==================== block 1
block_1/clock_nets.png
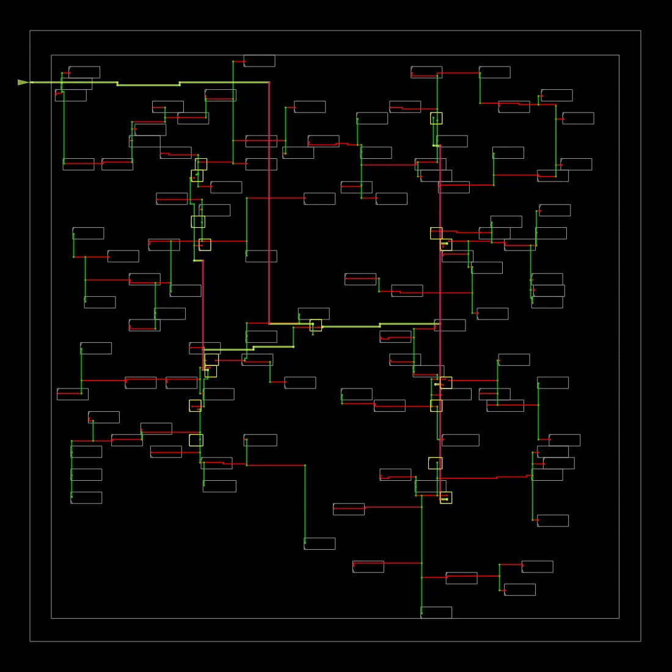
block_1/ff_map.png
Other sequential cells in the stronger gray, the rest of the logic in the fainter gray.
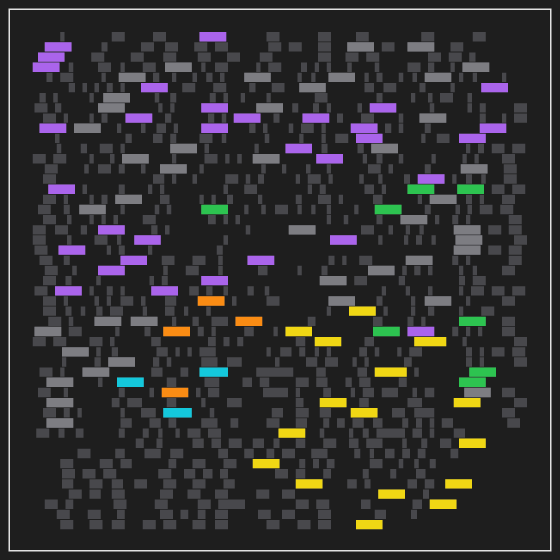
==> src/rtl/mips_boot_loader.sv <==
// mips_boot_loader
// ----------------
// Load-and-run sequencer for the single-cycle MIPS core. A host streams
// words (valid/ready handshake) that are written into the core's
// instruction or data memory through their init write ports while the core
// is held in reset. After the final word the core stays in reset for a short
// settle period. It is then released, and the loader watches the PC for a
// halt address or for a run-cycle budget to run out. From DONE or TIMEOUT a
// start pulse re-runs the loaded image without reloading it.
//
// Ports:
//   clk, reset                 clock; synchronous active-low reset
//   ld_valid/ld_ready          host word handshake (ready in IDLE/LOAD only)
//   ld_target                  0 = instruction memory, 1 = data memory
//   ld_addr, ld_data, ld_last  word address, word, end-of-image marker
//   start                      re-run pulse, honoured in DONE/TIMEOUT
//   pc_in                      processor program counter
//   instr_write_*              instruction memory init write port
//   data_init_*                data memory init write port
//   cpu_run                    1 = processor released from reset
//   done, timeout              run ended by halt PC / by cycle budget
//   addr_err                   sticky: an out-of-range word was dropped
//   cycle_count                run cycles of the last/current run
module mips_boot_loader #(
    parameter int          ADDR_W     = 8,
    parameter int          DATA_W     = 32,
    parameter int unsigned IMEM_DEPTH = 256,
    parameter int unsigned DMEM_DEPTH = 256,
    parameter int          SETTLE_CYC = 2,
    parameter int          RUN_LIMIT  = 150,
    parameter logic [31:0] HALT_PC    = 32'd20
) (
    input  logic              clk,
    input  logic              reset,
    input  logic              ld_valid,
    output logic              ld_ready,
    input  logic              ld_target,
    input  logic [ADDR_W-1:0] ld_addr,
    input  logic [DATA_W-1:0] ld_data,
    input  logic              ld_last,
    input  logic              start,
    input  logic [31:0]       pc_in,
    output logic              instr_write_enable,
    output logic [ADDR_W-1:0] instr_write_addr,
    output logic [DATA_W-1:0] instr_write_data,
    output logic              data_init_write_enable,
    output logic [ADDR_W-1:0] data_init_addr,
    output logic [DATA_W-1:0] data_init_data,
    output logic              cpu_run,
    output logic              done,
    output logic              timeout,
    output logic              addr_err,
    output logic [15:0]       cycle_count
);

    typedef enum logic [2:0] {
        IDLE,
        LOAD,
        SETTLE,
        RUN,
        DONE,
        TIMEOUT
    } state_t;

    // Last cycle_count value of a run that has not halted.
    localparam logic [15:0] LIMIT_CNT  = 16'(RUN_LIMIT - 1);
    localparam logic [3:0]  SETTLE_END = 4'(SETTLE_CYC);

    state_t      state_reg, state_next;
    logic [3:0]  settle_reg, settle_next;
    logic [15:0] count_reg, count_next;
    logic        err_reg, err_next;

    logic        beat;
    logic [1:0]  hit;       // beat routed to port gi and inside its depth
    logic        bad_beat;  // beat consumed but dropped as out of range

    assign ld_ready = reset && ((state_reg == IDLE) || (state_reg == LOAD));
    assign beat     = ld_valid && ld_ready;
    assign bad_beat = beat && (hit == 2'b00);

    // One registered write port per memory: index 0 = instruction, 1 = data.
    // A write is presented for exactly the cycle after the beat is accepted.
    // Address/data hold their last written values between writes.
    generate
        for (genvar gi = 0; gi < 2; gi++) begin : port_g
            localparam int unsigned DEPTH = (gi == 0) ? IMEM_DEPTH : DMEM_DEPTH;

            logic              en_reg;
            logic [ADDR_W-1:0] addr_reg;
            logic [DATA_W-1:0] data_reg;

            assign hit[gi] = beat && (ld_target == 1'(gi)) &&
                             (32'(ld_addr) < DEPTH);

            always_ff @(posedge clk) begin
                if (!reset) begin
                    en_reg   <= 1'b0;
                    addr_reg <= '0;
                    data_reg <= '0;
                end else begin
                    en_reg <= hit[gi];
                    if (hit[gi]) begin
                        addr_reg <= ld_addr;
                        data_reg <= ld_data;
                    end
                end
            end
        end
    endgenerate

    assign instr_write_enable     = port_g[0].en_reg;
    assign instr_write_addr       = port_g[0].addr_reg;
    assign instr_write_data       = port_g[0].data_reg;
    assign data_init_write_enable = port_g[1].en_reg;
    assign data_init_addr         = port_g[1].addr_reg;
    assign data_init_data         = port_g[1].data_reg;

    always_ff @(posedge clk) begin
        if (!reset) begin
            state_reg  <= IDLE;
            settle_reg <= '0;
            count_reg  <= '0;
            err_reg    <= 1'b0;
        end else begin
            state_reg  <= state_next;
            settle_reg <= settle_next;
            count_reg  <= count_next;
            err_reg    <= err_next;
        end
    end

    always_comb begin
        state_next  = state_reg;
        settle_next = settle_reg;
        count_next  = count_reg;
        err_next    = err_reg || bad_beat;

        case (state_reg)
            IDLE: begin
                if (beat) begin
                    state_next  = ld_last ? SETTLE : LOAD;
                    settle_next = '0;
                end
            end
            LOAD: begin
                if (beat && ld_last) begin
                    state_next  = SETTLE;
                    settle_next = '0;
                end
            end
            // The first SETTLE cycle carries the final write, so the core
            // stays in reset for SETTLE_CYC cycles after that write lands.
            SETTLE: begin
                if (settle_reg == SETTLE_END) begin
                    state_next = RUN;
                    count_next = '0;
                end else begin
                    settle_next = settle_reg + 4'd1;
                end
            end
            // The halt check comes first so that it wins over the budget.
            // The count is not advanced on the cycle that ends the run.
            RUN: begin
                if (pc_in == HALT_PC) begin
                    state_next = DONE;
                end else if (count_reg == LIMIT_CNT) begin
                    state_next = TIMEOUT;
                end else if (count_reg != 16'hFFFF) begin
                    count_next = count_reg + 16'd1;
                end
            end
            DONE, TIMEOUT: begin
                if (start) begin
                    state_next  = SETTLE;
                    settle_next = '0;
                end
            end
            default: state_next = IDLE;
        endcase
    end

    assign cpu_run     = (state_reg == RUN);
    assign done        = (state_reg == DONE);
    assign timeout     = (state_reg == TIMEOUT);
    assign addr_err    = err_reg;
    assign cycle_count = count_reg;

endmodule

==> config.mk <==
export PLATFORM = sky130hd
export DESIGN_NAME = mips_boot_loader
export DESIGN_NICKNAME = d
export VERILOG_FILES = /design/src/rtl/mips_boot_loader.sv
export SDC_FILE = /design/constraint.sdc
export NUM_CORES = 1
export LEC_CHECK = 0
export CAP_MARGIN = 20
export CELL_PAD_IN_SITES_DETAIL_PLACEMENT = 2
export CELL_PAD_IN_SITES_GLOBAL_PLACEMENT = 2
export CORE_MARGIN = 5
export CORE_UTILIZATION = 24
export CTS_BUF_LIST = sky130_fd_sc_hd__clkbuf_4
export DETAILED_ROUTE_END_ITERATION = 16
export GPL_TIMING_DRIVEN = 0
export MAX_ROUTING_LAYER = met4
export PLACE_DENSITY_LB_ADDON = 0.1
export SLEW_MARGIN = 15
export SYNTH_ARGS = -nofsm -noshare
export SYNTH_HDL_FRONTEND = slang
export SYNTH_SLANG_ARGS = --single-unit
==> constraint.sdc <==
create_clock -name clk -period 2.3 [get_ports clk]
set_input_delay 0.46 -clock clk [delete_from_list [all_inputs] [get_ports clk]]
set_output_delay 0.46 -clock clk [all_outputs]
set_load 0.01 [all_outputs]
==> Changelog: implementation <==
## Implementation

* Post-Syn Instances at approximately 540
* Worst Setup End Kind: register
* GRT Overall Usage at between 10% and 20%
* Synth Area in Simple Gates at about 25%
* Mux share at less than 1%
* Post-route cell area at about 0.0066 sq mm
* Top cell type by total area after synthesis: dfxtp_1
* Tool warnings at 28
* DP Worst Slack at -0.261 ns
* Status: finished clean
* Clk tree area frac at under 10%
* Top cells by area: dfxtp_1 (49%), nand2_1 (16%), a21oi_1 (11%)
* Yosys Instances at roughly 540
* Post-Syn Area at between 0.004 and 0.005 sq mm
* Adder share at under 10%
* Vias in the first global route at 5046
* Rel. slew slack at between 50% and 60%
* ANT nets after route at 0
* Seq cells at ~110
* RSZ-0062 raised after global routing: false
* Complex Gates by Area at about a fifth
* Clock buf count at 10
* Cell Type Count at 57
* Post-Route WL at roughly 18000 um
* Post-synth area from yosys stat at around 0.0043 sq mm
* Worst slew pin tran at ~0.63 ns
* Int Pwr at between 2 and 3 mW
* CP Data Arrival Time at roughly 2.6 ns
* CTS H-tree lvls at 3
* Placed Instances at roughly 950
* Synth flops at about 110
* Number of synthesized flops with an enable pin at 0
* Comb area at ~0.002 sq mm
* Iteration-0 DRC Markers at approximately 130
* Power Density at slightly above 600 mW/mm^2
* Port bufs at roughly 180
* Max VDD drop at 210 uV
* Vias per cell at around 4.8
* CTS max path bufs at 2
* Layout overhead on the synthesized area at 52.5%
* Endpoints failing setup at 0
* Sequential power share at 49.4%
About block_1/clock_nets.png:
number of CTS-inserted buffers: 9
Worst Skew: 0.0242 ns
clock-net power: 937 uW
Late-Pin Clk Latency: 0.48 ns
clock tree sinks: 106

About block_1/ff_map.png:
color	signal	placed flops
orange	settle_reg	4
purple	data_init_data	32
cyan	state_reg	3
yellow	cycle_count	16
green	data_init_addr	8
final core utilization: 37.0%
sequential share of cell area: 32.2%
Seq group: 2.03 mW
Register Area: 0.00213 sq mm

per-stage QoR:
step / setup TNS, ns / total power [mW]
finish: 0 / 4.11
floorplan: 0 / 2.61
detailed placement: -14.98 / 3.20
global route: 0 / 4.36
CTS: 0 / 4.15
global placement: -11.08 / 3.16
metal layers:
metal	up-vias	track usage (%)	part of all wire, %
met5	-	-	0
met4	0	4.71	1.2
met3	14	3.37	4.8
met2	97	28.4	49
met1	2255	21.9	45
li1	2227	-	-
final timing paths:
kind	start	end	slack (ns)	cells past startpoint
min reg2reg	data_init_addr[3]	data_init_addr[3]	0.47	2
max	cycle_count[1]	cycle_count[1]	0.14	8
min	data_init_addr[3]	data_init_addr[3]	0.47	2
max reg2reg	cycle_count[1]	cycle_count[1]	0.14	8
placed cells by master, fill, tap and decap left out, types with 4 or more instances in the layout:
cell type,count
clkbuf_1,24
nor4_1,8
o21ai_0,5
nand3_1,6
a311oi_1,5
dfxtp_1,102
clkdlybuf4s50_1,176
inv_1,9
a211oi_1,5
clkbuf_4,12
nand2_1,180
a21oi_1,92
buf_4,7
o21a_1,5
nor2_1,7
nand2b_1,4

==================== block 2
`src/rtl/spi_slave.sv`:
```
// -----------------------------------------------------------------------------
// spi_slave
//
// Board-side responder for a 32-bit LSB-first SPI link. The SPI pins are
// oversampled on BOARD_CLOCK. A normal frame delivers a write word to local
// logic. A frame whose low nibble equals READ_CMD is a read command. The word
// for that read is shifted back on MISO during the next chip-select frame.
//
// Ports
//   BOARD_CLOCK  in   sole clock, all logic on the rising edge
//   RST          in   asynchronous active-high reset
//   SPI_CLK      in   SPI clock from the master, idle low
//   SPI_CS_N     in   chip select, active low
//   SPI_MOSI     in   serial data from the master
//   SPI_MISO     out  serial data to the master
//   SPI_MISO_OE  out  MISO pad drive enable
//   RX_DATA_O    out  last complete write word
//   RX_VALID_O   out  one-cycle pulse when RX_DATA_O updates
//   RD_REQ_O     out  one-cycle pulse when a read command arrives
//   RD_CMD_O     out  full read-command word, held until the next command
//   TX_DATA_I    in   read-response word, sampled when the response frame starts
//   FRAME_ERR_O  out  one-cycle pulse when a frame ends with an illegal bit count
// -----------------------------------------------------------------------------
module spi_slave #(
    parameter int         SYNC_STAGES = 2,        // must be >= 2
    parameter int         WORD_BITS   = 32,       // must fit the 6-bit counter
    parameter logic [3:0] READ_CMD    = 4'b1110
) (
    input  logic                 BOARD_CLOCK,
    input  logic                 RST,
    input  logic                 SPI_CLK,
    input  logic                 SPI_CS_N,
    input  logic                 SPI_MOSI,
    output logic                 SPI_MISO,
    output logic                 SPI_MISO_OE,
    output logic [WORD_BITS-1:0] RX_DATA_O,
    output logic                 RX_VALID_O,
    output logic                 RD_REQ_O,
    output logic [WORD_BITS-1:0] RD_CMD_O,
    input  logic [WORD_BITS-1:0] TX_DATA_I,
    output logic                 FRAME_ERR_O
);

    localparam int         CNT_W    = 6;
    localparam logic [5:0] CNT_FULL = 6'(WORD_BITS);
    localparam logic [5:0] CNT_LAST = 6'(WORD_BITS - 1);
    localparam logic [5:0] CNT_MAX  = 6'd63;

    typedef enum logic [1:0] {
        ST_IDLE,
        ST_RECV,
        ST_WAIT_RD,
        ST_SEND
    } state_t;

    // -------------------------------------------------------------------------
    // Input synchronizers, edge-detect history flops and flush tracking
    // -------------------------------------------------------------------------
    logic [SYNC_STAGES-1:0] sclk_sync_q;
    logic [SYNC_STAGES-1:0] cs_sync_q;
    logic [SYNC_STAGES-1:0] mosi_sync_q;
    logic                   sclk_hist_q;
    logic                   cs_hist_q;
    // Fills with ones after reset. The top bit is set once the history flops
    // hold real pin samples rather than reset values.
    logic [SYNC_STAGES:0]   flush_q;

    // NOTE: the synchronizers are reset to the idle pin levels (CS_N high,
    // SCLK low). An idle bus then produces no edge when reset is released.
    always_ff @(posedge BOARD_CLOCK or posedge RST) begin
        if (RST) begin
            sclk_sync_q <= '0;
            cs_sync_q   <= '1;
            mosi_sync_q <= '0;
            sclk_hist_q <= 1'b0;
            cs_hist_q   <= 1'b1;
            flush_q     <= '0;
        end else begin
            // NOTE: sequential state uses non-blocking assignments. Each stage
            // therefore takes the value its neighbour had before this edge.
            sclk_sync_q <= {sclk_sync_q[SYNC_STAGES-2:0], SPI_CLK};
            cs_sync_q   <= {cs_sync_q[SYNC_STAGES-2:0], SPI_CS_N};
            mosi_sync_q <= {mosi_sync_q[SYNC_STAGES-2:0], SPI_MOSI};
            sclk_hist_q <= sclk_sync_q[SYNC_STAGES-1];
            cs_hist_q   <= cs_sync_q[SYNC_STAGES-1];
            flush_q     <= {flush_q[SYNC_STAGES-1:0], 1'b1};
        end
    end

    logic sclk_s;
    logic cs_s;
    logic mosi_s;
    logic sync_valid;
    logic cs_fall;
    logic cs_rise;
    logic bit_fall;

    assign sclk_s     = sclk_sync_q[SYNC_STAGES-1];
    assign cs_s       = cs_sync_q[SYNC_STAGES-1];
    assign mosi_s     = mosi_sync_q[SYNC_STAGES-1];
    assign sync_valid = flush_q[SYNC_STAGES];

    // If CS_N is held low through reset, the preset-high history flop would
    // otherwise show a phantom falling edge. A frame may only start after the
    // chain has been flushed with real pin samples.
    assign cs_fall  = sync_valid & cs_hist_q & ~cs_s;
    assign cs_rise  = ~cs_hist_q & cs_s;
    // SCLK activity counts only while the chip is selected.
    assign bit_fall = sclk_hist_q & ~sclk_s & ~cs_s;

    // -------------------------------------------------------------------------
    // Datapath next values
    // -------------------------------------------------------------------------
    logic [CNT_W-1:0]     bit_cnt_q;
    logic [CNT_W-1:0]     bit_cnt_d;
    logic [WORD_BITS-1:0] rx_shift_q;
    logic [WORD_BITS-1:0] rx_shift_d;
    logic [WORD_BITS-1:0] tx_shift_q;
    logic [WORD_BITS-1:0] tx_shift_d;
    logic                 frame_full;
    logic                 send_len_ok;

    // The counter saturates, so a long runaway frame cannot wrap around to a
    // legal length.
    assign bit_cnt_d   = (bit_cnt_q == CNT_MAX) ? bit_cnt_q : bit_cnt_q + 6'd1;
    // LSB-first: each new bit enters at the top and moves down one place
    // per clock.
    assign rx_shift_d  = {mosi_s, rx_shift_q[WORD_BITS-1:1]};
    assign tx_shift_d  = {1'b0, tx_shift_q[WORD_BITS-1:1]};
    assign frame_full  = (bit_cnt_q == CNT_FULL);
    // Bit 0 of the response is already on MISO when CS falls. A master that
    // stops after its last sampling edge has therefore made only
    // WORD_BITS-1 falls.
    assign send_len_ok = frame_full || (bit_cnt_q == CNT_LAST);

    // -------------------------------------------------------------------------
    // Frame FSM with registered outputs
    // -------------------------------------------------------------------------
    state_t               state_q;
    logic [WORD_BITS-1:0] rx_data_q;
    logic [WORD_BITS-1:0] rd_cmd_q;
    logic                 rx_valid_q;
    logic                 rd_req_q;
    logic                 frame_err_q;
    logic                 miso_oe_q;

    always_ff @(posedge BOARD_CLOCK or posedge RST) begin
        if (RST) begin
            state_q     <= ST_IDLE;
            bit_cnt_q   <= '0;
            rx_shift_q  <= '0;
            tx_shift_q  <= '0;
            rx_data_q   <= '0;
            rd_cmd_q    <= '0;
            rx_valid_q  <= 1'b0;
            rd_req_q    <= 1'b0;
            frame_err_q <= 1'b0;
            miso_oe_q   <= 1'b0;
        end else begin
            rx_valid_q  <= 1'b0;
            rd_req_q    <= 1'b0;
            frame_err_q <= 1'b0;

            case (state_q)
                ST_IDLE: begin
                    miso_oe_q <= 1'b0;
                    if (cs_fall) begin
                        bit_cnt_q  <= '0;
                        rx_shift_q <= '0;
                        state_q    <= ST_RECV;
                    end
                end

                ST_RECV: begin
                    // A CS rise in the same cycle as an SCLK fall ends the
                    // frame, and that last bit is not counted.
                    if (cs_rise) begin
                        if (frame_full && rx_shift_q[3:0] == READ_CMD) begin
                            rd_cmd_q <= rx_shift_q;
                            rd_req_q <= 1'b1;
                            state_q  <= ST_WAIT_RD;
                        end else if (frame_full) begin
                            rx_data_q  <= rx_shift_q;
                            rx_valid_q <= 1'b1;
                            state_q    <= ST_IDLE;
                        end else begin
                            frame_err_q <= 1'b1;
                            state_q     <= ST_IDLE;
                        end
                    end else if (bit_fall) begin
                        rx_shift_q <= rx_shift_d;
                        bit_cnt_q  <= bit_cnt_d;
                    end
                end

                ST_WAIT_RD: begin
                    // Waits without a timeout for the response frame.
                    miso_oe_q <= 1'b0;
                    if (cs_fall) begin
                        tx_shift_q <= TX_DATA_I;
                        miso_oe_q  <= 1'b1;
                        bit_cnt_q  <= '0;
                        state_q    <= ST_SEND;
                    end
                end

                ST_SEND: begin
                    if (cs_rise) begin
                        miso_oe_q   <= 1'b0;
                        tx_shift_q  <= '0;
                        frame_err_q <= ~send_len_ok;
                        state_q     <= ST_IDLE;
                    end else if (bit_fall) begin
                        tx_shift_q <= tx_shift_d;
                        bit_cnt_q  <= bit_cnt_d;
                    end
                end

                default: begin
                    miso_oe_q <= 1'b0;
                    state_q   <= ST_IDLE;
                end
            endcase
        end
    end

    // MISO comes directly from the shifter's low bit, so it is a registered
    // output. It returns to 0 when the response frame ends.
    assign SPI_MISO    = tx_shift_q[0];
    assign SPI_MISO_OE = miso_oe_q;
    assign RX_DATA_O   = rx_data_q;
    assign RX_VALID_O  = rx_valid_q;
    assign RD_REQ_O    = rd_req_q;
    assign RD_CMD_O    = rd_cmd_q;
    assign FRAME_ERR_O = frame_err_q;

endmodule

```
`config.mk`:
```
export PLATFORM = sky130hd
export DESIGN_NAME = spi_slave
export DESIGN_NICKNAME = d
export VERILOG_FILES = /design/src/rtl/spi_slave.sv
export SDC_FILE = /design/constraint.sdc
export NUM_CORES = 1
export LEC_CHECK = 0
export CAP_MARGIN = 20
export CORE_MARGIN = 3
export CORE_UTILIZATION = 45
export CTS_CLUSTER_SIZE = 25
export DETAILED_ROUTE_END_ITERATION = 7
export PLACE_DENSITY_LB_ADDON = 0.15
export RECOVER_POWER = 50
export SYNTH_ARGS = -nofsm -noshare
export SYNTH_HDL_FRONTEND = slang
export SYNTH_SLANG_ARGS = --single-unit
```
`constraint.sdc`:
```
create_clock -name BOARD_CLOCK -period 5.3 [get_ports BOARD_CLOCK]
set_input_delay 0.53 -clock BOARD_CLOCK [delete_from_list [all_inputs] [get_ports BOARD_CLOCK]]
set_output_delay 0.53 -clock BOARD_CLOCK [all_outputs]
set_load 0.005 [all_outputs]
```
block_2/m4.png
Supply wires on this layer in gray.
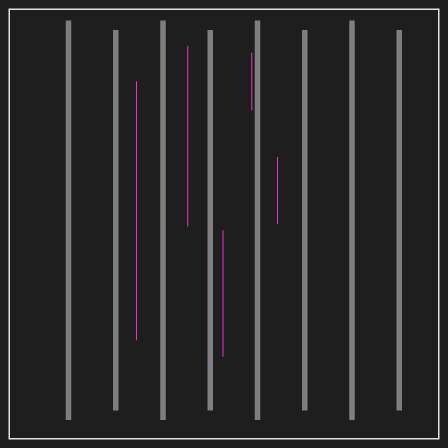
main direction	vertical
wire length on this layer	197 um
share of all routed wire	1.6%
nets with wire on the layer	3
Post-Route WL: 12400 um
total number of vias: 4234

==> Changelog: implementation <==
## Implementation

* CTS tree: yes
* Seq cells at 151
* Top cell type by total area after synthesis: dfrtp_1
* CP Data Arrival Time at between 2 and 3 ns
* Leakage Power at about 4.0 nW
* GRT met1 Usage at approximately 23%
* Port bufs at about 110
* Fmax at about 420 MHz
* Syn avg cell area at between 10 and 15 sq um
* DP Worst Slack at roughly 2.4 ns
* Clock-net power at around 1.3 mW
* Overall power at roughly 2.6 mW
* RSZ-0062 raised after global routing: false
* Hold_buf cts at 0
* Post-route setup slack at between 2 and 3 ns
* Worst slew pin tran at ~0.94 ns
* Comb area at between 0.002 and 0.0025 sq mm
* Register share after synthesis at between 60% and 70%
* Setup TNS at 0 ns
* Final slew viol count at 0
* Post-Syn Instances at about 530
* Die ar. at 0.0151 sq mm
* Max-area cell share at approximately three fifths
* Placed Instances at between 700 and 800
* Main flop type: dfrtp_1
* Post-synth area from yosys stat at slightly above 0.006 sq mm
* TAP cells at ~180
* Switching power share of the total at between 20% and 30%
* Minimum clock period at ~2.4 ns
* CTS max path bufs at 2
* Largest net degree at the start of global routing at approximately 110
* Count leader, synth: nand2_1
* Late-Pin Clk Latency at 0.42 ns
* Status: finished clean
* Cycle use final at 45.0%
* Gr busiest metal: met2
## logic make-up after synthesis
family	share of synthesized area (%)
DFF	61.5
other	0.0610
muxes	11.5
adders and majority gates	0.407
buffers and inverters	3.07
AOI/OAI and AO/OA	9.42
and+or+nand+nor	14.1
## critical path: cells and delay by family, from the launching register on
family                 cells  cell delay [ns]
AND/OR/NAND/NOR            2             0.44
AND-OR/OR-AND              1             0.14
flip-flops                 1             0.69
buffers and inverters      3             0.88
multiplexers               1             0.14
## sequential cells by signal (all words and copies together) (netlist names), named ones only
signal       flops
FRAME_ERR_O      1
RD_CMD_O        32
RD_REQ_O         1
RX_DATA_O       32
RX_VALID_O       1
SPI_MISO_OE      1
bit_cnt_q        6
cs_hist_q        1
cs_sync_q        2
flush_q          3
mosi_sync_q      2
rx_shift_q      32
sclk_hist_q      1
sclk_sync_q      2
state_q          1
tx_shift_q      32
## worst paths after layout
kind                                       end  cells past startpoint
worst min-delay path                flush_q[2]                      0
worst max-delay path             tx_shift_q[7]                      7
min in group asynchronous       tx_shift_q[16]                      2
worst max register to register   tx_shift_q[7]                      7
max in group asynchronous          RD_CMD_O[5]                      3
worst min register to register      flush_q[2]                      0

==================== block 3
block_3/sizing.png
Scale bar: 20 um.
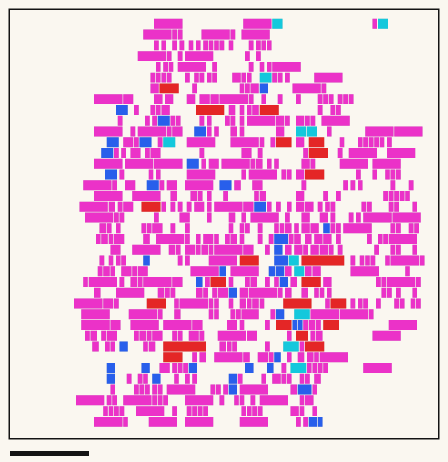
block_3/m4.png
Supply wires on this layer in gray.
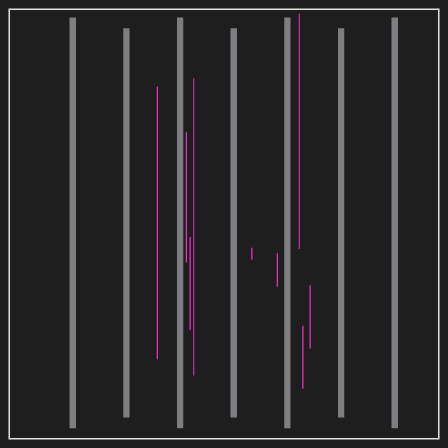
block_3/clock_nets.png
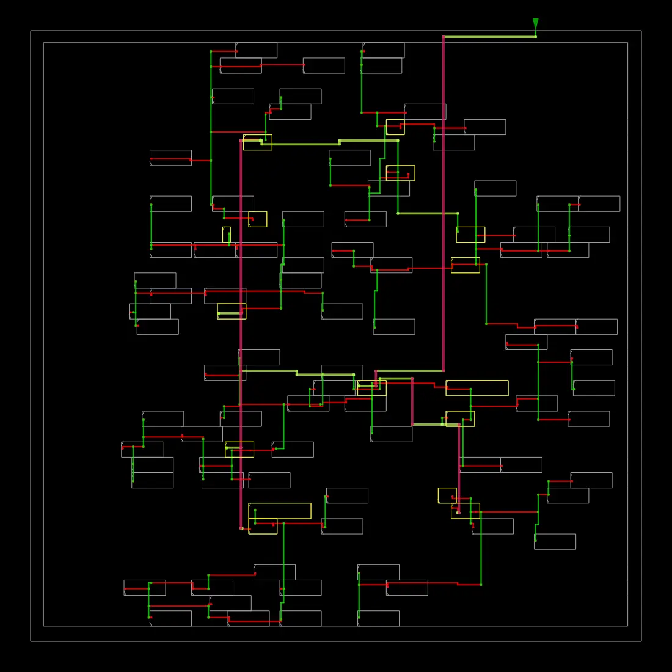
<file path="config.mk">
export PLATFORM = sky130hd
export DESIGN_NAME = rx_symbol_packer
export DESIGN_NICKNAME = d
export VERILOG_FILES = /design/src/rtl/rx_symbol_packer.sv
export SDC_FILE = /design/constraint.sdc
export NUM_CORES = 1
export LEC_CHECK = 0
export ABC_AREA = 1
export CORE_MARGIN = 2
export CORE_UTILIZATION = 38
export CTS_CLUSTER_DIAMETER = 200
export DETAILED_ROUTE_END_ITERATION = 7
export DONT_BUFFER_PORTS = 1
export GPL_TIMING_DRIVEN = 0
export PLACE_DENSITY = 0.64
export SLEW_MARGIN = 25
export SYNTH_ARGS = -nofsm -noshare
export SYNTH_HDL_FRONTEND = slang
export SYNTH_SLANG_ARGS = --single-unit
</file>
<file path="constraint.sdc">
create_clock -name Word_CLK -period 3.3 [get_ports Word_CLK]
set_clock_uncertainty 0.2 [all_clocks]
set_input_delay 0.66 -clock Word_CLK [delete_from_list [all_inputs] [get_ports Word_CLK]]
set_output_delay 0.66 -clock Word_CLK [all_outputs]
set_load 0.005 [all_outputs]
</file>
<file path="src/rtl/rx_symbol_packer.sv">
// rx_symbol_packer: packs 8b/10b-decoded symbols into 8/16/32-bit MAC words with error status.
// Optional comma realignment is enabled by defining RX_PACKER_COM_ALIGN_EN.
module rx_symbol_packer #(
  parameter int SYM_WIDTH = 8
) (
  input  logic                 Word_CLK,
  input  logic                 Reset,
  input  logic [SYM_WIDTH-1:0] Sym_Data,
  input  logic                 Sym_K,
  input  logic                 Sym_Valid,
  input  logic                 Sym_DecErr,
  input  logic                 Sym_DispErr,
  input  logic                 Sym_Lock,
  input  logic [5:0]           DataBusWidth,
  output logic [31:0]          Rx_Data,
  output logic [3:0]           Rx_DataK,
  output logic [2:0]           Rx_Status,
  output logic                 Rx_Valid,
  output logic                 Align_Event
);

  localparam logic [2:0] ST_OK   = 3'b000;
  localparam logic [2:0] ST_DEC  = 3'b100;
  localparam logic [2:0] ST_DISP = 3'b111;

  logic [2:0]  lanes_q, lanes_d;
  logic [1:0]  lane_idx_q, lane_idx_d;
  logic [31:0] stage_data_q, stage_data_d;
  logic [3:0]  stage_k_q, stage_k_d;
  logic        dec_acc_q, dec_acc_d;
  logic        disp_acc_q, disp_acc_d;
  logic [31:0] rx_data_q, rx_data_d;
  logic [3:0]  rx_datak_q, rx_datak_d;
  logic [2:0]  rx_status_q, rx_status_d;
  logic        rx_valid_q, rx_valid_d;
  logic        align_q, align_d;

  logic [2:0]  n_dec;
  logic [2:0]  n_cur;
  logic [1:0]  lane_last;
  logic [31:0] byte_mask;
  logic [3:0]  k_mask;
  logic [31:0] merged_data;
  logic [3:0]  merged_k;
  logic        dec_any;
  logic        disp_any;
  logic        com_realign;

  always_comb begin
    case (DataBusWidth)
      6'd16:   n_dec = 3'd2;
      6'd32:   n_dec = 3'd4;
      default: n_dec = 3'd1;
    endcase

    // The lane count of a word is fixed by its first symbol.
    n_cur = (lane_idx_q == 2'd0) ? n_dec : lanes_q;

    case (n_cur)
      3'd2:    begin lane_last = 2'd1; byte_mask = 32'h0000_FFFF; k_mask = 4'b0011; end
      3'd4:    begin lane_last = 2'd3; byte_mask = 32'hFFFF_FFFF; k_mask = 4'b1111; end
      default: begin lane_last = 2'd0; byte_mask = 32'h0000_00FF; k_mask = 4'b0001; end
    endcase

    merged_data = stage_data_q | ({{(32-SYM_WIDTH){1'b0}}, Sym_Data} << {lane_idx_q, 3'b000});
    merged_k    = stage_k_q | ({3'b000, Sym_K} << lane_idx_q);
    dec_any     = dec_acc_q | Sym_DecErr;
    disp_any    = disp_acc_q | Sym_DispErr;

`ifdef RX_PACKER_COM_ALIGN_EN
    com_realign = Sym_K && (Sym_Data == 8'hBC) && (lane_idx_q != 2'd0);
`else
    com_realign = 1'b0;
`endif
  end

  always_comb begin
    lanes_d      = lanes_q;
    lane_idx_d   = lane_idx_q;
    stage_data_d = stage_data_q;
    stage_k_d    = stage_k_q;
    dec_acc_d    = dec_acc_q;
    disp_acc_d   = disp_acc_q;
    rx_data_d    = rx_data_q;
    rx_datak_d   = rx_datak_q;
    rx_status_d  = rx_status_q;
    rx_valid_d   = 1'b0;
    align_d      = 1'b0;

    if (!Sym_Lock) begin
      lane_idx_d   = 2'd0;
      stage_data_d = '0;
      stage_k_d    = '0;
      dec_acc_d    = 1'b0;
      disp_acc_d   = 1'b0;
    end else if (Sym_Valid) begin
      if (lane_idx_q == 2'd0)
        lanes_d = n_dec;

      if (com_realign) begin
        // Restart the word with the comma in lane 0; errors of the dropped symbols go too.
        stage_data_d = {{(32-SYM_WIDTH){1'b0}}, Sym_Data};
        stage_k_d    = 4'b0001;
        dec_acc_d    = Sym_DecErr;
        disp_acc_d   = Sym_DispErr;
        lane_idx_d   = 2'd1;
        align_d      = 1'b1;
      end else if (lane_idx_q == lane_last) begin
        rx_valid_d   = 1'b1;
        rx_data_d    = merged_data & byte_mask;
        rx_datak_d   = merged_k & k_mask;
        rx_status_d  = dec_any ? ST_DEC : (disp_any ? ST_DISP : ST_OK);
        stage_data_d = '0;
        stage_k_d    = '0;
        dec_acc_d    = 1'b0;
        disp_acc_d   = 1'b0;
        lane_idx_d   = 2'd0;
      end else begin
        stage_data_d = merged_data;
        stage_k_d    = merged_k;
        dec_acc_d    = dec_any;
        disp_acc_d   = disp_any;
        lane_idx_d   = 2'(lane_idx_q + 2'd1);
      end
    end
  end

  always_ff @(posedge Word_CLK) begin
    if (Reset) begin
      lanes_q      <= 3'd1;
      lane_idx_q   <= 2'd0;
      stage_data_q <= '0;
      stage_k_q    <= '0;
      dec_acc_q    <= 1'b0;
      disp_acc_q   <= 1'b0;
      rx_data_q    <= '0;
      rx_datak_q   <= '0;
      rx_status_q  <= ST_OK;
      rx_valid_q   <= 1'b0;
      align_q      <= 1'b0;
    end else begin
      lanes_q      <= lanes_d;
      lane_idx_q   <= lane_idx_d;
      stage_data_q <= stage_data_d;
      stage_k_q    <= stage_k_d;
      dec_acc_q    <= dec_acc_d;
      disp_acc_q   <= disp_acc_d;
      rx_data_q    <= rx_data_d;
      rx_datak_q   <= rx_datak_d;
      rx_status_q  <= rx_status_d;
      rx_valid_q   <= rx_valid_d;
      align_q      <= align_d;
    end
  end

  assign Rx_Data     = rx_data_q;
  assign Rx_DataK    = rx_datak_q;
  assign Rx_Status   = rx_status_q;
  assign Rx_Valid    = rx_valid_q;
  assign Align_Event = align_q;

endmodule

</file>
==> Changelog: implementation <==
## Implementation

* Status: finished clean
* Worst path required time at around 3.4 ns
* Late-Pin Clk Latency at 0.37 ns
* Post-synth area from yosys stat at approximately 0.0041 sq mm
* Initial antenna violation count at 0
* Post-CTS Setup Inserts at 0
* Sequential power share at roughly 50%
* Detailed-route DRC error count at 0
* Mux share at 0%
* Hold Path Depth at 1
* Met3 routed WL at 736 um
* Number of synthesized flops with an enable pin at 0
* Cell Type Count at 30
* Grt total ovfl at 0
* Main flop type: dfxtp_1
* Hold violation count in the final report at 0
* Slowest cell on crit path: buf_1
* Int Pwr at 1.53 mW
* ANT nets after route at 0
* WP buf/inv at 5
* Minimum clock period at 2.97 ns
* R2R cell count at 16
* Routed len/inst at 13.6 um
* Overall power at around 2.0 mW
* Layout cell share with drive strength beyond 1 at around 12%
Notes on block_3/sizing.png above:
color	size	cells
magenta	x1 and smaller	549
blue	x2	40
cyan	x3 and x4	11
red	x6 and larger	21
non-clock buffer count: 40
layout overhead on the synthesized area: 9.79%

Notes on block_3/m4.png above:
nets with wire on the layer	6
share of all routed wire	2.9%
longest straight run	74.8 um
Post-Route WL: 10300 um
total number of vias: 3695

Notes on block_3/clock_nets.png above:
Seq cells: 82
clock buf count: 11
number of CTS-inserted buffers: 9
clock-net power: 843 uW
clock tree sinks: 82

what timing repair did:
item                                    4_1_cts  5_1_grt
gates resized                                 0        2
hold buffers                                  0        0
endpoints found under the setup margin        0       42
worst register-to-register path, stage by stage, from the launching register on:
cell	delay [ns]
dfxtp_1	0.35
inv_1	0.13
buf_1	0.44
ha_1	0.41
inv_2	0.10
nand2_1	0.08
nand2_1	0.09
nand2_4	0.12
nand2_4	0.11
nand2_2	0.09
nand2_1	0.06
nand2_2	0.09
nand3_2	0.13
buf_6	0.18
buf_6	0.15
nor2_2	0.09
nor2_1	0.05
cell type report:
cell class / count / area share, %
multi-input cells: 403 / 42.9
flip-flops and latches: 82 / 36.2
inverters: 80 / 6.63
plain buffers: 40 / 5.36
well taps: 140 / 3.87
clock buffers: 11 / 3.12
clock inverters: 5 / 1.91
cell usage after synthesis, types with 6 or more instances:
library cell / n
nor2_2: 10
nand3_1: 11
a21oi_2: 10
nor2_1: 48
buf_1: 7
buf_6: 6
clkbuf_1: 14
a21oi_1: 32
nand4_1: 30
buf_4: 6
o21bai_1: 34
dfxtp_1: 82
inv_1: 77
buf_2: 6
nand2_1: 205

==================== block 4
==> config.mk <==
export PLATFORM = sky130hd
export DESIGN_NAME = data_memory_arbiter
export DESIGN_NICKNAME = d
export VERILOG_FILES = /design/src/rtl/data_memory_arbiter.sv
export SDC_FILE = /design/constraint.sdc
export NUM_CORES = 1
export LEC_CHECK = 0
export CAP_MARGIN = 20
export CORE_MARGIN = 5
export CORE_UTILIZATION = 40
export DETAILED_ROUTE_END_ITERATION = 10
export PLACE_DENSITY = 0.81
export SYNTH_ARGS = -nofsm -noshare
export SYNTH_HDL_FRONTEND = slang
export SYNTH_SLANG_ARGS = --single-unit
==> constraint.sdc <==
create_clock -name clk -period 1.7 [get_ports clk]
set_input_delay 0.17 -clock clk [delete_from_list [all_inputs] [get_ports clk]]
set_output_delay 0.17 -clock clk [all_outputs]
set_load 0.02 [all_outputs]
==> src/rtl/data_memory_arbiter.sv <==
`default_nettype none
// ============================================================================
// Module      : data_memory_arbiter
// Description : Round-robin arbiter sharing one data-memory port between two
//               requesters, with one outstanding access and optional timeout.
// Revision    : 1.0 - initial release
// ============================================================================
module data_memory_arbiter #(
    parameter int ADDR_SIZE      = 32,
    parameter int DATA_SIZE      = 32,
    parameter int TIMEOUT_CYCLES = 64
) (
    input  logic                 clk,
    input  logic                 rst,
    input  logic                 req0_valid,
    output logic                 req0_ready,
    input  logic [ADDR_SIZE-1:0] req0_addr,
    input  logic                 req0_write_enable,
    input  logic [DATA_SIZE-1:0] req0_write_data,
    output logic                 rsp0_valid,
    output logic [DATA_SIZE-1:0] rsp0_read_data,
    output logic                 rsp0_error,
    input  logic                 req1_valid,
    output logic                 req1_ready,
    input  logic [ADDR_SIZE-1:0] req1_addr,
    input  logic                 req1_write_enable,
    input  logic [DATA_SIZE-1:0] req1_write_data,
    output logic                 rsp1_valid,
    output logic [DATA_SIZE-1:0] rsp1_read_data,
    output logic                 rsp1_error,
    output logic [ADDR_SIZE-1:0] mem_addr,
    output logic                 mem_write_enable,
    output logic [DATA_SIZE-1:0] mem_write_data,
    output logic                 mem_valid,
    input  logic                 mem_ready,
    input  logic [DATA_SIZE-1:0] mem_read_data,
    output logic                 busy,
    output logic                 grant
);

    localparam int c_CNT_W = (TIMEOUT_CYCLES > 0) ? $clog2(TIMEOUT_CYCLES + 1) : 1;
    localparam logic [c_CNT_W-1:0] c_CNT_LAST =
        c_CNT_W'((TIMEOUT_CYCLES > 0) ? TIMEOUT_CYCLES - 1 : 0);

    localparam logic [1:0] c_S_IDLE    = 2'd0;
    localparam logic [1:0] c_S_ACCESS  = 2'd1;
    localparam logic [1:0] c_S_RESPOND = 2'd2;

    logic [1:0]           r_state;
    logic [1:0]           w_state_next;
    logic                 r_ptr;
    logic                 r_grant;
    logic [c_CNT_W-1:0]   r_cnt;
    logic [ADDR_SIZE-1:0] r_mem_addr;
    logic                 r_mem_we;
    logic [DATA_SIZE-1:0] r_mem_wdata;
    logic                 r_err;
    logic [DATA_SIZE-1:0] r_rsp_data0;
    logic [DATA_SIZE-1:0] r_rsp_data1;
    logic                 w_any;
    logic                 w_winner;
    logic                 w_idle;
    logic                 w_respond;
    logic                 w_timeout;

    assign w_any     = req0_valid | req1_valid;
    // Contention is settled by the pointer; a lone requester always wins.
    assign w_winner  = (req0_valid & req1_valid) ? r_ptr : req1_valid;
    assign w_idle    = (r_state == c_S_IDLE);
    assign w_respond = (r_state == c_S_RESPOND);

    generate
        if (TIMEOUT_CYCLES != 0) begin : g_timeout_en
            assign w_timeout = (r_state == c_S_ACCESS) & ~mem_ready & (r_cnt == c_CNT_LAST);
        end else begin : g_timeout_off
            assign w_timeout = 1'b0;
        end
    endgenerate

    always_ff @(posedge clk or negedge rst) begin
        if (!rst) begin
            r_state <= c_S_IDLE;
        end else begin
            r_state <= w_state_next;
        end
    end

    always_comb begin
        w_state_next = r_state;
        case (r_state)
            c_S_IDLE:    if (w_any) w_state_next = c_S_ACCESS;
            c_S_ACCESS:  if (mem_ready || w_timeout) w_state_next = c_S_RESPOND;
            c_S_RESPOND: w_state_next = c_S_IDLE;
            default:     w_state_next = c_S_IDLE;
        endcase
    end

    always_ff @(posedge clk or negedge rst) begin
        if (!rst) begin
            r_ptr       <= 1'b0;
            r_grant     <= 1'b0;
            r_cnt       <= '0;
            r_mem_addr  <= '0;
            r_mem_we    <= 1'b0;
            r_mem_wdata <= '0;
            r_err       <= 1'b0;
            r_rsp_data0 <= '0;
            r_rsp_data1 <= '0;
        end else begin
            case (r_state)
                c_S_IDLE: begin
                    if (w_any) begin
                        r_grant     <= w_winner;
                        r_cnt       <= '0;
                        r_mem_addr  <= w_winner ? req1_addr : req0_addr;
                        r_mem_we    <= w_winner ? req1_write_enable : req0_write_enable;
                        r_mem_wdata <= w_winner ? req1_write_data : req0_write_data;
                    end
                end
                c_S_ACCESS: begin
                    if (mem_ready) begin
                        r_err <= 1'b0;
                        if (r_grant) r_rsp_data1 <= r_mem_we ? '0 : mem_read_data;
                        else         r_rsp_data0 <= r_mem_we ? '0 : mem_read_data;
                    end else if (w_timeout) begin
                        r_err <= 1'b1;
                        if (r_grant) r_rsp_data1 <= '0;
                        else         r_rsp_data0 <= '0;
                    end else begin
                        r_cnt <= r_cnt + 1'b1;
                    end
                end
                c_S_RESPOND: r_ptr <= ~r_grant;
                default: ;
            endcase
        end
    end

    assign req0_ready       = w_idle & w_any & ~w_winner;
    assign req1_ready       = w_idle & w_any & w_winner;
    assign rsp0_valid       = w_respond & ~r_grant;
    assign rsp1_valid       = w_respond & r_grant;
    assign rsp0_error       = rsp0_valid & r_err;
    assign rsp1_error       = rsp1_valid & r_err;
    assign rsp0_read_data   = r_rsp_data0;
    assign rsp1_read_data   = r_rsp_data1;
    assign mem_valid        = (r_state == c_S_ACCESS);
    assign mem_addr         = r_mem_addr;
    assign mem_write_enable = r_mem_we;
    assign mem_write_data   = r_mem_wdata;
    assign busy             = ~w_idle;
    assign grant            = r_grant;

endmodule
`default_nettype wire

block_4/clock_wires.png
Scale bar: 50 um.
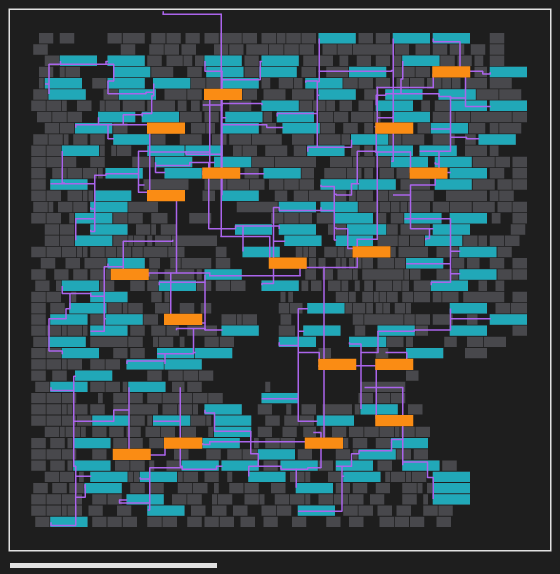
[purple] clock wires | length: 1780 um
[orange] clock-net drivers | count: 17
[cyan] flip-flops | count: 141
flops lie	widely spread
routed clock nets	18
clock-net power: 4.12 mW
Worst Skew: 0.00956 ns
Late-Pin Clk Latency: 0.42 ns
clock share of power: 20.2%

block_4/m4.png
Supply wires on this layer in gray.
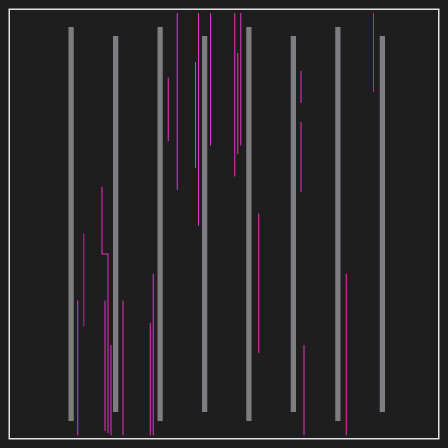
wire length on this layer	838 um
share of all routed wire	3.8%
longest straight run	64.6 um
nets with wire on the layer	19
main direction	vertical
Post-Route WL: 22400 um
total number of vias: 5571

==> Changelog: implementation <==
## Implementation

* Drt pass-1 iters at 9
* Crit path launch: r_state[0]
* Main flop type: dfrtp_1
* Fmax at 545 MHz
* Tool warnings at 28
* Asr flop ratio synth at 100%
* Failing checks: negative setup slack
* ANT nets after route at 0
* Flop2flop setup slack at -0.13 ns
* Hold violation count in the final report at 0
* Post-Syn Instances at around 460
* Count of cells resized by post-cts repair at around 120
* Endpoints failing setup at 27
* Port bufs at a little over 300
* Status: complete, but fails checks
* Rows at 44
* Placed Instances at around 950
* Max VDD drop at 1210 uV
* Post-route setup slack at -0.134 ns
* RR Endpoint: mem_addr[15]
* Vias per cell at roughly 5.6
block_4/ff_map.png
Other sequential cells in the stronger gray, the rest of the logic in the fainter gray.
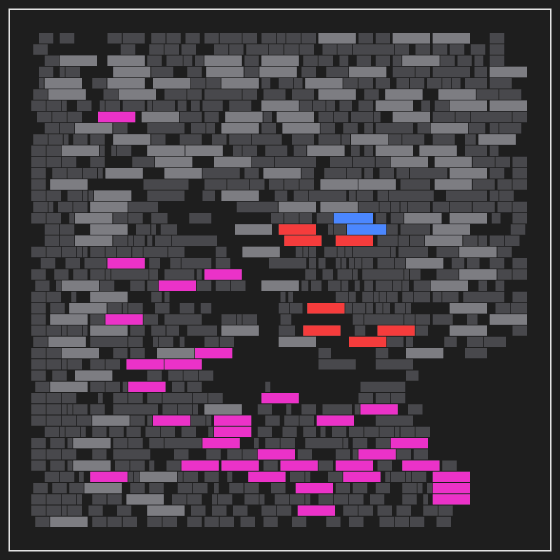
color	signal	placed flops
red	r_cnt	7
magenta	mem_write_data	32
blue	r_state	2
sequential share of cell area: 33.6%
final core utilization: 73.1%
Register Area: 0.00353 sq mm
Seq group: 6.02 mW

[power groups by stage]
stage                     clock network (mW)  logic (mW)  registers [mW]
final                                   4.12        10.3            6.02
after global routing                    4.32        10.8            6.18
after CTS                               4.17        10.1            5.97
after detailed placement                   0        9.30            5.83
after global placement                     0        9.06            5.78
after floorplan                            0        2.92            7.43
[cell families after synthesis]
logic type               Yosys count  share of synthesized area, %
multiplexers                       1                         0.172
adder cells (fa/ha/maj)            1                         0.215
flip-flops                       141                          60.7
AND/OR/NAND/NOR                   64                          6.58
AND-OR/OR-AND                    147                          23.5
buffers and inverters            110                          8.89
[critical path, stage by stage, from the launching register on]
cell and delay [ns]:
dfrtp_2 0.43, buf_12 0.13, nor2_4 0.15, buf_6 0.12, buf_6 0.09, o21ai_4 0.08
buf_8 0.14, buf_12 0.13, a222oi_1 0.38, inv_1 0.07
[state kept, by name, indices dropped and copies added (netlist names)]
name / count
r_err: 1
r_state: 2
mem_write_enable: 1
r_ptr: 1
mem_write_data: 32
grant: 1
mem_addr: 32
rsp0_read_data: 32
r_cnt: 7
rsp1_read_data: 32

==================== block 5
===== src/rtl/conv_layer_2_window_buf.sv =====
// 3x3 sliding-window generator over an 8-channel binary raster stream.
// Two per-channel line buffers supply the upper rows; outputs are registered.
module conv_layer_2_window_buf #(
  parameter int WIDTH  = 13,
  parameter int HEIGHT = 13
) (
  input  logic        clk,
  input  logic        rst,
  input  logic        valid_in,
  input  logic [7:0]  pixel_in,
  output logic [71:0] window_out,
  output logic        valid_out,
  output logic        frame_done
);

  localparam int CW = (WIDTH  > 1) ? $clog2(WIDTH)  : 1;
  localparam int RW = (HEIGHT > 1) ? $clog2(HEIGHT) : 1;

  logic [CW-1:0]             col_q, col_d;
  logic [RW-1:0]             row_q, row_d;
  logic [7:0][WIDTH-1:0]     lb0_q, lb0_d;   // row-2 per channel
  logic [7:0][WIDTH-1:0]     lb1_q, lb1_d;   // row-1 per channel
  logic [7:0][8:0]           win_q, win_d;
  logic [71:0]               wout_q, wout_d;
  logic                      vout_q, vout_d;
  logic                      fdone_q, fdone_d;
  logic                      last_col, last_row;

  assign last_col = (col_q == CW'(WIDTH - 1));
  assign last_row = (row_q == RW'(HEIGHT - 1));

  always_comb begin
    col_d   = col_q;
    row_d   = row_q;
    lb0_d   = lb0_q;
    lb1_d   = lb1_q;
    win_d   = win_q;
    wout_d  = wout_q;
    vout_d  = 1'b0;
    fdone_d = 1'b0;
    if (valid_in) begin
      if (last_col) begin
        col_d = '0;
        row_d = last_row ? '0 : row_q + RW'(1);
      end else begin
        col_d = col_q + CW'(1);
      end
      // Each window row shifts left; the new column is {row-2, row-1, current}.
      for (int unsigned c = 0; c < 8; c++) begin
        win_d[c] = {pixel_in[c],        win_q[c][8:7],
                    lb1_q[c][col_q],    win_q[c][5:4],
                    lb0_q[c][col_q],    win_q[c][2:1]};
        lb0_d[c][col_q] = lb1_q[c][col_q];
        lb1_d[c][col_q] = pixel_in[c];
      end
      if (row_q >= RW'(2) && col_q >= CW'(2)) begin
        vout_d  = 1'b1;
        wout_d  = win_d;
        fdone_d = last_col && last_row;
      end
    end
  end

  always_ff @(posedge clk) begin
    if (rst) begin
      col_q   <= '0;
      row_q   <= '0;
      lb0_q   <= '0;
      lb1_q   <= '0;
      win_q   <= '0;
      wout_q  <= '0;
      vout_q  <= 1'b0;
      fdone_q <= 1'b0;
    end else begin
      col_q   <= col_d;
      row_q   <= row_d;
      lb0_q   <= lb0_d;
      lb1_q   <= lb1_d;
      win_q   <= win_d;
      wout_q  <= wout_d;
      vout_q  <= vout_d;
      fdone_q <= fdone_d;
    end
  end

  assign window_out = wout_q;
  assign valid_out  = vout_q;
  assign frame_done = fdone_q;

endmodule


===== config.mk =====
export PLATFORM = sky130hd
export DESIGN_NAME = conv_layer_2_window_buf
export DESIGN_NICKNAME = d
export VERILOG_FILES = /design/src/rtl/conv_layer_2_window_buf.sv
export SDC_FILE = /design/constraint.sdc
export NUM_CORES = 1
export LEC_CHECK = 0
export CORE_UTILIZATION = 60
export DETAILED_ROUTE_END_ITERATION = 7
export GPL_TIMING_DRIVEN = 0
export HOLD_SLACK_MARGIN = 0.1
export PLACE_DENSITY = 0.92
export SLEW_MARGIN = 0
export SYNTH_ARGS = -nofsm -noshare
export SYNTH_HDL_FRONTEND = slang
export SYNTH_SLANG_ARGS = --single-unit

===== constraint.sdc =====
create_clock -name clk -period 3.25 [get_ports clk]
set_input_delay 0.65 -clock clk [delete_from_list [all_inputs] [get_ports clk]]
set_output_delay 0.65 -clock clk [all_outputs]
set_load 0.005 [all_outputs]

block_5/clock_nets.png
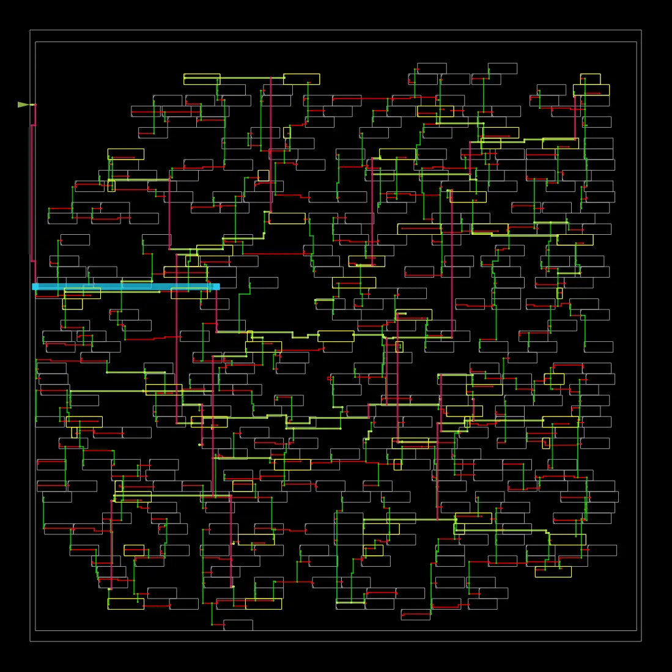
clock buf count: 46
clock tree sinks: 338

block_5/clock_wires.png
Scale bar: 50 um.
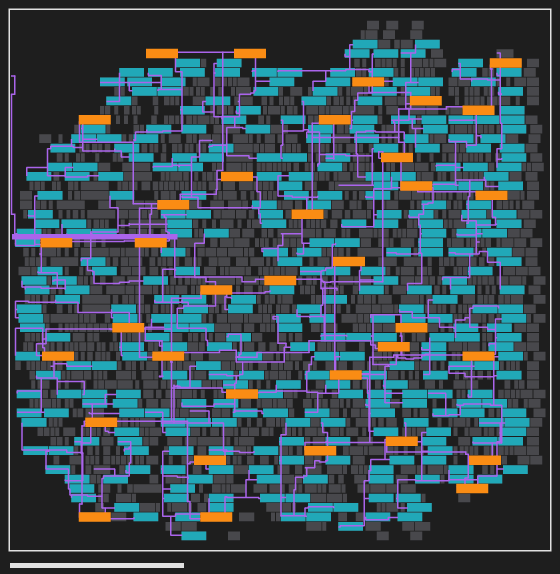
[purple] clock wires | length: 3790 um
[orange] clock-net drivers | count: 35
[cyan] flip-flops | count: 338
routed clock nets	36
clock-net power: 4.04 mW
clock share of power: 44.5%

==> Changelog: implementation <==
## Implementation

* Post-Syn Instances at between 1.5k and 2k
* Most instantiated logic cell after routing: nand2_1
* Logic power comb at between 700 and 800 uW
* XOR/XNOR Fraction of Synth Area at 0.124%
* Post-route cell area at around 0.016 sq mm
* Syn Nets at between 1.5k and 2k
* Number of CTS-inserted buffers at 35
* Mux share at a little over a tenth
* Cell Type Count at 54
* CP endpoint: lb0_q[56]
* Post-Route WL at 45400 um
* RR Endpoint: lb0_q[56]
* Nets at around 1.7k
* Max VDD drop at 522 uV
* Sequential power share at a little under half
* Post-Syn Area at between 0.01 and 0.015 sq mm
* N_diodes at 0
* Worst Min Path Start: lb1_q[67]
* Number of synthesized flops with an enable pin at 0
* Routed len/inst at 22.2 um
* Cycle use final at 97.4%
* Vias per cell at ~6.4
* DP Worst Slack at about 0.31 ns
* Count leader, synth: nand2_1
* Overall power at a little over 9 mW
* Status: finished clean
* Final slew viol count at 0
* Placed Area at roughly 0.015 sq mm
* Asr flop ratio synth at 0%
* Worst path required time at about 3.7 ns
* Slowest cell on crit path: clkbuf_1
* Vias in the first global route at approximately 13k
* Leakage Power at 5.45 nW
==> sequential cells by signal, summed over array words and instances (netlist names) <==
name / cells
lb0_q: 104
lb1_q: 104
window_out: 72
win_q: 48
col_q: 4
row_q: 4
frame_done: 1
valid_out: 1
==> layer usage <==
metal | vias up | GRT usage, % | wire length [um]
li1 | 5671 | - | -
met1 | 6132 | 44.4 | 16400
met2 | 965 | 61.2 | 20200
met3 | 295 | 11.8 | 5630
met4 | 2 | 24.6 | 3130
met5 | - | 0 | 46
==> cell type report <==
cell class / count / area (sq um) / share of cell area [%]
plain buffers: 145 / 850 / 5.16
clock buffers: 46 / 987 / 6.00
clock inverters: 12 / 144 / 0.874
inverters: 5 / 18.8 / 0.114
multi-input cells: 1101 / 6470 / 39.3
flip-flops and latches: 338 / 6770 / 41.1
well taps: 313 / 392 / 2.38
repair buffers: 83 / 831 / 5.05
==> worst max-delay path, delay by kind of cell, from the launching register on <==
kind / cells / cell delay (ns)
flops: 1 / 0.38
buf+inv: 7 / 1.91
simple gates: 3 / 0.58
fa+ha+maj: 1 / 0.18

==================== block 6
block_6/clock_wires.png
Scale bar: 50 um.
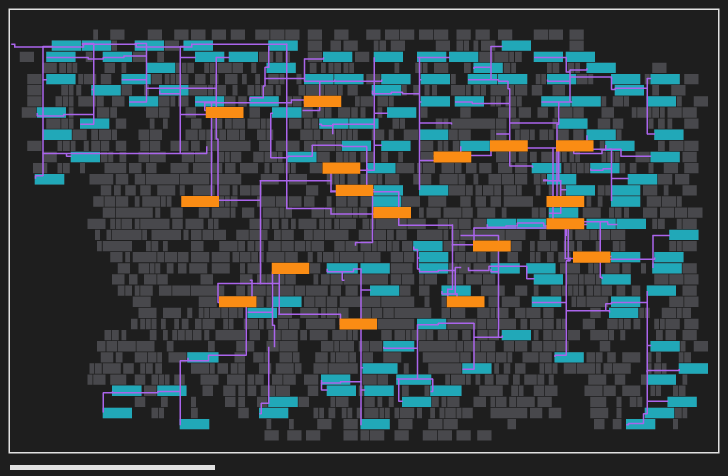
block_6/ff_map.png
Other sequential cells in the stronger gray, the rest of the logic in the fainter gray.
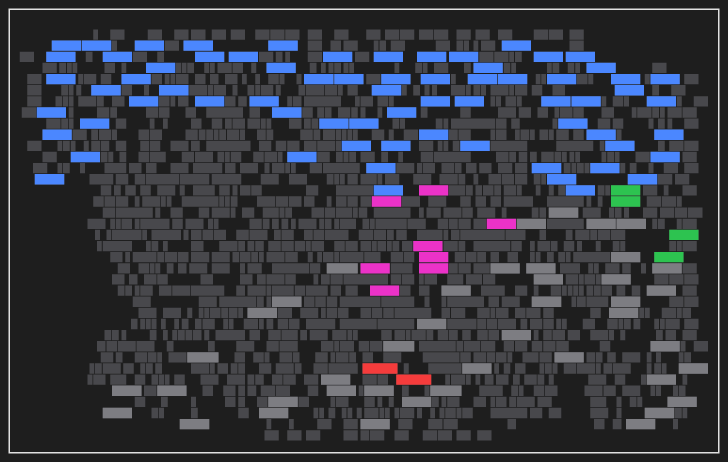
### src/rtl/cnn_router_pkg.sv
// Shared definitions for the CNN row-router address path.
// Holds the window-generator FSM state encoding, the kernel/window-length
// consistency check, and the window-address array type shared with row_group.
package cnn_router_pkg;

  localparam int unsigned KernelSize = 3;
  localparam int unsigned AddrWidth  = 8;
  localparam int unsigned AddrLength = KernelSize * KernelSize;

  // Window generator states.
  typedef enum logic [1:0] {
    StIdle = 2'd0,
    StGen  = 2'd1,
    StWait = 2'd2,
    StDone = 2'd3
  } ag_state_e;

  // One full window of SRAM addresses, row-major within the kernel.
  typedef logic [0:AddrLength-1][AddrWidth-1:0] win_addr_t;

  // A window carries exactly one address per kernel tap.
  function automatic bit kernel_len_ok(input int unsigned k, input int unsigned len);
    return len == k * k;
  endfunction

endpackage

### src/rtl/window_scan_ctr.sv
// Raster counter for the convolution window origin.
// Steps the column start by the stride until the window would overrun the
// map width, then wraps to column 0 and steps the row start. Holds once the
// last window origin is reached.
//   clk_i        clock
//   clr_i        synchronous active-high clear (reset or soft clear)
//   load_i       restart the scan at origin (0,0)
//   step_i       advance to the next window origin
//   stride_i     effective stride, 1..3
//   width_i      latched map width
//   height_i     latched map height
//   col_start_o  ox*S
//   row_start_o  oy*S
//   col_last_o   current origin is the last one of its row
//   last_o       current origin is the last one of the map
module window_scan_ctr
  import cnn_router_pkg::*;
#(
  parameter int unsigned ADDR_WIDTH  = 8,
  parameter int unsigned KERNEL_SIZE = 3
) (
  input  logic                  clk_i,
  input  logic                  clr_i,
  input  logic                  load_i,
  input  logic                  step_i,
  input  logic [1:0]            stride_i,
  input  logic [ADDR_WIDTH-1:0] width_i,
  input  logic [ADDR_WIDTH-1:0] height_i,
  output logic [ADDR_WIDTH-1:0] col_start_o,
  output logic [ADDR_WIDTH-1:0] row_start_o,
  output logic                  col_last_o,
  output logic                  last_o
);

  // Wide enough that start + stride + K never overflows.
  localparam int unsigned XW = ADDR_WIDTH + 8;

  logic [ADDR_WIDTH-1:0] col_q, col_d;
  logic [ADDR_WIDTH-1:0] row_q, row_d;
  logic [XW-1:0]         col_reach, row_reach;
  logic                  col_last, row_last;

  // The next origin exists only while next_start + K <= extent.
  assign col_reach = XW'(col_q) + XW'(stride_i) + XW'(KERNEL_SIZE);
  assign row_reach = XW'(row_q) + XW'(stride_i) + XW'(KERNEL_SIZE);
  assign col_last  = col_reach > XW'(width_i);
  assign row_last  = row_reach > XW'(height_i);

  always_comb begin
    col_d = col_q;
    row_d = row_q;
    if (load_i) begin
      col_d = '0;
      row_d = '0;
    end else if (step_i) begin
      if (!col_last) begin
        col_d = col_q + ADDR_WIDTH'(stride_i);
      end else if (!row_last) begin
        col_d = '0;
        row_d = row_q + ADDR_WIDTH'(stride_i);
      end
    end
  end

  always_ff @(posedge clk_i) begin
    if (clr_i) begin
      col_q <= '0;
      row_q <= '0;
    end else begin
      col_q <= col_d;
      row_q <= row_d;
    end
  end

  assign col_start_o = col_q;
  assign row_start_o = row_q;
  assign col_last_o  = col_last;
  assign last_o      = col_last & row_last;

endmodule

### src/rtl/window_addr_gen.sv
// Convolution window address generator feeding row_group.
// Walks a KxK window over a row-major feature map, emitting one full window
// of addresses per cycle, tagged with the target router index. Windows go
// out in batches of ROUTER_COUNT; between batches it waits for i_batch_ack.
//   i_clk, i_rst      clock, synchronous active-high reset
//   i_reg_clear       synchronous soft clear, same effect as i_rst
//   i_start           start a map (IDLE only)
//   i_base_addr       address of pixel (0,0)
//   i_img_width/height map dimensions W, H
//   i_stride          stride S (0 treated as 1)
//   i_batch_ack       downstream drained the batch (WAIT only)
//   o_ag_addr         window addresses, row-major within the kernel
//   o_ag_valid        window / row id valid
//   o_row_id          router index within the batch
//   o_busy            not IDLE
//   o_done            one-cycle pulse at map completion
module window_addr_gen
  import cnn_router_pkg::*;
#(
  parameter int unsigned ROUTER_COUNT = 4,
  parameter int unsigned ADDR_WIDTH   = 8,
  parameter int unsigned KERNEL_SIZE  = 3,
  parameter int unsigned ADDR_LENGTH  = 9
) (
  input  logic                                  i_clk,
  input  logic                                  i_rst,
  input  logic                                  i_reg_clear,
  input  logic                                  i_start,
  input  logic [ADDR_WIDTH-1:0]                 i_base_addr,
  input  logic [ADDR_WIDTH-1:0]                 i_img_width,
  input  logic [ADDR_WIDTH-1:0]                 i_img_height,
  input  logic [1:0]                            i_stride,
  input  logic                                  i_batch_ack,
  output logic [0:ADDR_LENGTH-1][ADDR_WIDTH-1:0] o_ag_addr,
  output logic                                  o_ag_valid,
  output logic [ROUTER_COUNT-1:0]               o_row_id,
  output logic                                  o_busy,
  output logic                                  o_done
);

  if (!kernel_len_ok(KERNEL_SIZE, ADDR_LENGTH)) begin : g_bad_len
    $error("ADDR_LENGTH must equal KERNEL_SIZE*KERNEL_SIZE");
  end

  localparam int unsigned           XW      = ADDR_WIDTH + 8;
  localparam logic [ADDR_WIDTH-1:0] KW      = ADDR_WIDTH'(KERNEL_SIZE);
  localparam logic [ROUTER_COUNT-1:0] RidLast = ROUTER_COUNT'(ROUTER_COUNT - 1);

  logic clr;
  assign clr = i_rst | i_reg_clear;

  ag_state_e state_q, state_d;

  // Configuration captured on an accepted start.
  logic [ADDR_WIDTH-1:0] width_q, height_q;
  logic [1:0]            stride_q;
  logic                  cfg_load;

  // Address of (oy*S, 0) within the map, kept by repeated addition.
  logic [ADDR_WIDTH-1:0] row_base_q, row_base_d;
  logic [ADDR_WIDTH-1:0] row_step;

  logic [ROUTER_COUNT-1:0] cnt_q, cnt_d;
  logic                    fin_q, fin_d;
  logic                    load, step;

  logic [ADDR_WIDTH-1:0] col_start, row_start;
  logic                  col_last, last;

  logic [0:ADDR_LENGTH-1][ADDR_WIDTH-1:0] win_addr;
  logic [ADDR_WIDTH-1:0]                  row_addr;

  logic [0:ADDR_LENGTH-1][ADDR_WIDTH-1:0] addr_q, addr_d;
  logic                                   valid_q, valid_d;
  logic [ROUTER_COUNT-1:0]                row_id_q, row_id_d;
  logic                                   busy_q, busy_d;
  logic                                   done_q, done_d;

  window_scan_ctr #(
    .ADDR_WIDTH (ADDR_WIDTH),
    .KERNEL_SIZE(KERNEL_SIZE)
  ) u_scan (
    .clk_i      (i_clk),
    .clr_i      (clr),
    .load_i     (load),
    .step_i     (step),
    .stride_i   (stride_q),
    .width_i    (width_q),
    .height_i   (height_q),
    .col_start_o(col_start),
    .row_start_o(row_start),
    .col_last_o (col_last),
    .last_o     (last)
  );

  // S*W as S additions of W (S is 1..3 once latched).
  always_comb begin
    row_step = width_q;
    if (stride_q >= 2'd2) row_step = row_step + width_q;
    if (stride_q == 2'd3) row_step = row_step + width_q;
  end

  always_comb begin
    row_base_d = row_base_q;
    if (cfg_load) begin
      row_base_d = i_base_addr;
    end else if (step && col_last && !last) begin
      row_base_d = row_base_q + row_step;
    end
  end

  // Kernel rows are successive +W offsets from the window row base.
  always_comb begin
    win_addr = '0;
    row_addr = row_base_q;
    for (int k = 0; k < KERNEL_SIZE; k++) begin
      for (int j = 0; j < KERNEL_SIZE; j++) begin
        win_addr[k*KERNEL_SIZE+j] = row_addr + col_start + ADDR_WIDTH'(j);
      end
      row_addr = row_addr + width_q;
    end
  end

  always_comb begin
    state_d  = state_q;
    cnt_d    = cnt_q;
    fin_d    = fin_q;
    load     = 1'b0;
    step     = 1'b0;
    cfg_load = 1'b0;
    valid_d  = 1'b0;
    done_d   = 1'b0;
    addr_d   = addr_q;
    row_id_d = row_id_q;
    unique case (state_q)
      StIdle: begin
        if (i_start) begin
          cfg_load = 1'b1;
          load     = 1'b1;
          cnt_d    = '0;
          fin_d    = 1'b0;
          state_d  = (i_img_width < KW || i_img_height < KW) ? StDone : StGen;
        end
      end
      StGen: begin
        valid_d  = 1'b1;
        addr_d   = win_addr;
        row_id_d = cnt_q;
        step     = 1'b1;
        if (last || cnt_q == RidLast) begin
          state_d = StWait;
          cnt_d   = '0;
          fin_d   = last;
        end else begin
          cnt_d = cnt_q + ROUTER_COUNT'(1);
        end
      end
      StWait: begin
        if (i_batch_ack) state_d = fin_q ? StDone : StGen;
      end
      StDone: begin
        done_d  = 1'b1;
        state_d = StIdle;
      end
      default: state_d = StIdle;
    endcase
    busy_d = (state_d != StIdle);
  end

  always_ff @(posedge i_clk) begin
    if (clr) begin
      state_q    <= StIdle;
      width_q    <= '0;
      height_q   <= '0;
      stride_q   <= '0;
      row_base_q <= '0;
      cnt_q      <= '0;
      fin_q      <= 1'b0;
      addr_q     <= '0;
      valid_q    <= 1'b0;
      row_id_q   <= '0;
      busy_q     <= 1'b0;
      done_q     <= 1'b0;
    end else begin
      state_q    <= state_d;
      row_base_q <= row_base_d;
      cnt_q      <= cnt_d;
      fin_q      <= fin_d;
      addr_q     <= addr_d;
      valid_q    <= valid_d;
      row_id_q   <= row_id_d;
      busy_q     <= busy_d;
      done_q     <= done_d;
      if (cfg_load) begin
        width_q  <= i_img_width;
        height_q <= i_img_height;
        stride_q <= (i_stride == 2'd0) ? 2'd1 : i_stride;
      end
    end
  end

  // While generating, the window origin always lies fully inside the map.
  assert property (@(posedge i_clk) disable iff (clr)
    (state_q == StGen) |->
      ((XW'(row_start) + XW'(KERNEL_SIZE) <= XW'(height_q)) &&
       (XW'(col_start) + XW'(KERNEL_SIZE) <= XW'(width_q))));

  assign o_ag_addr  = addr_q;
  assign o_ag_valid = valid_q;
  assign o_row_id   = row_id_q;
  assign o_busy     = busy_q;
  assign o_done     = done_q;

endmodule

### config.mk
export PLATFORM = sky130hd
export DESIGN_NAME = window_addr_gen
export DESIGN_NICKNAME = d
export VERILOG_FILES = /design/src/rtl/cnn_router_pkg.sv /design/src/rtl/window_scan_ctr.sv /design/src/rtl/window_addr_gen.sv
export SDC_FILE = /design/constraint.sdc
export NUM_CORES = 1
export LEC_CHECK = 0
export CORE_AREA = 2 2 171 106
export DETAILED_ROUTE_END_ITERATION = 7
export DIE_AREA = 0 0 173 108
export PLACE_DENSITY_LB_ADDON = 0.2
export RECOVER_POWER = 50
export SYNTH_ARGS = -nofsm -noshare
export SYNTH_HDL_FRONTEND = slang
export SYNTH_SLANG_ARGS = --single-unit
### constraint.sdc
create_clock -name i_clk -period 3.87 [get_ports i_clk]
set_input_delay 0.387 -clock i_clk [delete_from_list [all_inputs] [get_ports i_clk]]
set_output_delay 0.387 -clock i_clk [all_outputs]
set_load 0.05 [all_outputs]
==> Changelog: implementation <==
## Implementation

* Status: finished clean
* Ports at approximately 110
* Non-clock buffer count at a little under 200
* Tool warnings at 28
* Register share after synthesis at 31.0%
* First-pass GRT wire length at about 38000 um
* Seq cells at 125
* MI comb cells at between 700 and 800
* Routed len/inst at about 17 um
* Dpl hpwl at around 17000 um
* Final slew viol count at 0
* Reg-to-Reg Start: stride_q[0]
* Most frequent cells in the layout: nand2_1 (146), dfxtp_1 (119), nor2_1 (87)
* Slowest cell on crit path: fa_2
* Initial antenna violation count at 0
* Die X-Extent at between 150 and 200 um
* Power Density at between 300 and 400 mW/mm^2
* Clock tree sinks at about 130
* DP Worst Slack at -0.134 ns
* Top cells by count, synth: nand2_1 (146), dfxtp_1 (125), nor2_1 (93)
* Complex Gates by Area at around 18%
* Rows at 37
* R2R cell count at 19
* Post-CTS Setup Inserts at 6
* Minimum clock period at 3.78 ns
* Critical path startpoint category: register
* Combinational fraction of the cell area at around 50%
* Count leader, synth: nand2_1
* CP Data Arrival Time at 4.08 ns
* Min Hold Slack at between 0.4 and 0.5 ns
* Post-route cell area at about 0.011 sq mm
* Synth warnings at 0
* Count of cells resized by post-cts repair at 14
* Fmax at ~260 MHz
* Synth Area in Simple Gates at a little under a fifth
* Cell breakdown of the critical path: ha_4 > fa_2 > buf_4 > nor2_2 > nor2_1 > xor2_1 > a21oi_1 > xnor2_1 > ha_1 > nand4_1 > mux2i_1 > a21oi_1 > buf_4 > nor3_4 > nor2_8 > buf_6 > buf_4 > o31ai_1 > a21oi_1
* Top cells by area: dfxtp_1 (31%), ha_1 (11%), nand2_1 (6.8%)
* Most instantiated logic cell after routing: nand2_1
* RSZ-0062 raised after global routing: true
* Cell Type Count at ~60
* Worst path required time at around 4.2 ns
* Die ar. at roughly 0.019 sq mm
* Drt pass-1 iters at 5
* Core ar. at ~0.017 sq mm
* Max-area cell share at 31.0%
## Picture notes: block_6/clock_wires.png
[purple] clock wires | length: 1860 um
[orange] clock-net drivers | count: 17
[cyan] flip-flops | count: 125
flops lie	widely spread
routed clock nets	18
Worst Skew: 0.0139 ns
clock-net power: 1.71 mW

## Picture notes: block_6/ff_map.png
color	signal	placed flops
blue	o_ag_addr	69
red	stride_q	2
magenta	u_scan.col_start_o	8
green	o_row_id	4
Register Area: 0.00251 sq mm
sequential share of cell area: 23.1%
final core utilization: 64.1%
Seq group: 1.34 mW

## routing by layer
| metal | wire, um | vias up | track usage, % |
|---|---|---|---|
| li1 | - | 3769 | - |
| met1 | 11800 | 3518 | 36.7 |
| met2 | 9860 | 224 | 37.7 |
| met3 | 1650 | 33 | 6.08 |
| met4 | 295 | 0 | 6.96 |
| met5 | 0 | - | 0 |
## power by group
group          switching, mW  internal, mW  leakage (nW)  total (mW)
sequential            0.0235          1.32          1.01        1.34
clock                  0.634          1.08         0.297        1.71
combinational          0.389         0.267          3.22       0.656
## state kept, by name (all words and copies together) (netlist names), 2 cells and up
signal              count
o_ag_addr              69
height_q                8
row_base_q              8
u_scan.col_start_o      8
u_scan.row_start_o      8
width_q                 8
cnt_q                   4
o_row_id                4
state_q                 2
stride_q                2
## worst max path at each step
stage | start | end | slack, ns | cells after the start
global route | row_base_q[0] | o_ag_addr[7] | -0.07 | 15
floorplan | stride_q[1] | row_base_q[2] | 0.02 | 19
finish | stride_q[0] | row_base_q[7] | 0.09 | 19
detailed placement | stride_q[0] | row_base_q[3] | -0.13 | 18
global placement | stride_q[0] | row_base_q[5] | 0.005 | 18
CTS | row_base_q[0] | o_ag_addr[15] | -0.005 | 17

==================== block 7
block_7/ff_map.png
Other sequential cells in the stronger gray, the rest of the logic in the fainter gray.
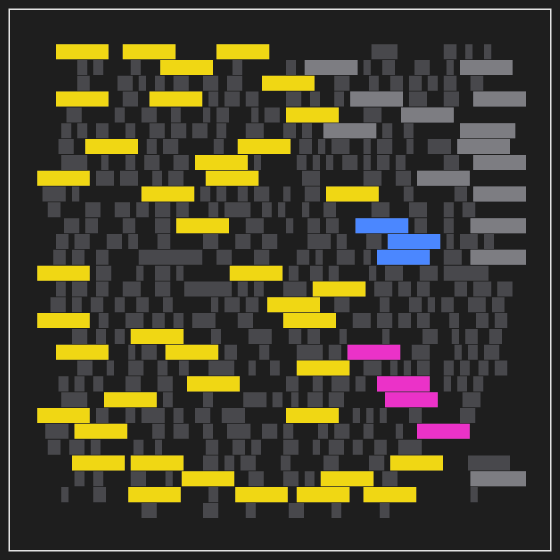
block_7/sizing.png
Scale bar: 20 um.
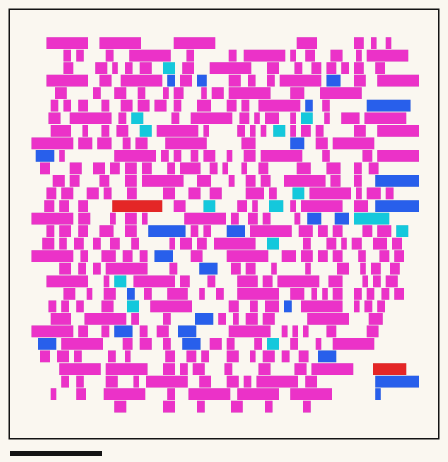
block_7/clock_nets.png
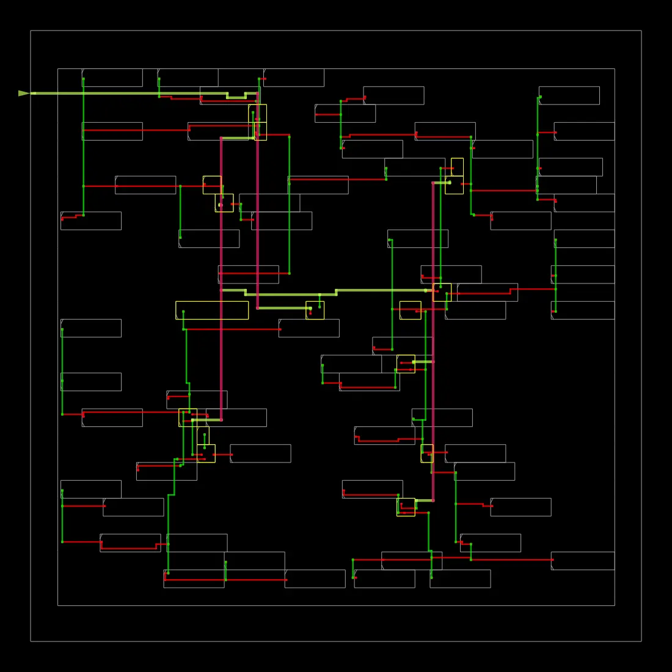
$ cat src/rtl/fsm_out_monitor.sv
// Monitors the Moore outputs of a 5-state upstream sequencer: decodes its state, counts entries
// per state, tracks dwell time and flags illegal encodings or transitions.
module fsm_out_monitor (
    input  logic       clk,
    input  logic       rst,
    input  logic       o3,
    input  logic       u8,
    input  logic       U6,
    input  logic       U9,
    input  logic       clr,
    input  logic [2:0] sel,
    output logic [2:0] st_code,
    output logic       st_vld,
    output logic [7:0] visit_cnt,
    output logic [3:0] dwell,
    output logic       e0_lock,
    output logic       bad_state,
    output logic       bad_trans
);

    localparam logic [2:0] C1  = 3'd0;
    localparam logic [2:0] N7  = 3'd1;
    localparam logic [2:0] C2  = 3'd2;
    localparam logic [2:0] G1  = 3'd3;
    localparam logic [2:0] E0  = 3'd4;
    localparam logic [2:0] ILL = 3'd7;

    logic [3:0]      s1_bits_q;
    logic            s1_vld_q;
    logic [2:0]      dec_code;
    logic            dec_legal;
    logic            cnt_entry;
    logic [4:0][7:0] cnt_all;

    logic [2:0] st_code_q, st_code_d;
    logic       st_vld_q, st_vld_d;
    logic [2:0] prev_code_q, prev_code_d;
    logic       prev_vld_q, prev_vld_d;
    logic       first_chk_q, first_chk_d;
    logic [3:0] dwell_q, dwell_d;
    logic       e0_lock_q, e0_lock_d;
    logic       bad_state_q, bad_state_d;
    logic       bad_trans_q, bad_trans_d;

    function automatic logic legal_trans(input logic [2:0] prev, input logic [2:0] cur);
        case (prev)
            C1:      legal_trans = (cur == C1) || (cur == N7) || (cur == C2);
            N7:      legal_trans = (cur == C2) || (cur == G1);
            C2:      legal_trans = (cur == G1) || (cur == E0);
            G1:      legal_trans = (cur == N7);
            E0:      legal_trans = (cur == E0);
            default: legal_trans = 1'b0;
        endcase
    endfunction

    always_ff @(posedge clk or posedge rst) begin
        if (rst) begin
            s1_bits_q <= 4'b0000;
            s1_vld_q  <= 1'b0;
        end else begin
            s1_bits_q <= {o3, u8, U6, U9};
            s1_vld_q  <= 1'b1;
        end
    end

    always_comb begin
        dec_code = ILL;
        case (s1_bits_q)
            4'b1000: dec_code = C1;
            4'b0000: dec_code = N7;
            4'b1111: dec_code = C2;
            4'b0110: dec_code = G1;
            4'b0011: dec_code = E0;
            default: dec_code = ILL;
        endcase
    end

    assign dec_legal = (dec_code != ILL);
    // An entry is a legal code that differs from the previous one, or has no predecessor.
    assign cnt_entry = s1_vld_q && !clr && dec_legal &&
                       (!prev_vld_q || (prev_code_q != dec_code));

    // State register
    always_ff @(posedge clk or posedge rst) begin
        if (rst) begin
            st_code_q   <= ILL;
            st_vld_q    <= 1'b0;
            prev_code_q <= C1;
            prev_vld_q  <= 1'b0;
            first_chk_q <= 1'b1;
            dwell_q     <= 4'd0;
            e0_lock_q   <= 1'b0;
            bad_state_q <= 1'b0;
            bad_trans_q <= 1'b0;
        end else begin
            st_code_q   <= st_code_d;
            st_vld_q    <= st_vld_d;
            prev_code_q <= prev_code_d;
            prev_vld_q  <= prev_vld_d;
            first_chk_q <= first_chk_d;
            dwell_q     <= dwell_d;
            e0_lock_q   <= e0_lock_d;
            bad_state_q <= bad_state_d;
            bad_trans_q <= bad_trans_d;
        end
    end

    // Next-state logic
    always_comb begin
        st_code_d   = dec_code;
        st_vld_d    = s1_vld_q;
        prev_code_d = prev_code_q;
        prev_vld_d  = prev_vld_q;
        first_chk_d = first_chk_q;
        dwell_d     = dwell_q;
        e0_lock_d   = 1'b0;
        bad_state_d = bad_state_q;
        bad_trans_d = bad_trans_q;
        if (clr) begin
            prev_vld_d  = 1'b0;
            first_chk_d = 1'b0;
            dwell_d     = 4'd0;
            bad_state_d = 1'b0;
            bad_trans_d = 1'b0;
        end else if (s1_vld_q) begin
            first_chk_d = 1'b0;
            if (first_chk_q && (dec_code != C1)) begin
                bad_trans_d = 1'b1;
            end
            if (!dec_legal) begin
                bad_state_d = 1'b1;
                dwell_d     = 4'd0;
                prev_vld_d  = 1'b0;
            end else begin
                if (prev_vld_q && !legal_trans(prev_code_q, dec_code)) begin
                    bad_trans_d = 1'b1;
                end
                if (cnt_entry) begin
                    dwell_d = 4'd1;
                end else if (dwell_q != 4'hF) begin
                    dwell_d = dwell_q + 4'd1;
                end
                prev_code_d = dec_code;
                prev_vld_d  = 1'b1;
            end
            e0_lock_d = (dec_code == E0) && (dwell_d >= 4'd4);
        end
    end

    genvar gi;
    generate
        for (gi = 0; gi < 5; gi++) begin : g_cnt
            logic [7:0] cnt_q, cnt_d;

            always_comb begin
                cnt_d = cnt_q;
                if (clr) begin
                    cnt_d = 8'd0;
                end else if (cnt_entry && (dec_code == 3'(gi)) && (cnt_q != 8'hFF)) begin
                    cnt_d = cnt_q + 8'd1;
                end
            end

            always_ff @(posedge clk or posedge rst) begin
                if (rst) begin
                    cnt_q <= 8'd0;
                end else begin
                    cnt_q <= cnt_d;
                end
            end

            assign cnt_all[gi] = cnt_q;
        end
    endgenerate

    // Output logic
    always_comb begin
        st_code   = st_code_q;
        st_vld    = st_vld_q;
        dwell     = dwell_q;
        e0_lock   = e0_lock_q;
        bad_state = bad_state_q;
        bad_trans = bad_trans_q;
        case (sel)
            3'd0:    visit_cnt = cnt_all[0];
            3'd1:    visit_cnt = cnt_all[1];
            3'd2:    visit_cnt = cnt_all[2];
            3'd3:    visit_cnt = cnt_all[3];
            3'd4:    visit_cnt = cnt_all[4];
            default: visit_cnt = 8'd0;
        endcase
    end

endmodule

$ cat config.mk
export PLATFORM = sky130hd
export DESIGN_NAME = fsm_out_monitor
export DESIGN_NICKNAME = d
export VERILOG_FILES = /design/src/rtl/fsm_out_monitor.sv
export SDC_FILE = /design/constraint.sdc
export NUM_CORES = 1
export LEC_CHECK = 0
export ABC_AREA = 0
export CAP_MARGIN = 20
export CELL_PAD_IN_SITES_DETAIL_PLACEMENT = 1
export CELL_PAD_IN_SITES_GLOBAL_PLACEMENT = 1
export CORE_MARGIN = 4
export CORE_UTILIZATION = 51
export CTS_BUF_LIST = sky130_fd_sc_hd__clkbuf_4
export DETAILED_ROUTE_END_ITERATION = 8
export DONT_BUFFER_PORTS = 1
export GPL_TIMING_DRIVEN = 1
export PLACE_DENSITY_LB_ADDON = 0.1
export SYNTH_ARGS = -nofsm -noshare
export SYNTH_HDL_FRONTEND = slang
export SYNTH_SLANG_ARGS = --single-unit
export TNS_END_PERCENT = 20
$ cat constraint.sdc
create_clock -name clk -period 3.1 [get_ports clk]
set_input_delay 0.62 -clock clk [delete_from_list [all_inputs] [get_ports clk]]
set_output_delay 0.62 -clock clk [all_outputs]
set_load 0.01 [all_outputs]
==> Changelog: implementation <==
## Implementation

* Core ar. at just under 0.007 sq mm
* Most frequent cells in the layout: dfrtp_1 (57), a21oi_1 (36), nand3_1 (31)
* Worst path required time at between 3 and 4 ns
* Count leader, synth: dfrtp_1
* Post-Syn Area at 0.00367 sq mm
* Post-Syn Instances at around 400
* Worst Skew at around 0.021 ns
* Seq cells at between 60 and 70
* Critical path startpoint category: register
* Leakage Power at between 1 and 1.5 nW
* Worst slew pin tran at 0.943 ns
* Synth flops at 61
* Initial antenna violation count at 0
* Tool warnings at 26
* Routed len/inst at roughly 20 um
* Invs w/o clock at 12
* Max VDD drop at between 150 and 200 uV
* Cycle use final at a little under nine tenths
* DP Worst Slack at about 0.5 ns
* RR Endpoint: g_cnt[2].cnt_q[6]
* Clk tree area frac at ~3.5%
* CTS tree: yes
* Fill cell count at approximately 820
* Post-synth area from yosys stat at ~0.0037 sq mm
* GRT Overall Usage at about a quarter
* Reg-to-Reg Start: s1_bits_q[3]
* Nets at between 300 and 400
* Rel. slew slack at a little under two fifths
* Post-Route WL at 9900 um
* Port bufs at 0
* Ports at 29
* CTS max path bufs at 2
* Status: finished clean
* Worst path depth at 6
* Reg with most FFs: g_cnt.cnt_q
* Count of cells resized by post-cts repair at 0
* Number of synthesized flops with an enable pin at 0
* Critical path class: register to register
* Grt total ovfl at 0
* CP endpoint: g_cnt[2].cnt_q[6]
* Endpoints failing setup at 0
* Largest register FFs at ~40
About block_7/ff_map.png:
color	signal	placed flops
blue	prev_code_q	3
yellow	g_cnt.cnt_q	40
magenta	s1_bits_q	4
sequential share of cell area: 40.3%
Register Area: 0.00153 sq mm
final core utilization: 55.0%

About block_7/sizing.png:
color	size	cells
cyan	x3 and x4	14
blue	x2	25
magenta	x1 and smaller	347
red	x6 and larger	2
post-route setup slack: 0.449 ns
non-clock buffer count: 3
post-route cell area: 0.00380 sq mm
layout overhead on the synthesized area: 3.41%

About block_7/clock_nets.png:
Late-Pin Clk Latency: 0.42 ns
clock-net power: 564 uW
clock buf count: 9

## per-stage QoR
step / cell area, sq um / utilization, % / hold WS, ns / instances
after floorplan: 3670 / - / 0.413 / 399
after global placement: 3660 / 53.0 / 0.477 / 468
after detailed placement: 3660 / 53.0 / 0.485 / 468
after CTS: 3800 / 55.0 / 0.185 / 484
after global routing: 3800 / 55.0 / 0.193 / 484
final: 3800 / 55.0 / 0.180 / 484
## cell families (layout without fill, tap and decap cells)
group	count (synthesis)	count (layout)	synth area share, %
and+or+nand+nor	144	144	22.2
AOI/OAI and AO/OA	131	131	23.8
DFF	61	61	41.7
buffers and inverters	42	31	5.69
muxes	12	12	3.99
adders and majority gates	6	6	2.04
xor gates and xnor gates	2	2	0.477
other	1	1	0.102
## routing by layer
| metal | vias up | wire length, um | GRT usage, % |
|---|---|---|---|
| met5 | - | 0 | 0 |
| met4 | 0 | 206 | 9.16 |
| met2 | 63 | 4850 | 38.8 |
| met3 | 21 | 426 | 4.71 |
| met1 | 1649 | 4420 | 33.3 |
| li1 | 1516 | - | - |
## power by group
group / switching, mW / internal [mW] / leakage (nW)
registers: 0.0392 / 0.817 / 0.815
logic: 0.0718 / 0.0441 / 0.583
clock network: 0.323 / 0.241 / 0.0754

==================== block 8
<file path="src/rtl/led_ctrl_pkg.sv">
// Shared constants and FSM type for the mole-game RGB status LED controller.
package led_ctrl_pkg;

  localparam logic [2:0] GS_GAME_OVER  = 3'd3;
  localparam logic [2:0] GS_GAME_CLEAR = 3'd5;

  localparam logic [2:0] LED_ALL_ON = 3'b111;
  localparam logic [2:0] LED_OFF    = 3'b000;

  typedef enum logic [2:0] {
    FX_IDLE,
    FX_FLASH_HIT,
    FX_FLASH_MISS,
    FX_OVER_BLINK,
    FX_CLEAR_CHASE
  } led_fx_e;

endpackage

</file>
<file path="src/rtl/led_tick_gen.sv">
// Effect step timer: pulses tick every TICK_DIV cycles; clr restarts the count at 0.
module led_tick_gen #(
  parameter int unsigned TICK_DIV = 25_000_000
) (
  input  logic clk,
  input  logic rst,
  input  logic clr,
  output logic tick
);

  localparam int unsigned CW = (TICK_DIV > 1) ? $clog2(TICK_DIV) : 1;
  localparam logic [CW-1:0] LAST = CW'(TICK_DIV - 1);

  logic [CW-1:0] cnt_q, cnt_d;

  assign tick = (cnt_q == LAST);

  always_comb begin
    cnt_d = cnt_q + 1'b1;
    if (clr || tick) cnt_d = '0;
  end

  always_ff @(posedge clk or posedge rst) begin
    if (rst) cnt_q <= '0;
    else     cnt_q <= cnt_d;
  end

endmodule

</file>
<file path="src/rtl/rgb_led_effect_ctrl.sv">
// Arbitrates game-state effects and hit/miss flashes onto the three RGB status LEDs.
module rgb_led_effect_ctrl
  import led_ctrl_pkg::*;
#(
  parameter int unsigned TICK_DIV    = 25_000_000,
  parameter int unsigned FLASH_COUNT = 2
) (
  input  logic       clk,
  input  logic       rst,
  input  logic [2:0] state,
  input  logic       hit_pulse,
  input  logic       miss_pulse,
  output logic [2:0] led_red,
  output logic [2:0] led_green,
  output logic [2:0] led_blue,
  output logic       busy
);

  localparam int unsigned FW = $clog2(2 * FLASH_COUNT + 1);
  localparam logic [FW-1:0] FLASH_LAST = FW'(2 * FLASH_COUNT - 1);

  led_fx_e       fsm_q, fsm_d;
  logic [FW-1:0] flash_q, flash_d;
  logic [2:0]    red_q, red_d, green_q, green_d, blue_q, blue_d;
  logic          entry;
  logic          tick;

  led_tick_gen #(.TICK_DIV(TICK_DIV)) u_tick (
    .clk  (clk),
    .rst  (rst),
    .clr  (entry),
    .tick (tick)
  );

  // entry marks any state entry (including a retrigger) so the step timer restarts.
  always_comb begin
    fsm_d   = fsm_q;
    flash_d = flash_q;
    entry   = 1'b0;
    if (state == GS_GAME_OVER) begin
      fsm_d = FX_OVER_BLINK;
      entry = (fsm_q != FX_OVER_BLINK);
    end else if (state == GS_GAME_CLEAR) begin
      fsm_d = FX_CLEAR_CHASE;
      entry = (fsm_q != FX_CLEAR_CHASE);
    end else if (fsm_q == FX_OVER_BLINK || fsm_q == FX_CLEAR_CHASE) begin
      fsm_d = FX_IDLE;
      entry = 1'b1;
    end else if (miss_pulse) begin
      fsm_d = FX_FLASH_MISS;
      entry = 1'b1;
    end else if (hit_pulse && fsm_q != FX_FLASH_MISS) begin
      fsm_d = FX_FLASH_HIT;
      entry = 1'b1;
    end else if (tick && (fsm_q == FX_FLASH_HIT || fsm_q == FX_FLASH_MISS)) begin
      if (flash_q == FLASH_LAST) begin
        fsm_d = FX_IDLE;
        entry = 1'b1;
      end else begin
        flash_d = flash_q + 1'b1;
      end
    end
    if (entry) flash_d = '0;

    // Outputs follow the next state so they change on the same edge as the FSM.
    red_d   = LED_OFF;
    green_d = LED_OFF;
    blue_d  = LED_OFF;
    case (fsm_d)
      FX_FLASH_HIT:   green_d = entry ? LED_ALL_ON : (tick ? ~green_q : green_q);
      FX_FLASH_MISS,
      FX_OVER_BLINK:  red_d   = entry ? LED_ALL_ON : (tick ? ~red_q : red_q);
      FX_CLEAR_CHASE: green_d = entry ? 3'b001 :
                                (tick ? {green_q[1:0], green_q[2]} : green_q);
      default: ;
    endcase
  end

  always_ff @(posedge clk or posedge rst) begin
    if (rst) begin
      fsm_q   <= FX_IDLE;
      flash_q <= '0;
      red_q   <= LED_OFF;
      green_q <= LED_OFF;
      blue_q  <= LED_OFF;
    end else begin
      fsm_q   <= fsm_d;
      flash_q <= flash_d;
      red_q   <= red_d;
      green_q <= green_d;
      blue_q  <= blue_d;
    end
  end

  assign led_red   = red_q;
  assign led_green = green_q;
  assign led_blue  = blue_q;
  assign busy      = (fsm_q != FX_IDLE);

endmodule

</file>
<file path="config.mk">
export PLATFORM = sky130hd
export DESIGN_NAME = rgb_led_effect_ctrl
export DESIGN_NICKNAME = d
export VERILOG_FILES = /design/src/rtl/led_ctrl_pkg.sv /design/src/rtl/led_tick_gen.sv /design/src/rtl/rgb_led_effect_ctrl.sv
export SDC_FILE = /design/constraint.sdc
export NUM_CORES = 1
export LEC_CHECK = 0
export CAP_MARGIN = 20
export CORE_MARGIN = 4
export CORE_UTILIZATION = 44
export CTS_CLUSTER_SIZE = 12
export DETAILED_ROUTE_END_ITERATION = 16
export SKIP_LAST_GASP = 1
export SYNTH_ARGS = -nofsm -noshare
export SYNTH_HDL_FRONTEND = slang
export SYNTH_HIERARCHICAL = 1
export SYNTH_SLANG_ARGS = --single-unit
</file>
<file path="constraint.sdc">
create_clock -name clk -period 8.15 [get_ports clk]
set_clock_uncertainty 0.05 [all_clocks]
set_input_delay 1.63 -clock clk [delete_from_list [all_inputs] [get_ports clk]]
set_output_delay 1.63 -clock clk [all_outputs]
set_load 0.05 [all_outputs]
</file>
block_8/clock_wires.png
Scale bar: 20 um.
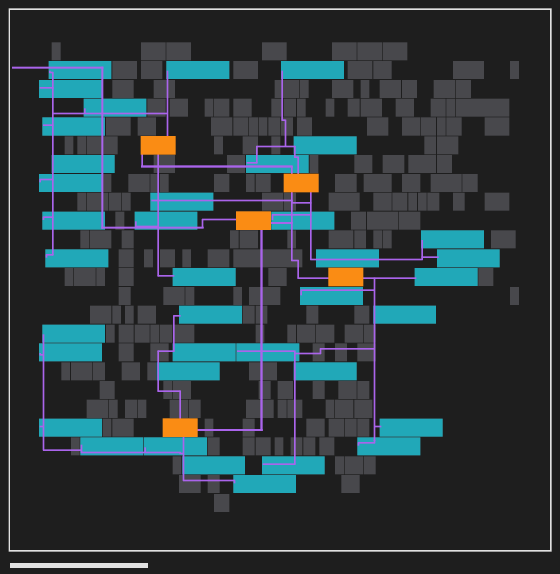
[purple] clock wires | length: 500 um
[cyan] flip-flops | count: 37
[orange] clock-net drivers | count: 5
flops lie	widely spread
Late-Pin Clk Latency: 0.29 ns
clock-net power: 123 uW
clock share of power: 29.1%

block_8/sizing.png
Scale bar: 20 um.
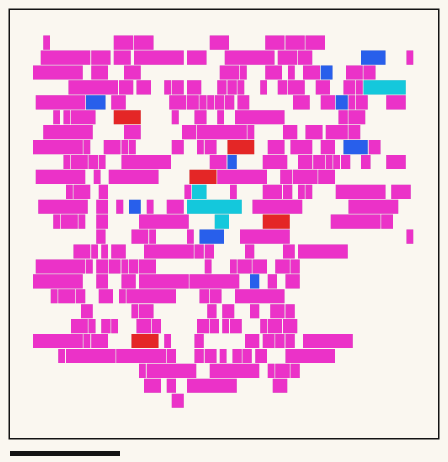
color	size	cells	most used
red	x6 and larger	5	clkbuf_8
blue	x2	9	or2_2
magenta	x1 and smaller	229	dfrtp_1
cyan	x3 and x4	4	buf_4
layout overhead on the synthesized area: 12.0%
post-route cell area: 0.00242 sq mm
non-clock buffer count: 15
post-route setup slack: 4.23 ns

==> Changelog: implementation <==
## Implementation

* Status: finished clean
* CTS H-tree lvls at 2
* Post-Syn Area at about 0.0022 sq mm
* Switching power share of the total at between 30 and 40%
* Gr busiest metal: met2
* Layout cell share with drive strength beyond 1 at under 10%
* Die Y at slightly below 80 um
* Critical path class: input port to register
* RePlAce Congestion at approximately 0.83
* Logic power comb at about 95 uW
* Seq group at 204 uW
* Largest delay share family, worst path: buffers and inverters
* Worst hold endpoint: u_tick/cnt_q[0]
* XOR/XNOR Fraction of Synth Area at under 10%
* CTS tree: yes
* Rel. slew slack at about a third
* Number of CTS-inserted buffers at 5
* Cycle use final at about 48%
* Top non-seq family: simple AND/OR/NAND/NOR gates
* Largest net degree at the start of global routing at 26
* Endpoints failing setup at 0
* First-pass GRT wire length at slightly above 7000 um
* ANT nets after route at 0
* Count leader, synth: dfrtp_1
* Min Hold Slack at ~0.44 ns
* Gate power share at between 20% and 30%
* Routed len/inst at between 10 and 15 um
## state kept, by name, indices dropped and copies added (netlist names)
| signal | count |
|---|---|
| u_tick/cnt_q | 25 |
| fsm_q | 3 |
| led_green | 3 |
| flash_q | 3 |
| led_red | 3 |
## metrics by stage
step | utilization (%) | setup WS [ns] | cell area (sq um)
floorplan | - | 5.00 | 2170
global placement | 49.4 | 3.95 | 2330
detailed placement | 49.4 | 3.94 | 2330
CTS | 51.2 | 4.24 | 2420
global route | 51.2 | 4.02 | 2420
finish | 51.2 | 4.23 | 2420
## final cells by class
cell class	instances	area share, %
clock buffers	6	3.00
clock inverters	2	0.414
inverters	10	1.55
multi-input cells	177	47.3
flip-flops and latches	37	38.3
well taps	67	3.47
repair buffers	15	6.00
## worst max-delay path by stage
stage,startpoint,to,slack [ns],depth (start not counted)
final,state[2],u_tick/cnt_q[13],4.23,8
after global routing,state[2],u_tick/cnt_q[11],4.02,8
after CTS,state[2],u_tick/cnt_q[13],4.24,8
after detailed placement,state[2],u_tick/cnt_q[2],3.94,8
after global placement,state[2],u_tick/cnt_q[11],3.95,8
after floorplan,state[2],u_tick/cnt_q[10],5.00,9

==================== block 9
**config.mk**
```make
export PLATFORM = sky130hd
export DESIGN_NAME = cdb_arbiter
export DESIGN_NICKNAME = d
export VERILOG_FILES = /design/src/rtl/cdb_arbiter.sv
export SDC_FILE = /design/constraint.sdc
export NUM_CORES = 1
export LEC_CHECK = 0
export CAP_MARGIN = 10
export CORE_ASPECT_RATIO = 1.75
export CORE_MARGIN = 3
export CORE_UTILIZATION = 36
export CTS_CLUSTER_SIZE = 10
export DETAILED_ROUTE_END_ITERATION = 10
export PLACE_DENSITY = 0.81
export SLEW_MARGIN = 30
export SYNTH_ARGS = -nofsm -noshare
export SYNTH_HDL_FRONTEND = slang
export SYNTH_SLANG_ARGS = --single-unit
```
**constraint.sdc**
```tcl
create_clock -name clk -period 3 [get_ports clk]
set_input_delay 0.6 -clock clk [delete_from_list [all_inputs] [get_ports clk]]
set_output_delay 0.6 -clock clk [all_outputs]
set_load 0.02 [all_outputs]
```
**src/rtl/cdb_arbiter.sv**
```systemverilog
// Common data bus arbiter: one grant per cycle between FU results and PRF
// rebroadcast reads, with a registered shared CDB output stage.
module cdb_arbiter #(
  parameter int NUM_FU         = 4,
  parameter int MAX_PRF_STREAK = 3
) (
  input  logic                  clk,
  input  logic                  rst,
  input  logic [NUM_FU-1:0]     fu_req,
  input  logic [NUM_FU*4-1:0]   fu_id,
  input  logic [NUM_FU*8-1:0]   fu_val,
  output logic [NUM_FU-1:0]     fu_grant,
  input  logic                  prf_rd_req,
  input  logic [3:0]            prf_rd_id,
  output logic                  prf_rd_grant,
  output logic                  requesting,
  output logic [3:0]            requested_id,
  input  logic [7:0]            prf_cdb_val,
  output logic                  shared_cdb_transmit,
  output logic [3:0]            shared_cdb_id,
  output logic [7:0]            shared_cdb_val,
  output logic                  shared_cdb_write,
  input  logic                  cdb_stall
);

  localparam int PTR_W    = (NUM_FU > 1) ? $clog2(NUM_FU) : 1;
  localparam int STREAK_W = (MAX_PRF_STREAK > 0) ? $clog2(MAX_PRF_STREAK + 1) : 1;
  localparam logic [STREAK_W-1:0] STREAK_MAX  = STREAK_W'(MAX_PRF_STREAK);
  localparam logic [PTR_W-1:0]    LAST_FU     = PTR_W'(NUM_FU - 1);

  typedef struct packed {
    logic       transmit;
    logic [3:0] id;
    logic [7:0] val;
    logic       write;
  } cdb_t;

  logic [PTR_W-1:0]    rr_ptr_q, rr_ptr_d;
  logic [STREAK_W-1:0] streak_q, streak_d;
  cdb_t                cdb_q, cdb_d;
  logic                ready_q;

  logic [3:0] fu_id_a  [NUM_FU];
  logic [7:0] fu_val_a [NUM_FU];

  logic             any_fu, streak_full, prf_wins, grant_en;
  logic             fu_found, fu_gnt, prf_gnt;
  logic [PTR_W-1:0] fu_win, cand;

  for (genvar g = 0; g < NUM_FU; g++) begin : g_unpack
    assign fu_id_a[g]  = fu_id[g*4 +: 4];
    assign fu_val_a[g] = fu_val[g*8 +: 8];
  end

  // ready_q is low for the first cycle after reset release, so requests
  // raised alongside the release are not served until the following cycle.
  assign grant_en    = rst && ready_q && !cdb_stall;
  assign any_fu      = |fu_req;
  assign streak_full = (streak_q == STREAK_MAX);
  assign prf_wins    = prf_rd_req && !(streak_full && any_fu);

  // NOTE: every always_comb output gets a default first so no latch is inferred.
  always_comb begin
    fu_found = 1'b0;
    fu_win   = '0;
    cand     = '0;
    for (int k = 0; k < NUM_FU; k++) begin
      cand = PTR_W'((int'(rr_ptr_q) + k) % NUM_FU);
      if (!fu_found && fu_req[cand]) begin
        fu_found = 1'b1;
        fu_win   = cand;
      end
    end
  end

  assign prf_gnt      = grant_en && prf_wins;
  assign fu_gnt       = grant_en && !prf_wins && fu_found;
  assign fu_grant     = fu_gnt ? (NUM_FU'(1) << fu_win) : '0;
  assign prf_rd_grant = prf_gnt;
  assign requesting   = prf_gnt;
  assign requested_id = prf_gnt ? prf_rd_id : 4'd0;

  always_comb begin
    rr_ptr_d = rr_ptr_q;
    streak_d = streak_q;
    cdb_d    = cdb_q;
    if (!cdb_stall) begin
      cdb_d = '0;
      if (fu_gnt) begin
        cdb_d.transmit = 1'b1;
        cdb_d.id       = fu_id_a[fu_win];
        cdb_d.val      = fu_val_a[fu_win];
        cdb_d.write    = |fu_id_a[fu_win];
        rr_ptr_d       = (fu_win == LAST_FU) ? '0 : fu_win + 1'b1;
        streak_d       = '0;
      end else if (prf_gnt) begin
        // Rebroadcasts never re-mark the entry ready.
        cdb_d.transmit = 1'b1;
        cdb_d.id       = prf_rd_id;
        cdb_d.val      = prf_cdb_val;
        cdb_d.write    = 1'b0;
        if (any_fu && !streak_full) streak_d = streak_q + 1'b1;
      end
      if (!any_fu) streak_d = '0;
    end
  end

  // NOTE: sequential state uses non-blocking assignments; reset is synchronous
  // and clears the pending broadcast along with the arbitration state.
  always_ff @(posedge clk) begin
    if (!rst) begin
      rr_ptr_q <= '0;
      streak_q <= '0;
      cdb_q    <= '0;
      ready_q  <= 1'b0;
    end else begin
      rr_ptr_q <= rr_ptr_d;
      streak_q <= streak_d;
      cdb_q    <= cdb_d;
      ready_q  <= 1'b1;
    end
  end

  assign shared_cdb_transmit = cdb_q.transmit;
  assign shared_cdb_id       = cdb_q.id;
  assign shared_cdb_val      = cdb_q.val;
  assign shared_cdb_write    = cdb_q.write;

endmodule

```
block_9/clock_nets.png
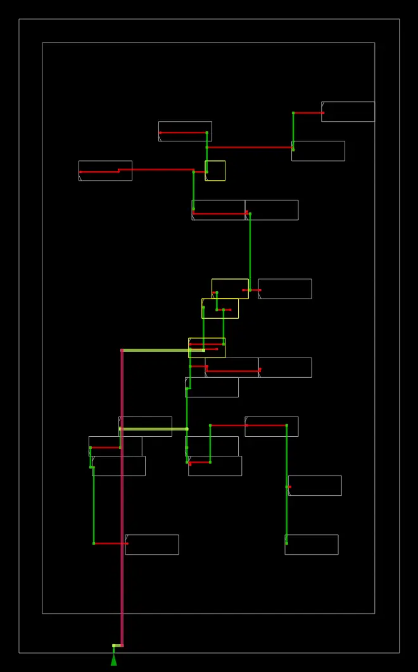
Worst Skew: 0.00563 ns
Late-Pin Clk Latency: 0.25 ns
clock tree sinks: 19
Seq cells: 19

==> Changelog: implementation <==
## Implementation

* Worst-path fanout max at 9
* CTS max path bufs at 2
* Most frequent cells in the layout: clkdlybuf4s50_1 (81), buf_4 (25), dfxtp_1 (19)
* Int Pwr at ~520 uW
* Die ar. at approximately 0.0046 sq mm
* Post-route setup slack at around 0.14 ns
* First-pass GRT wire length at around 7400 um
* WP buf/inv at 3
* Final slew viol count at 0
* Tool warnings at 29
* Post-synth area from yosys stat at ~0.0014 sq mm
* Clock share of power at 25.8%
* CTS tree: yes
* Vias per cell at 5.30
* Final Instance Count excl. Fillers at between 200 and 300
* Post-Route WL at about 4700 um
* Status: finished clean
* Worst slew pin tran at 0.417 ns
* Die Y at just under 90 um
* RePlAce Congestion at ~0.74
* Worst Setup End Kind: output port
* Iteration-0 DRC Markers at 51
* Cycle use final at a little over nine tenths
* Placed Area at approximately 0.0024 sq mm
* ANT nets after route at 0
* Initial antenna violation count at 0
* Syn Nets at between 200 and 250
* Hold violation count in the final report at 0
* Asr flop ratio synth at 0%
* Flop2flop setup slack at 0.76 ns
* Port bufs at 91
* Logic power comb at about 260 uW
* Setup TNS at 0 ns
* Fmax at around 350 MHz
* Leakage Power at roughly 0.99 nW
* Hold Path Depth at 2
* Placed Instances at about 290
* Slowest cell on crit path: or4_1
* Most instantiated logic cell after routing: clkdlybuf4s50_1
* Largest net degree at the start of global routing at 20
* Rows at 29
* Switching power share of the total at around a quarter
* Synth warnings at 0
* Worst path depth at 6
[final cells by class]
type	count	area [sq um]	area share, %
clock buffers	3	41.3	1.66
clock inverters	1	7.51	0.301
repair buffers	117	1070	42.9
inverters	5	18.8	0.753
well taps	46	57.6	2.31
multi-input cells	100	916	36.8
flip-flops and latches	19	380	15.3
[kinds of logic (layout without fill, tap and decap cells)]
group	count (synthesis)	count (layout)	share of synthesized area (%)
mux	13	13	17.7
compound gates	38	38	23.5
simple gates	44	44	19.5
flops	19	19	27.8
buf+inv	17	126	7.03
fa+ha+maj	5	5	4.57
[layer usage]
metal | up-vias | global-route usage, % | part of all wire [%]
met5 | - | 0 | 0
met3 | 2 | 3.24 | 6.2
met2 | 60 | 41.7 | 57
met1 | 742 | 22.3 | 36
li1 | 738 | - | -
met4 | 0 | 5.58 | 0.86
[registers in the layout, summed over array words and instances (netlist names)]
register and flops:
rr_ptr_q 2, shared_cdb_id 4, shared_cdb_val 8, streak_q 2
ready_q 1, shared_cdb_transmit 1, shared_cdb_write 1

==================== block 10
`config.mk`:
```
export PLATFORM = sky130hd
export DESIGN_NAME = phy_rx_sync_ctrl
export DESIGN_NICKNAME = d
export VERILOG_FILES = /design/src/rtl/phy_rx_pkg.sv /design/src/rtl/phy_rx_lane_sync.sv /design/src/rtl/phy_rx_sync_ctrl.sv
export SDC_FILE = /design/constraint.sdc
export NUM_CORES = 1
export LEC_CHECK = 0
export CAP_MARGIN = 20
export CORE_ASPECT_RATIO = 1.25
export CORE_MARGIN = 2
export CORE_UTILIZATION = 53
export CTS_CLUSTER_DIAMETER = 30
export CTS_CLUSTER_SIZE = 14
export DETAILED_ROUTE_END_ITERATION = 10
export PLACE_DENSITY = 0.78
export REMOVE_ABC_BUFFERS = 1
export SLEW_MARGIN = 15
export SYNTH_ARGS = -nofsm -noshare
export SYNTH_HDL_FRONTEND = slang
export SYNTH_SLANG_ARGS = --single-unit
```
`constraint.sdc`:
```
create_clock -name clk_32f -period 2.53 [get_ports clk_32f]
set_clock_uncertainty 0.15 [all_clocks]
set_input_delay 0.506 -clock clk_32f [delete_from_list [all_inputs] [get_ports clk_32f]]
set_output_delay 0.506 -clock clk_32f [all_outputs]
set_load 0.005 [all_outputs]
```
`src/rtl/phy_rx_pkg.sv`:
```
// Shared constants and types for the two-lane PHY receive synchroniser.
package phy_rx_pkg;

   localparam logic [7:0] COMMA_BC = 8'hBC;

   typedef enum logic [1:0] {
      SEARCH = 2'd0,
      ALIGN  = 2'd1,
      ACTIVE = 2'd2
   } lane_state_t;

   function automatic logic [2:0] sat_inc3(input logic [2:0] v);
      return (v == 3'd7) ? v : v + 3'd1;
   endfunction

endpackage

```
`src/rtl/phy_rx_lane_sync.sv`:
```
// One serial lane: comma search, byte alignment and aligned byte delivery.
//
// state  | meaning
// SEARCH | hunting for a comma at any bit offset
// ALIGN  | byte boundary fixed, counting consecutive aligned commas
// ACTIVE | locked; non-comma bytes are strobed out, commas are idle
module phy_rx_lane_sync
   import phy_rx_pkg::*;
#(
   parameter int COMMA_COUNT = 4
) (
   input  logic       clk,
   input  logic       rst,
   input  logic       serial,
   input  logic       resync,
   output logic [7:0] data,
   output logic       valid,
   output logic       active,
   output logic [2:0] bc_count
);

   localparam logic [2:0] COMMA_TARGET = 3'(COMMA_COUNT);

   lane_state_t state, state_nxt;
   logic [6:0]  sr;
   logic [7:0]  nsr;
   logic [2:0]  bit_cnt, bit_cnt_nxt;
   logic [2:0]  bc_nxt, bc_inc;
   logic [7:0]  data_nxt;
   logic        valid_nxt, active_nxt;
   logic        is_comma, boundary;

   // Decisions use the byte including the bit sampled on this edge.
   assign nsr      = {sr, serial};
   assign is_comma = (nsr == COMMA_BC);
   assign boundary = (bit_cnt == 3'd7);
   assign bc_inc   = sat_inc3(bc_count);

   always_ff @(posedge clk or posedge rst) begin
      if (rst) begin
         state    <= SEARCH;
         sr       <= '0;
         bit_cnt  <= '0;
         bc_count <= '0;
         data     <= '0;
         valid    <= 1'b0;
         active   <= 1'b0;
      end else begin
         state    <= state_nxt;
         sr       <= nsr[6:0];
         bit_cnt  <= bit_cnt_nxt;
         bc_count <= bc_nxt;
         data     <= data_nxt;
         valid    <= valid_nxt;
         active   <= active_nxt;
      end
   end

   always_comb begin
      state_nxt   = state;
      bit_cnt_nxt = bit_cnt + 3'd1;
      bc_nxt      = bc_count;
      data_nxt    = data;
      valid_nxt   = 1'b0;
      active_nxt  = active;
      if (resync) begin
         state_nxt   = SEARCH;
         bit_cnt_nxt = '0;
         bc_nxt      = '0;
         active_nxt  = 1'b0;
      end else begin
         case (state)
            SEARCH: begin
               bit_cnt_nxt = '0;
               if (is_comma) begin
                  bc_nxt = 3'd1;
                  if (COMMA_TARGET <= 3'd1) begin
                     state_nxt  = ACTIVE;
                     active_nxt = 1'b1;
                  end else begin
                     state_nxt = ALIGN;
                  end
               end
            end
            ALIGN: begin
               if (boundary) begin
                  if (is_comma) begin
                     bc_nxt = bc_inc;
                     if (bc_inc >= COMMA_TARGET) begin
                        state_nxt  = ACTIVE;
                        active_nxt = 1'b1;
                     end
                  end else begin
                     state_nxt = SEARCH;
                     bc_nxt    = '0;
                  end
               end
            end
            ACTIVE: begin
               if (boundary) begin
                  if (is_comma) begin
                     bc_nxt = bc_inc;
                  end else begin
                     data_nxt  = nsr;
                     valid_nxt = 1'b1;
                  end
               end
            end
            default: begin
               state_nxt  = SEARCH;
               bc_nxt     = '0;
               active_nxt = 1'b0;
            end
         endcase
      end
   end

endmodule

```
`src/rtl/phy_rx_sync_ctrl.sv`:
```
// Two independent lane synchronisers plus the combined lane-active flag.
module phy_rx_sync_ctrl
   import phy_rx_pkg::*;
#(
   parameter int COMMA_COUNT = 4
) (
   input  logic       clk_32f,
   input  logic       reset,
   input  logic       input_0,
   input  logic       input_1,
   input  logic       resync,
   output logic [7:0] data_0,
   output logic       valid_0,
   output logic [7:0] data_1,
   output logic       valid_1,
   output logic       active_0,
   output logic       active_1,
   output logic       active_all,
   output logic [2:0] BC_counter_0,
   output logic [2:0] BC_counter_1
);

   phy_rx_lane_sync #(.COMMA_COUNT(COMMA_COUNT)) u_lane_0 (
      .clk      (clk_32f),
      .rst      (reset),
      .serial   (input_0),
      .resync   (resync),
      .data     (data_0),
      .valid    (valid_0),
      .active   (active_0),
      .bc_count (BC_counter_0)
   );

   phy_rx_lane_sync #(.COMMA_COUNT(COMMA_COUNT)) u_lane_1 (
      .clk      (clk_32f),
      .rst      (reset),
      .serial   (input_1),
      .resync   (resync),
      .data     (data_1),
      .valid    (valid_1),
      .active   (active_1),
      .bc_count (BC_counter_1)
   );

   // Lane skew is not compensated; this only reports that both are locked.
   always_ff @(posedge clk_32f or posedge reset) begin
      if (reset) active_all <= 1'b0;
      else       active_all <= active_0 & active_1;
   end

endmodule

```
==> Changelog: implementation <==
## Implementation

* Fp_density at between 50 and 60%
* Power Density at slightly above 500 mW/mm^2
* Fmax at about 460 MHz
* Port bufs at 31
* Number of CTS-inserted buffers at 5
* Placed Area at 0.00260 sq mm
* Asr flop ratio synth at 100%
* Post-Route WL at between 4000 and 5000 um
* Core ar. at ~0.0040 sq mm
* Status: finished clean
* Detailed-route DRC error count at 0
* CTS max path bufs at 2
* Worst path required time at about 2.6 ns
* Ports at 32
* Max-area cell share at 57.8%
* Top cell type by total area after synthesis: dfrtp_1
* Main flop type: dfrtp_1
* MaxCap Viol Count at 0
* First-pass GRT wire length at 7040 um
* Tool warnings at 25
* Register share after synthesis at slightly below 60%
* Final slew viol count at 0
worst max-delay path, delay by kind of cell:
family	cells	cell delay, ns
AND/OR/NAND/NOR	1	0.22
AND-OR/OR-AND	3	0.88
buffers and inverters	2	0.61
cell type report:
class | instances | area [sq um]
Fill cell | 327 | 1340
Sequential cell | 51 | 1280
Multi-Input combinational cell | 106 | 855
Timing Repair Buffer | 38 | 363
Clock buffer | 6 | 82.6
Tap cell | 56 | 70.1
Inverter | 9 | 33.8
Clock inverter | 2 | 16.3
where the power goes:
| group | internal, mW | total [mW] | switching [mW] |
|---|---|---|---|
| clock network | 0.223 | 0.494 | 0.270 |
| registers | 0.828 | 0.840 | 0.0120 |
| logic | 0.0256 | 0.0583 | 0.0327 |
through the flow:
step | power (mW) | std cells | hold WS [ns]
CTS | 1.40 | 268 | 0.264
global route | 1.43 | 268 | 0.273
detailed placement | 0.917 | 260 | 0.237
finish | 1.39 | 268 | 0.259
global placement | 0.913 | 260 | 0.227
floorplan | 0.881 | 166 | 0.209
routing by layer:
metal	routed length (um)	global-route usage [%]	vias up
li1	-	-	695
met1	1740	27.1	733
met2	2060	30.4	42
met3	169	4.41	8
met4	76	6.81	0
met5	0	0	-
block_10/ff_map.png
Other sequential cells in the stronger gray, the rest of the logic in the fainter gray.
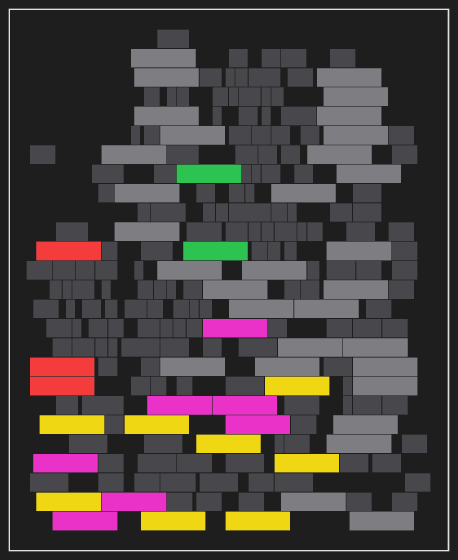
color	signal	placed flops
green	u_lane_0.state	2
yellow	u_lane_1.data	8
red	u_lane_1.bc_count	3
magenta	u_lane_1.sr	7
not colored	31
final core utilization: 66.8%
Seq group: 840 uW
Register Area: 0.00128 sq mm
sequential share of cell area: 47.3%


==================== block 11
**config.mk**
```make
export PLATFORM = sky130hd
export DESIGN_NAME = conv3x3_window_gen
export DESIGN_NICKNAME = d
export VERILOG_FILES = /design/src/rtl/conv3x3_window_gen.sv
export SDC_FILE = /design/constraint.sdc
export NUM_CORES = 1
export LEC_CHECK = 0
export CAP_MARGIN = 20
export CELL_PAD_IN_SITES_DETAIL_PLACEMENT = 0
export CELL_PAD_IN_SITES_GLOBAL_PLACEMENT = 2
export CORE_MARGIN = 3
export CORE_UTILIZATION = 40
export CTS_CLUSTER_SIZE = 12
export DETAILED_ROUTE_END_ITERATION = 16
export GPL_TIMING_DRIVEN = 0
export PLACE_DENSITY = 0.84
export SLEW_MARGIN = 20
export SYNTH_ARGS = -nofsm -noshare
export SYNTH_HDL_FRONTEND = slang
export SYNTH_SLANG_ARGS = --single-unit
```
**constraint.sdc**
```tcl
create_clock -name clk -period 6.45 [get_ports clk]
set_input_delay 0.645 -clock clk [delete_from_list [all_inputs] [get_ports clk]]
set_output_delay 0.645 -clock clk [all_outputs]
set_load 0.03 [all_outputs]
```
**src/rtl/conv3x3_window_gen.sv**
```systemverilog
// conv3x3_window_gen
//   Streaming 3x3 window generator. Converts a raster-order pixel stream into
//   packed 3x3 windows ("valid" convolution, no padding): one window per
//   accepted pixel whose position is row >= 2 and col >= 2, so each frame
//   yields (IMG_W-2)x(IMG_H-2) windows.
//
// Ports
//   clk        single clock, rising edge
//   rst_n      synchronous active-low reset
//   pix_valid  source has a pixel
//   pix_ready  block accepts a pixel this cycle (combinational from win_ready)
//   pix_data   pixel value, raster order
//   pix_sof    start of frame, meaningful only on an accepted pixel
//   win_valid  win_data holds a valid window
//   win_ready  downstream consumes the window
//   win_data   packed [2:0][2:0][DATA_W-1:0]; [r][c] at (r*3+c)*DATA_W;
//              r=0 oldest row, c=0 oldest column
//   win_last   set with the final window of a frame
module conv3x3_window_gen #(
  parameter int DATA_W = 8,
  parameter int IMG_W  = 16,
  parameter int IMG_H  = 16
) (
  input  logic                  clk,
  input  logic                  rst_n,
  input  logic                  pix_valid,
  output logic                  pix_ready,
  input  logic [DATA_W-1:0]     pix_data,
  input  logic                  pix_sof,
  output logic                  win_valid,
  input  logic                  win_ready,
  output logic [9*DATA_W-1:0]   win_data,
  output logic                  win_last
);

  localparam int CW = $clog2(IMG_W);
  localparam int RW = $clog2(IMG_H);

  logic [CW-1:0]                 r_col;
  logic [RW-1:0]                 r_row;
  logic [DATA_W-1:0]             r_lb0 [IMG_W];   // row-1
  logic [DATA_W-1:0]             r_lb1 [IMG_W];   // row-2
  logic [2:0][2:0][DATA_W-1:0]   r_win;
  logic                          r_win_valid;
  logic                          r_win_last;

  logic                          w_acc;
  logic [CW-1:0]                 w_col;
  logic [RW-1:0]                 w_row;
  logic                          w_col_end;
  logic                          w_row_end;
  logic                          w_emit;
  logic [DATA_W-1:0]             w_a;
  logic [DATA_W-1:0]             w_b;

  // Accepting a pixel overwrites the window register, so only accept once the
  // current window has been taken (or there is none).
  assign pix_ready = !r_win_valid || win_ready;
  assign w_acc     = pix_valid && pix_ready;

  // SOF forces the pixel to (0,0), which discards any partial frame.
  assign w_col     = pix_sof ? '0 : r_col;
  assign w_row     = pix_sof ? '0 : r_row;
  assign w_col_end = (w_col == CW'(IMG_W-1));
  assign w_row_end = (w_row == RW'(IMG_H-1));
  assign w_emit    = (w_row >= RW'(2)) && (w_col >= CW'(2));

  assign w_a = r_lb1[w_col];
  assign w_b = r_lb0[w_col];

  // Raster position counters.
  always_ff @(posedge clk) begin
    if (!rst_n) begin
      r_col <= '0;
      r_row <= '0;
    end else if (w_acc) begin
      r_col <= w_col_end ? '0 : w_col + 1'b1;
      r_row <= w_col_end ? (w_row_end ? '0 : w_row + 1'b1) : w_row;
    end
  end

  // Line buffers: plain RAM, never cleared. Reads above see the old contents
  // (read-before-write), so lb1 takes the row-1 value before lb0 is refreshed.
  always_ff @(posedge clk) begin
    if (rst_n && w_acc) begin
      r_lb1[w_col] <= w_b;
      r_lb0[w_col] <= pix_data;
    end
  end

  // Window shift register and output qualifiers. The shift register moves on
  // every accept, emitting or not, so after a column wrap the columns refill
  // from the current row triplet before the next emit at col 2.
  always_ff @(posedge clk) begin
    if (!rst_n) begin
      r_win       <= '0;
      r_win_valid <= 1'b0;
      r_win_last  <= 1'b0;
    end else if (w_acc) begin
      for (int r = 0; r < 3; r++) begin
        r_win[r][0] <= r_win[r][1];
        r_win[r][1] <= r_win[r][2];
      end
      r_win[0][2] <= w_a;
      r_win[1][2] <= w_b;
      r_win[2][2] <= pix_data;
      r_win_valid <= w_emit;
      r_win_last  <= w_emit && w_row_end && w_col_end;
    end else if (win_ready) begin
      r_win_valid <= 1'b0;
    end
  end

  assign win_valid = r_win_valid;
  assign win_last  = r_win_last;
  assign win_data  = r_win;

endmodule

```
block_11/clock_nets.png
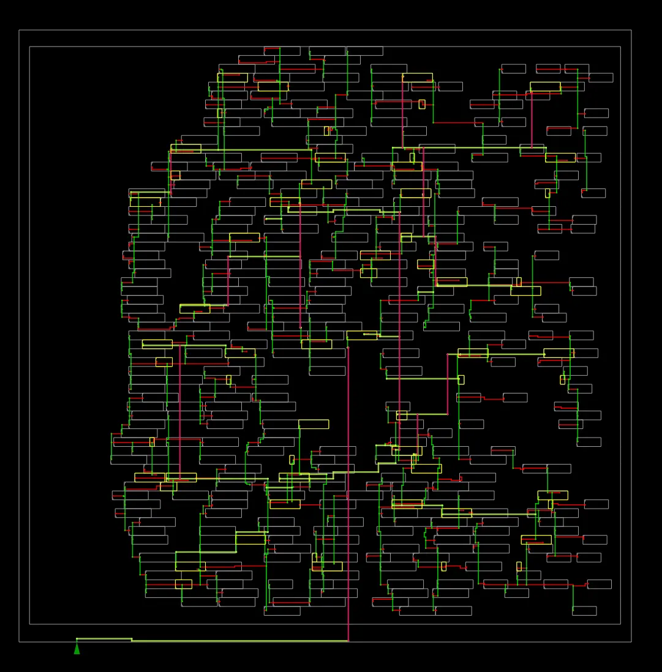
Seq cells: 338
Worst Skew: 0.0203 ns
Late-Pin Clk Latency: 0.52 ns

block_11/sizing.png
Scale bar: 50 um.
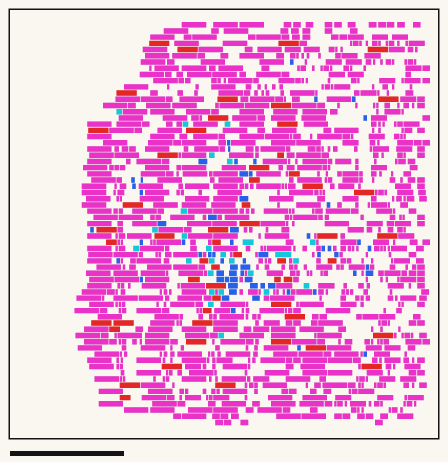
color	size	cells	most used
cyan	x3 and x4	26	buf_4
magenta	x1 and smaller	1020	edfxtp_1
blue	x2	63	buf_2
red	x6 and larger	55	clkbuf_16
non-clock buffer count: 188
post-route cell area: 0.0160 sq mm
post-route setup slack: 2.94 ns

==> Changelog: implementation <==
## Implementation

* Largest net degree at the start of global routing at 18
* Core ar. at around 0.032 sq mm
* Max VDD drop at around 150 uV
* Clock-net power at roughly 1.9 mW
* Vias in the first global route at about 8.6k
* Reg-to-Reg Start: r_col[1]
* Synth warnings at 0
* Die Y at 187 um
* Crit path launch: pix_sof
* Comb area at roughly 0.0035 sq mm
* Final slew viol count at 0
* Switching power share of the total at ~22%
* Final core utilization at 49.9%
* Rel. slew slack at 39.9%
* Routed len/inst at around 22 um
* CP endpoint: r_lb1[0][0]
* CTS H-tree lvls at 2
* Power Density at between 200 and 300 mW/mm^2
* Number of synthesized flops with an enable pin at between 200 and 300
* Final Instance Count excl. Fillers at approximately 1.6k
* Fmax at 285 MHz
* Post-synth area from yosys stat at ~0.013 sq mm
* DP Worst Slack at 2.51 ns
* Top non-seq family: AND-OR/OR-AND gates
* Initial antenna violation count at 0
* Worst path depth at 7
* ANT nets after route at 0
* Cycle use final at a little over half
* GRT Overall Usage at 20.1%
* WP buf/inv at 3
* NetSw at ~1.0 mW
* Placed Instances at around 1.5k
* Int Pwr at between 3 and 4 mW
* Adder share at less than 1%
* Complex Gates by Area at a little under an eighth
* Total number of vias at 8676
* Register share after synthesis at 70.9%
* Top power group: registers
* Worst-path fanout max at 16
* Status: finished clean
==> placed cells by master (no fill, tap or decap), drive strengths merged, types with 2 or more instances in the layout <==
cell	count
nor4	2
inv	6
dfxtp	82
a311oi	7
or3	2
clkbuf	86
and2	4
nor3b	2
mux2	6
o221ai	8
a22oi	2
a31oi	27
nor2	16
a21boi	61
o21ai	29
o22ai	16
buf	70
nor2b	11
a221o	8
a21oi	30
nor3	15
nand2	200
a221oi	12
o31ai	2
clkinv	5
a211oi	16
nand3	21
nand2b	2
mux2i	59
clkdlybuf4s50	86
edfxtp	256
a222oi	8
==> logic make-up after synthesis <==
family                     Yosys count
adders and majority gates            1
AOI/OAI and AO/OA                  227
DFF                                338
and+or+nand+nor                    279
buffers and inverters               78
muxes                               65
==> cell type report <==
type | instances | share of cell area [%]
timing repair buffer | 115 | 6.89
buffer | 73 | 2.23
tap | 435 | 3.41
multi-input combinational | 572 | 22.0
clock buffer | 54 | 6.52
clock inverter | 7 | 0.267
sequential | 338 | 58.5
inverter | 5 | 0.149
==> layer usage <==
layer,share of wire [%],routed length [um]
met3,6.8,2430
met1,43,15500
met2,48,17100
met5,0,0
met4,1.8,658


==> layout pictures side by side <==
Where the registers sit.
Other sequential cells in the stronger gray, the rest of the logic in the fainter gray.
shot_01.png
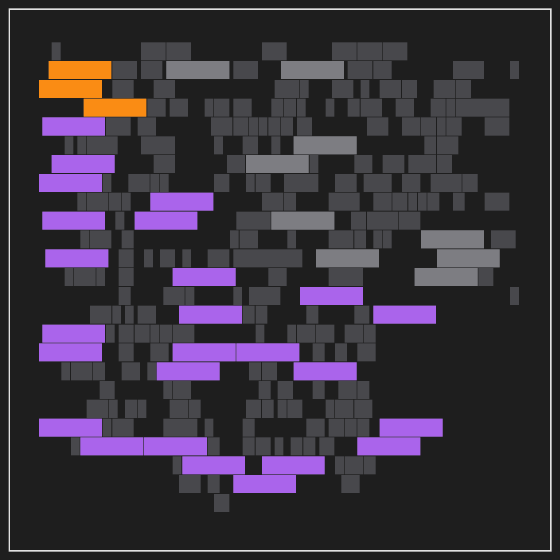
shot_02.png
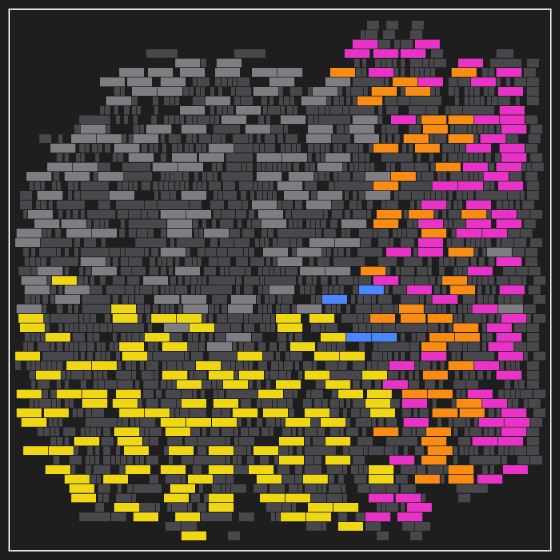
shot_03.png
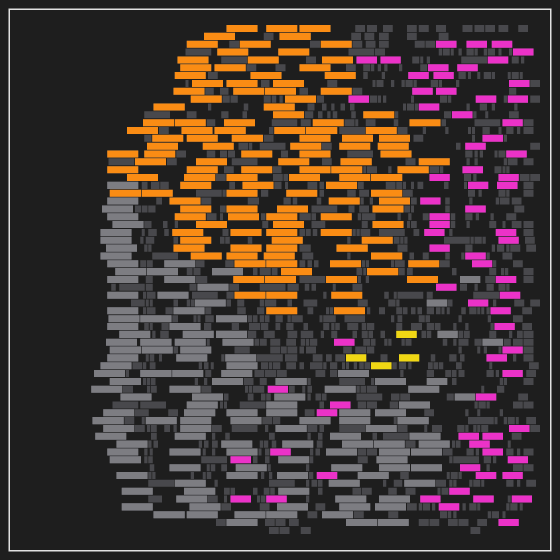
shot_04.png
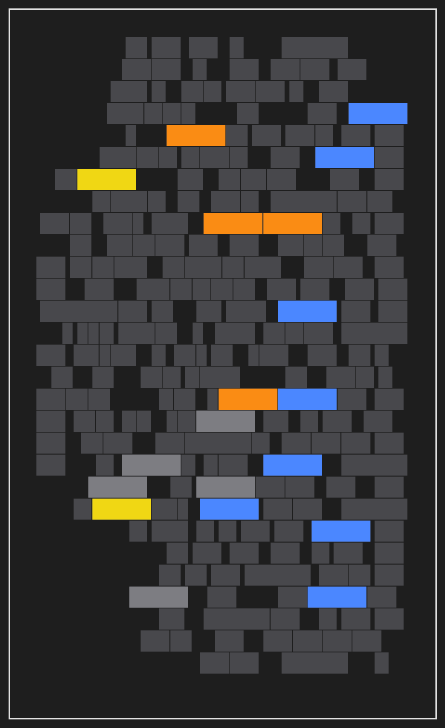
shot_05.png
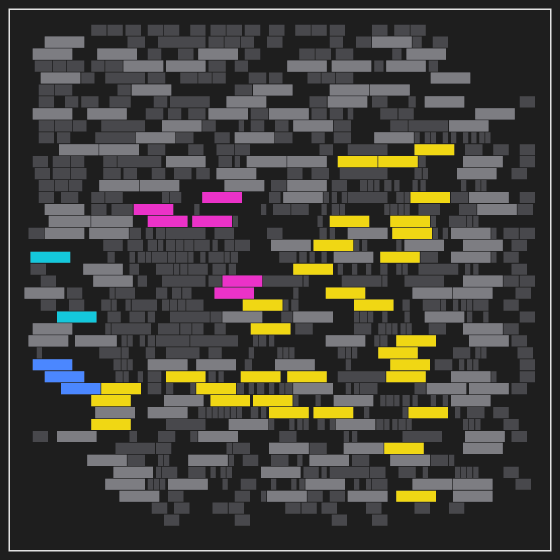
shot_06.png
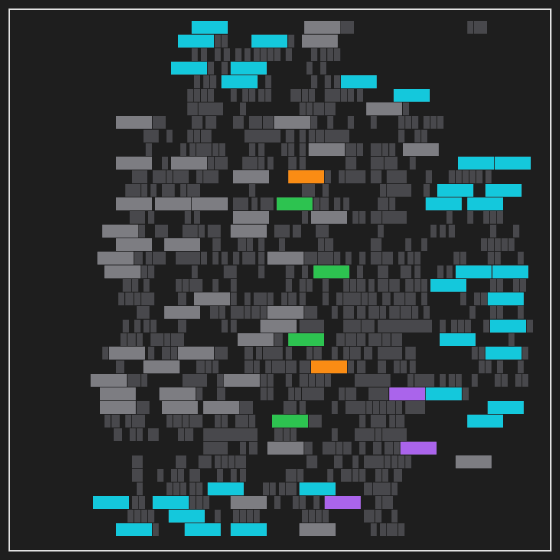
The one with the most cells is shot_02.png.
block 8: shot_01.png
block 9: shot_04.png
block 2: shot_05.png
block 11: shot_03.png
block 3: shot_06.png
block 5: shot_02.png


==> layout pictures side by side <==
Clock routing.
picture 1
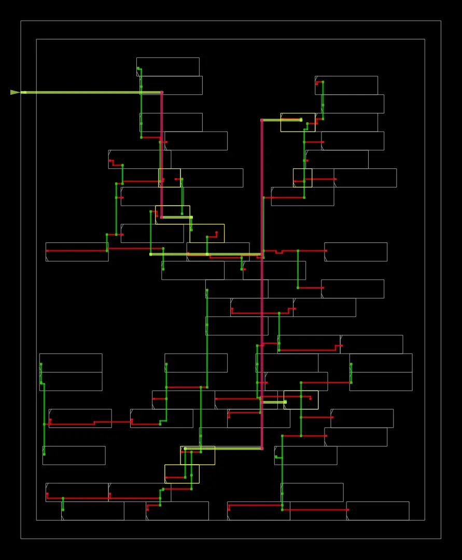
picture 2
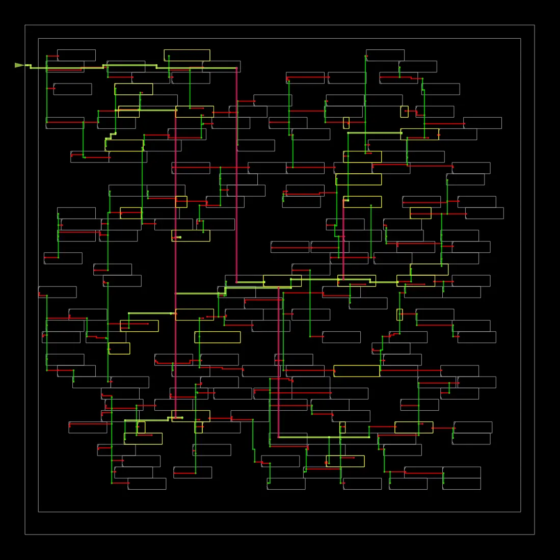
picture 3
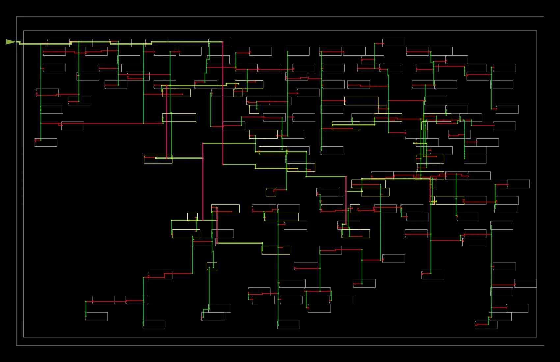
picture 4
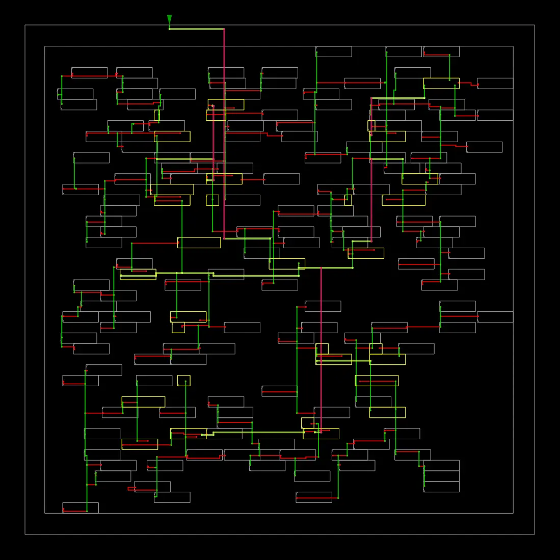
Of these, fewest clock buffers: picture 1
Of these, most clock buffers: picture 2
block 2: picture 2
block 6: picture 3
block 4: picture 4
block 10: picture 1

Power and IR drop assume default switching activity.
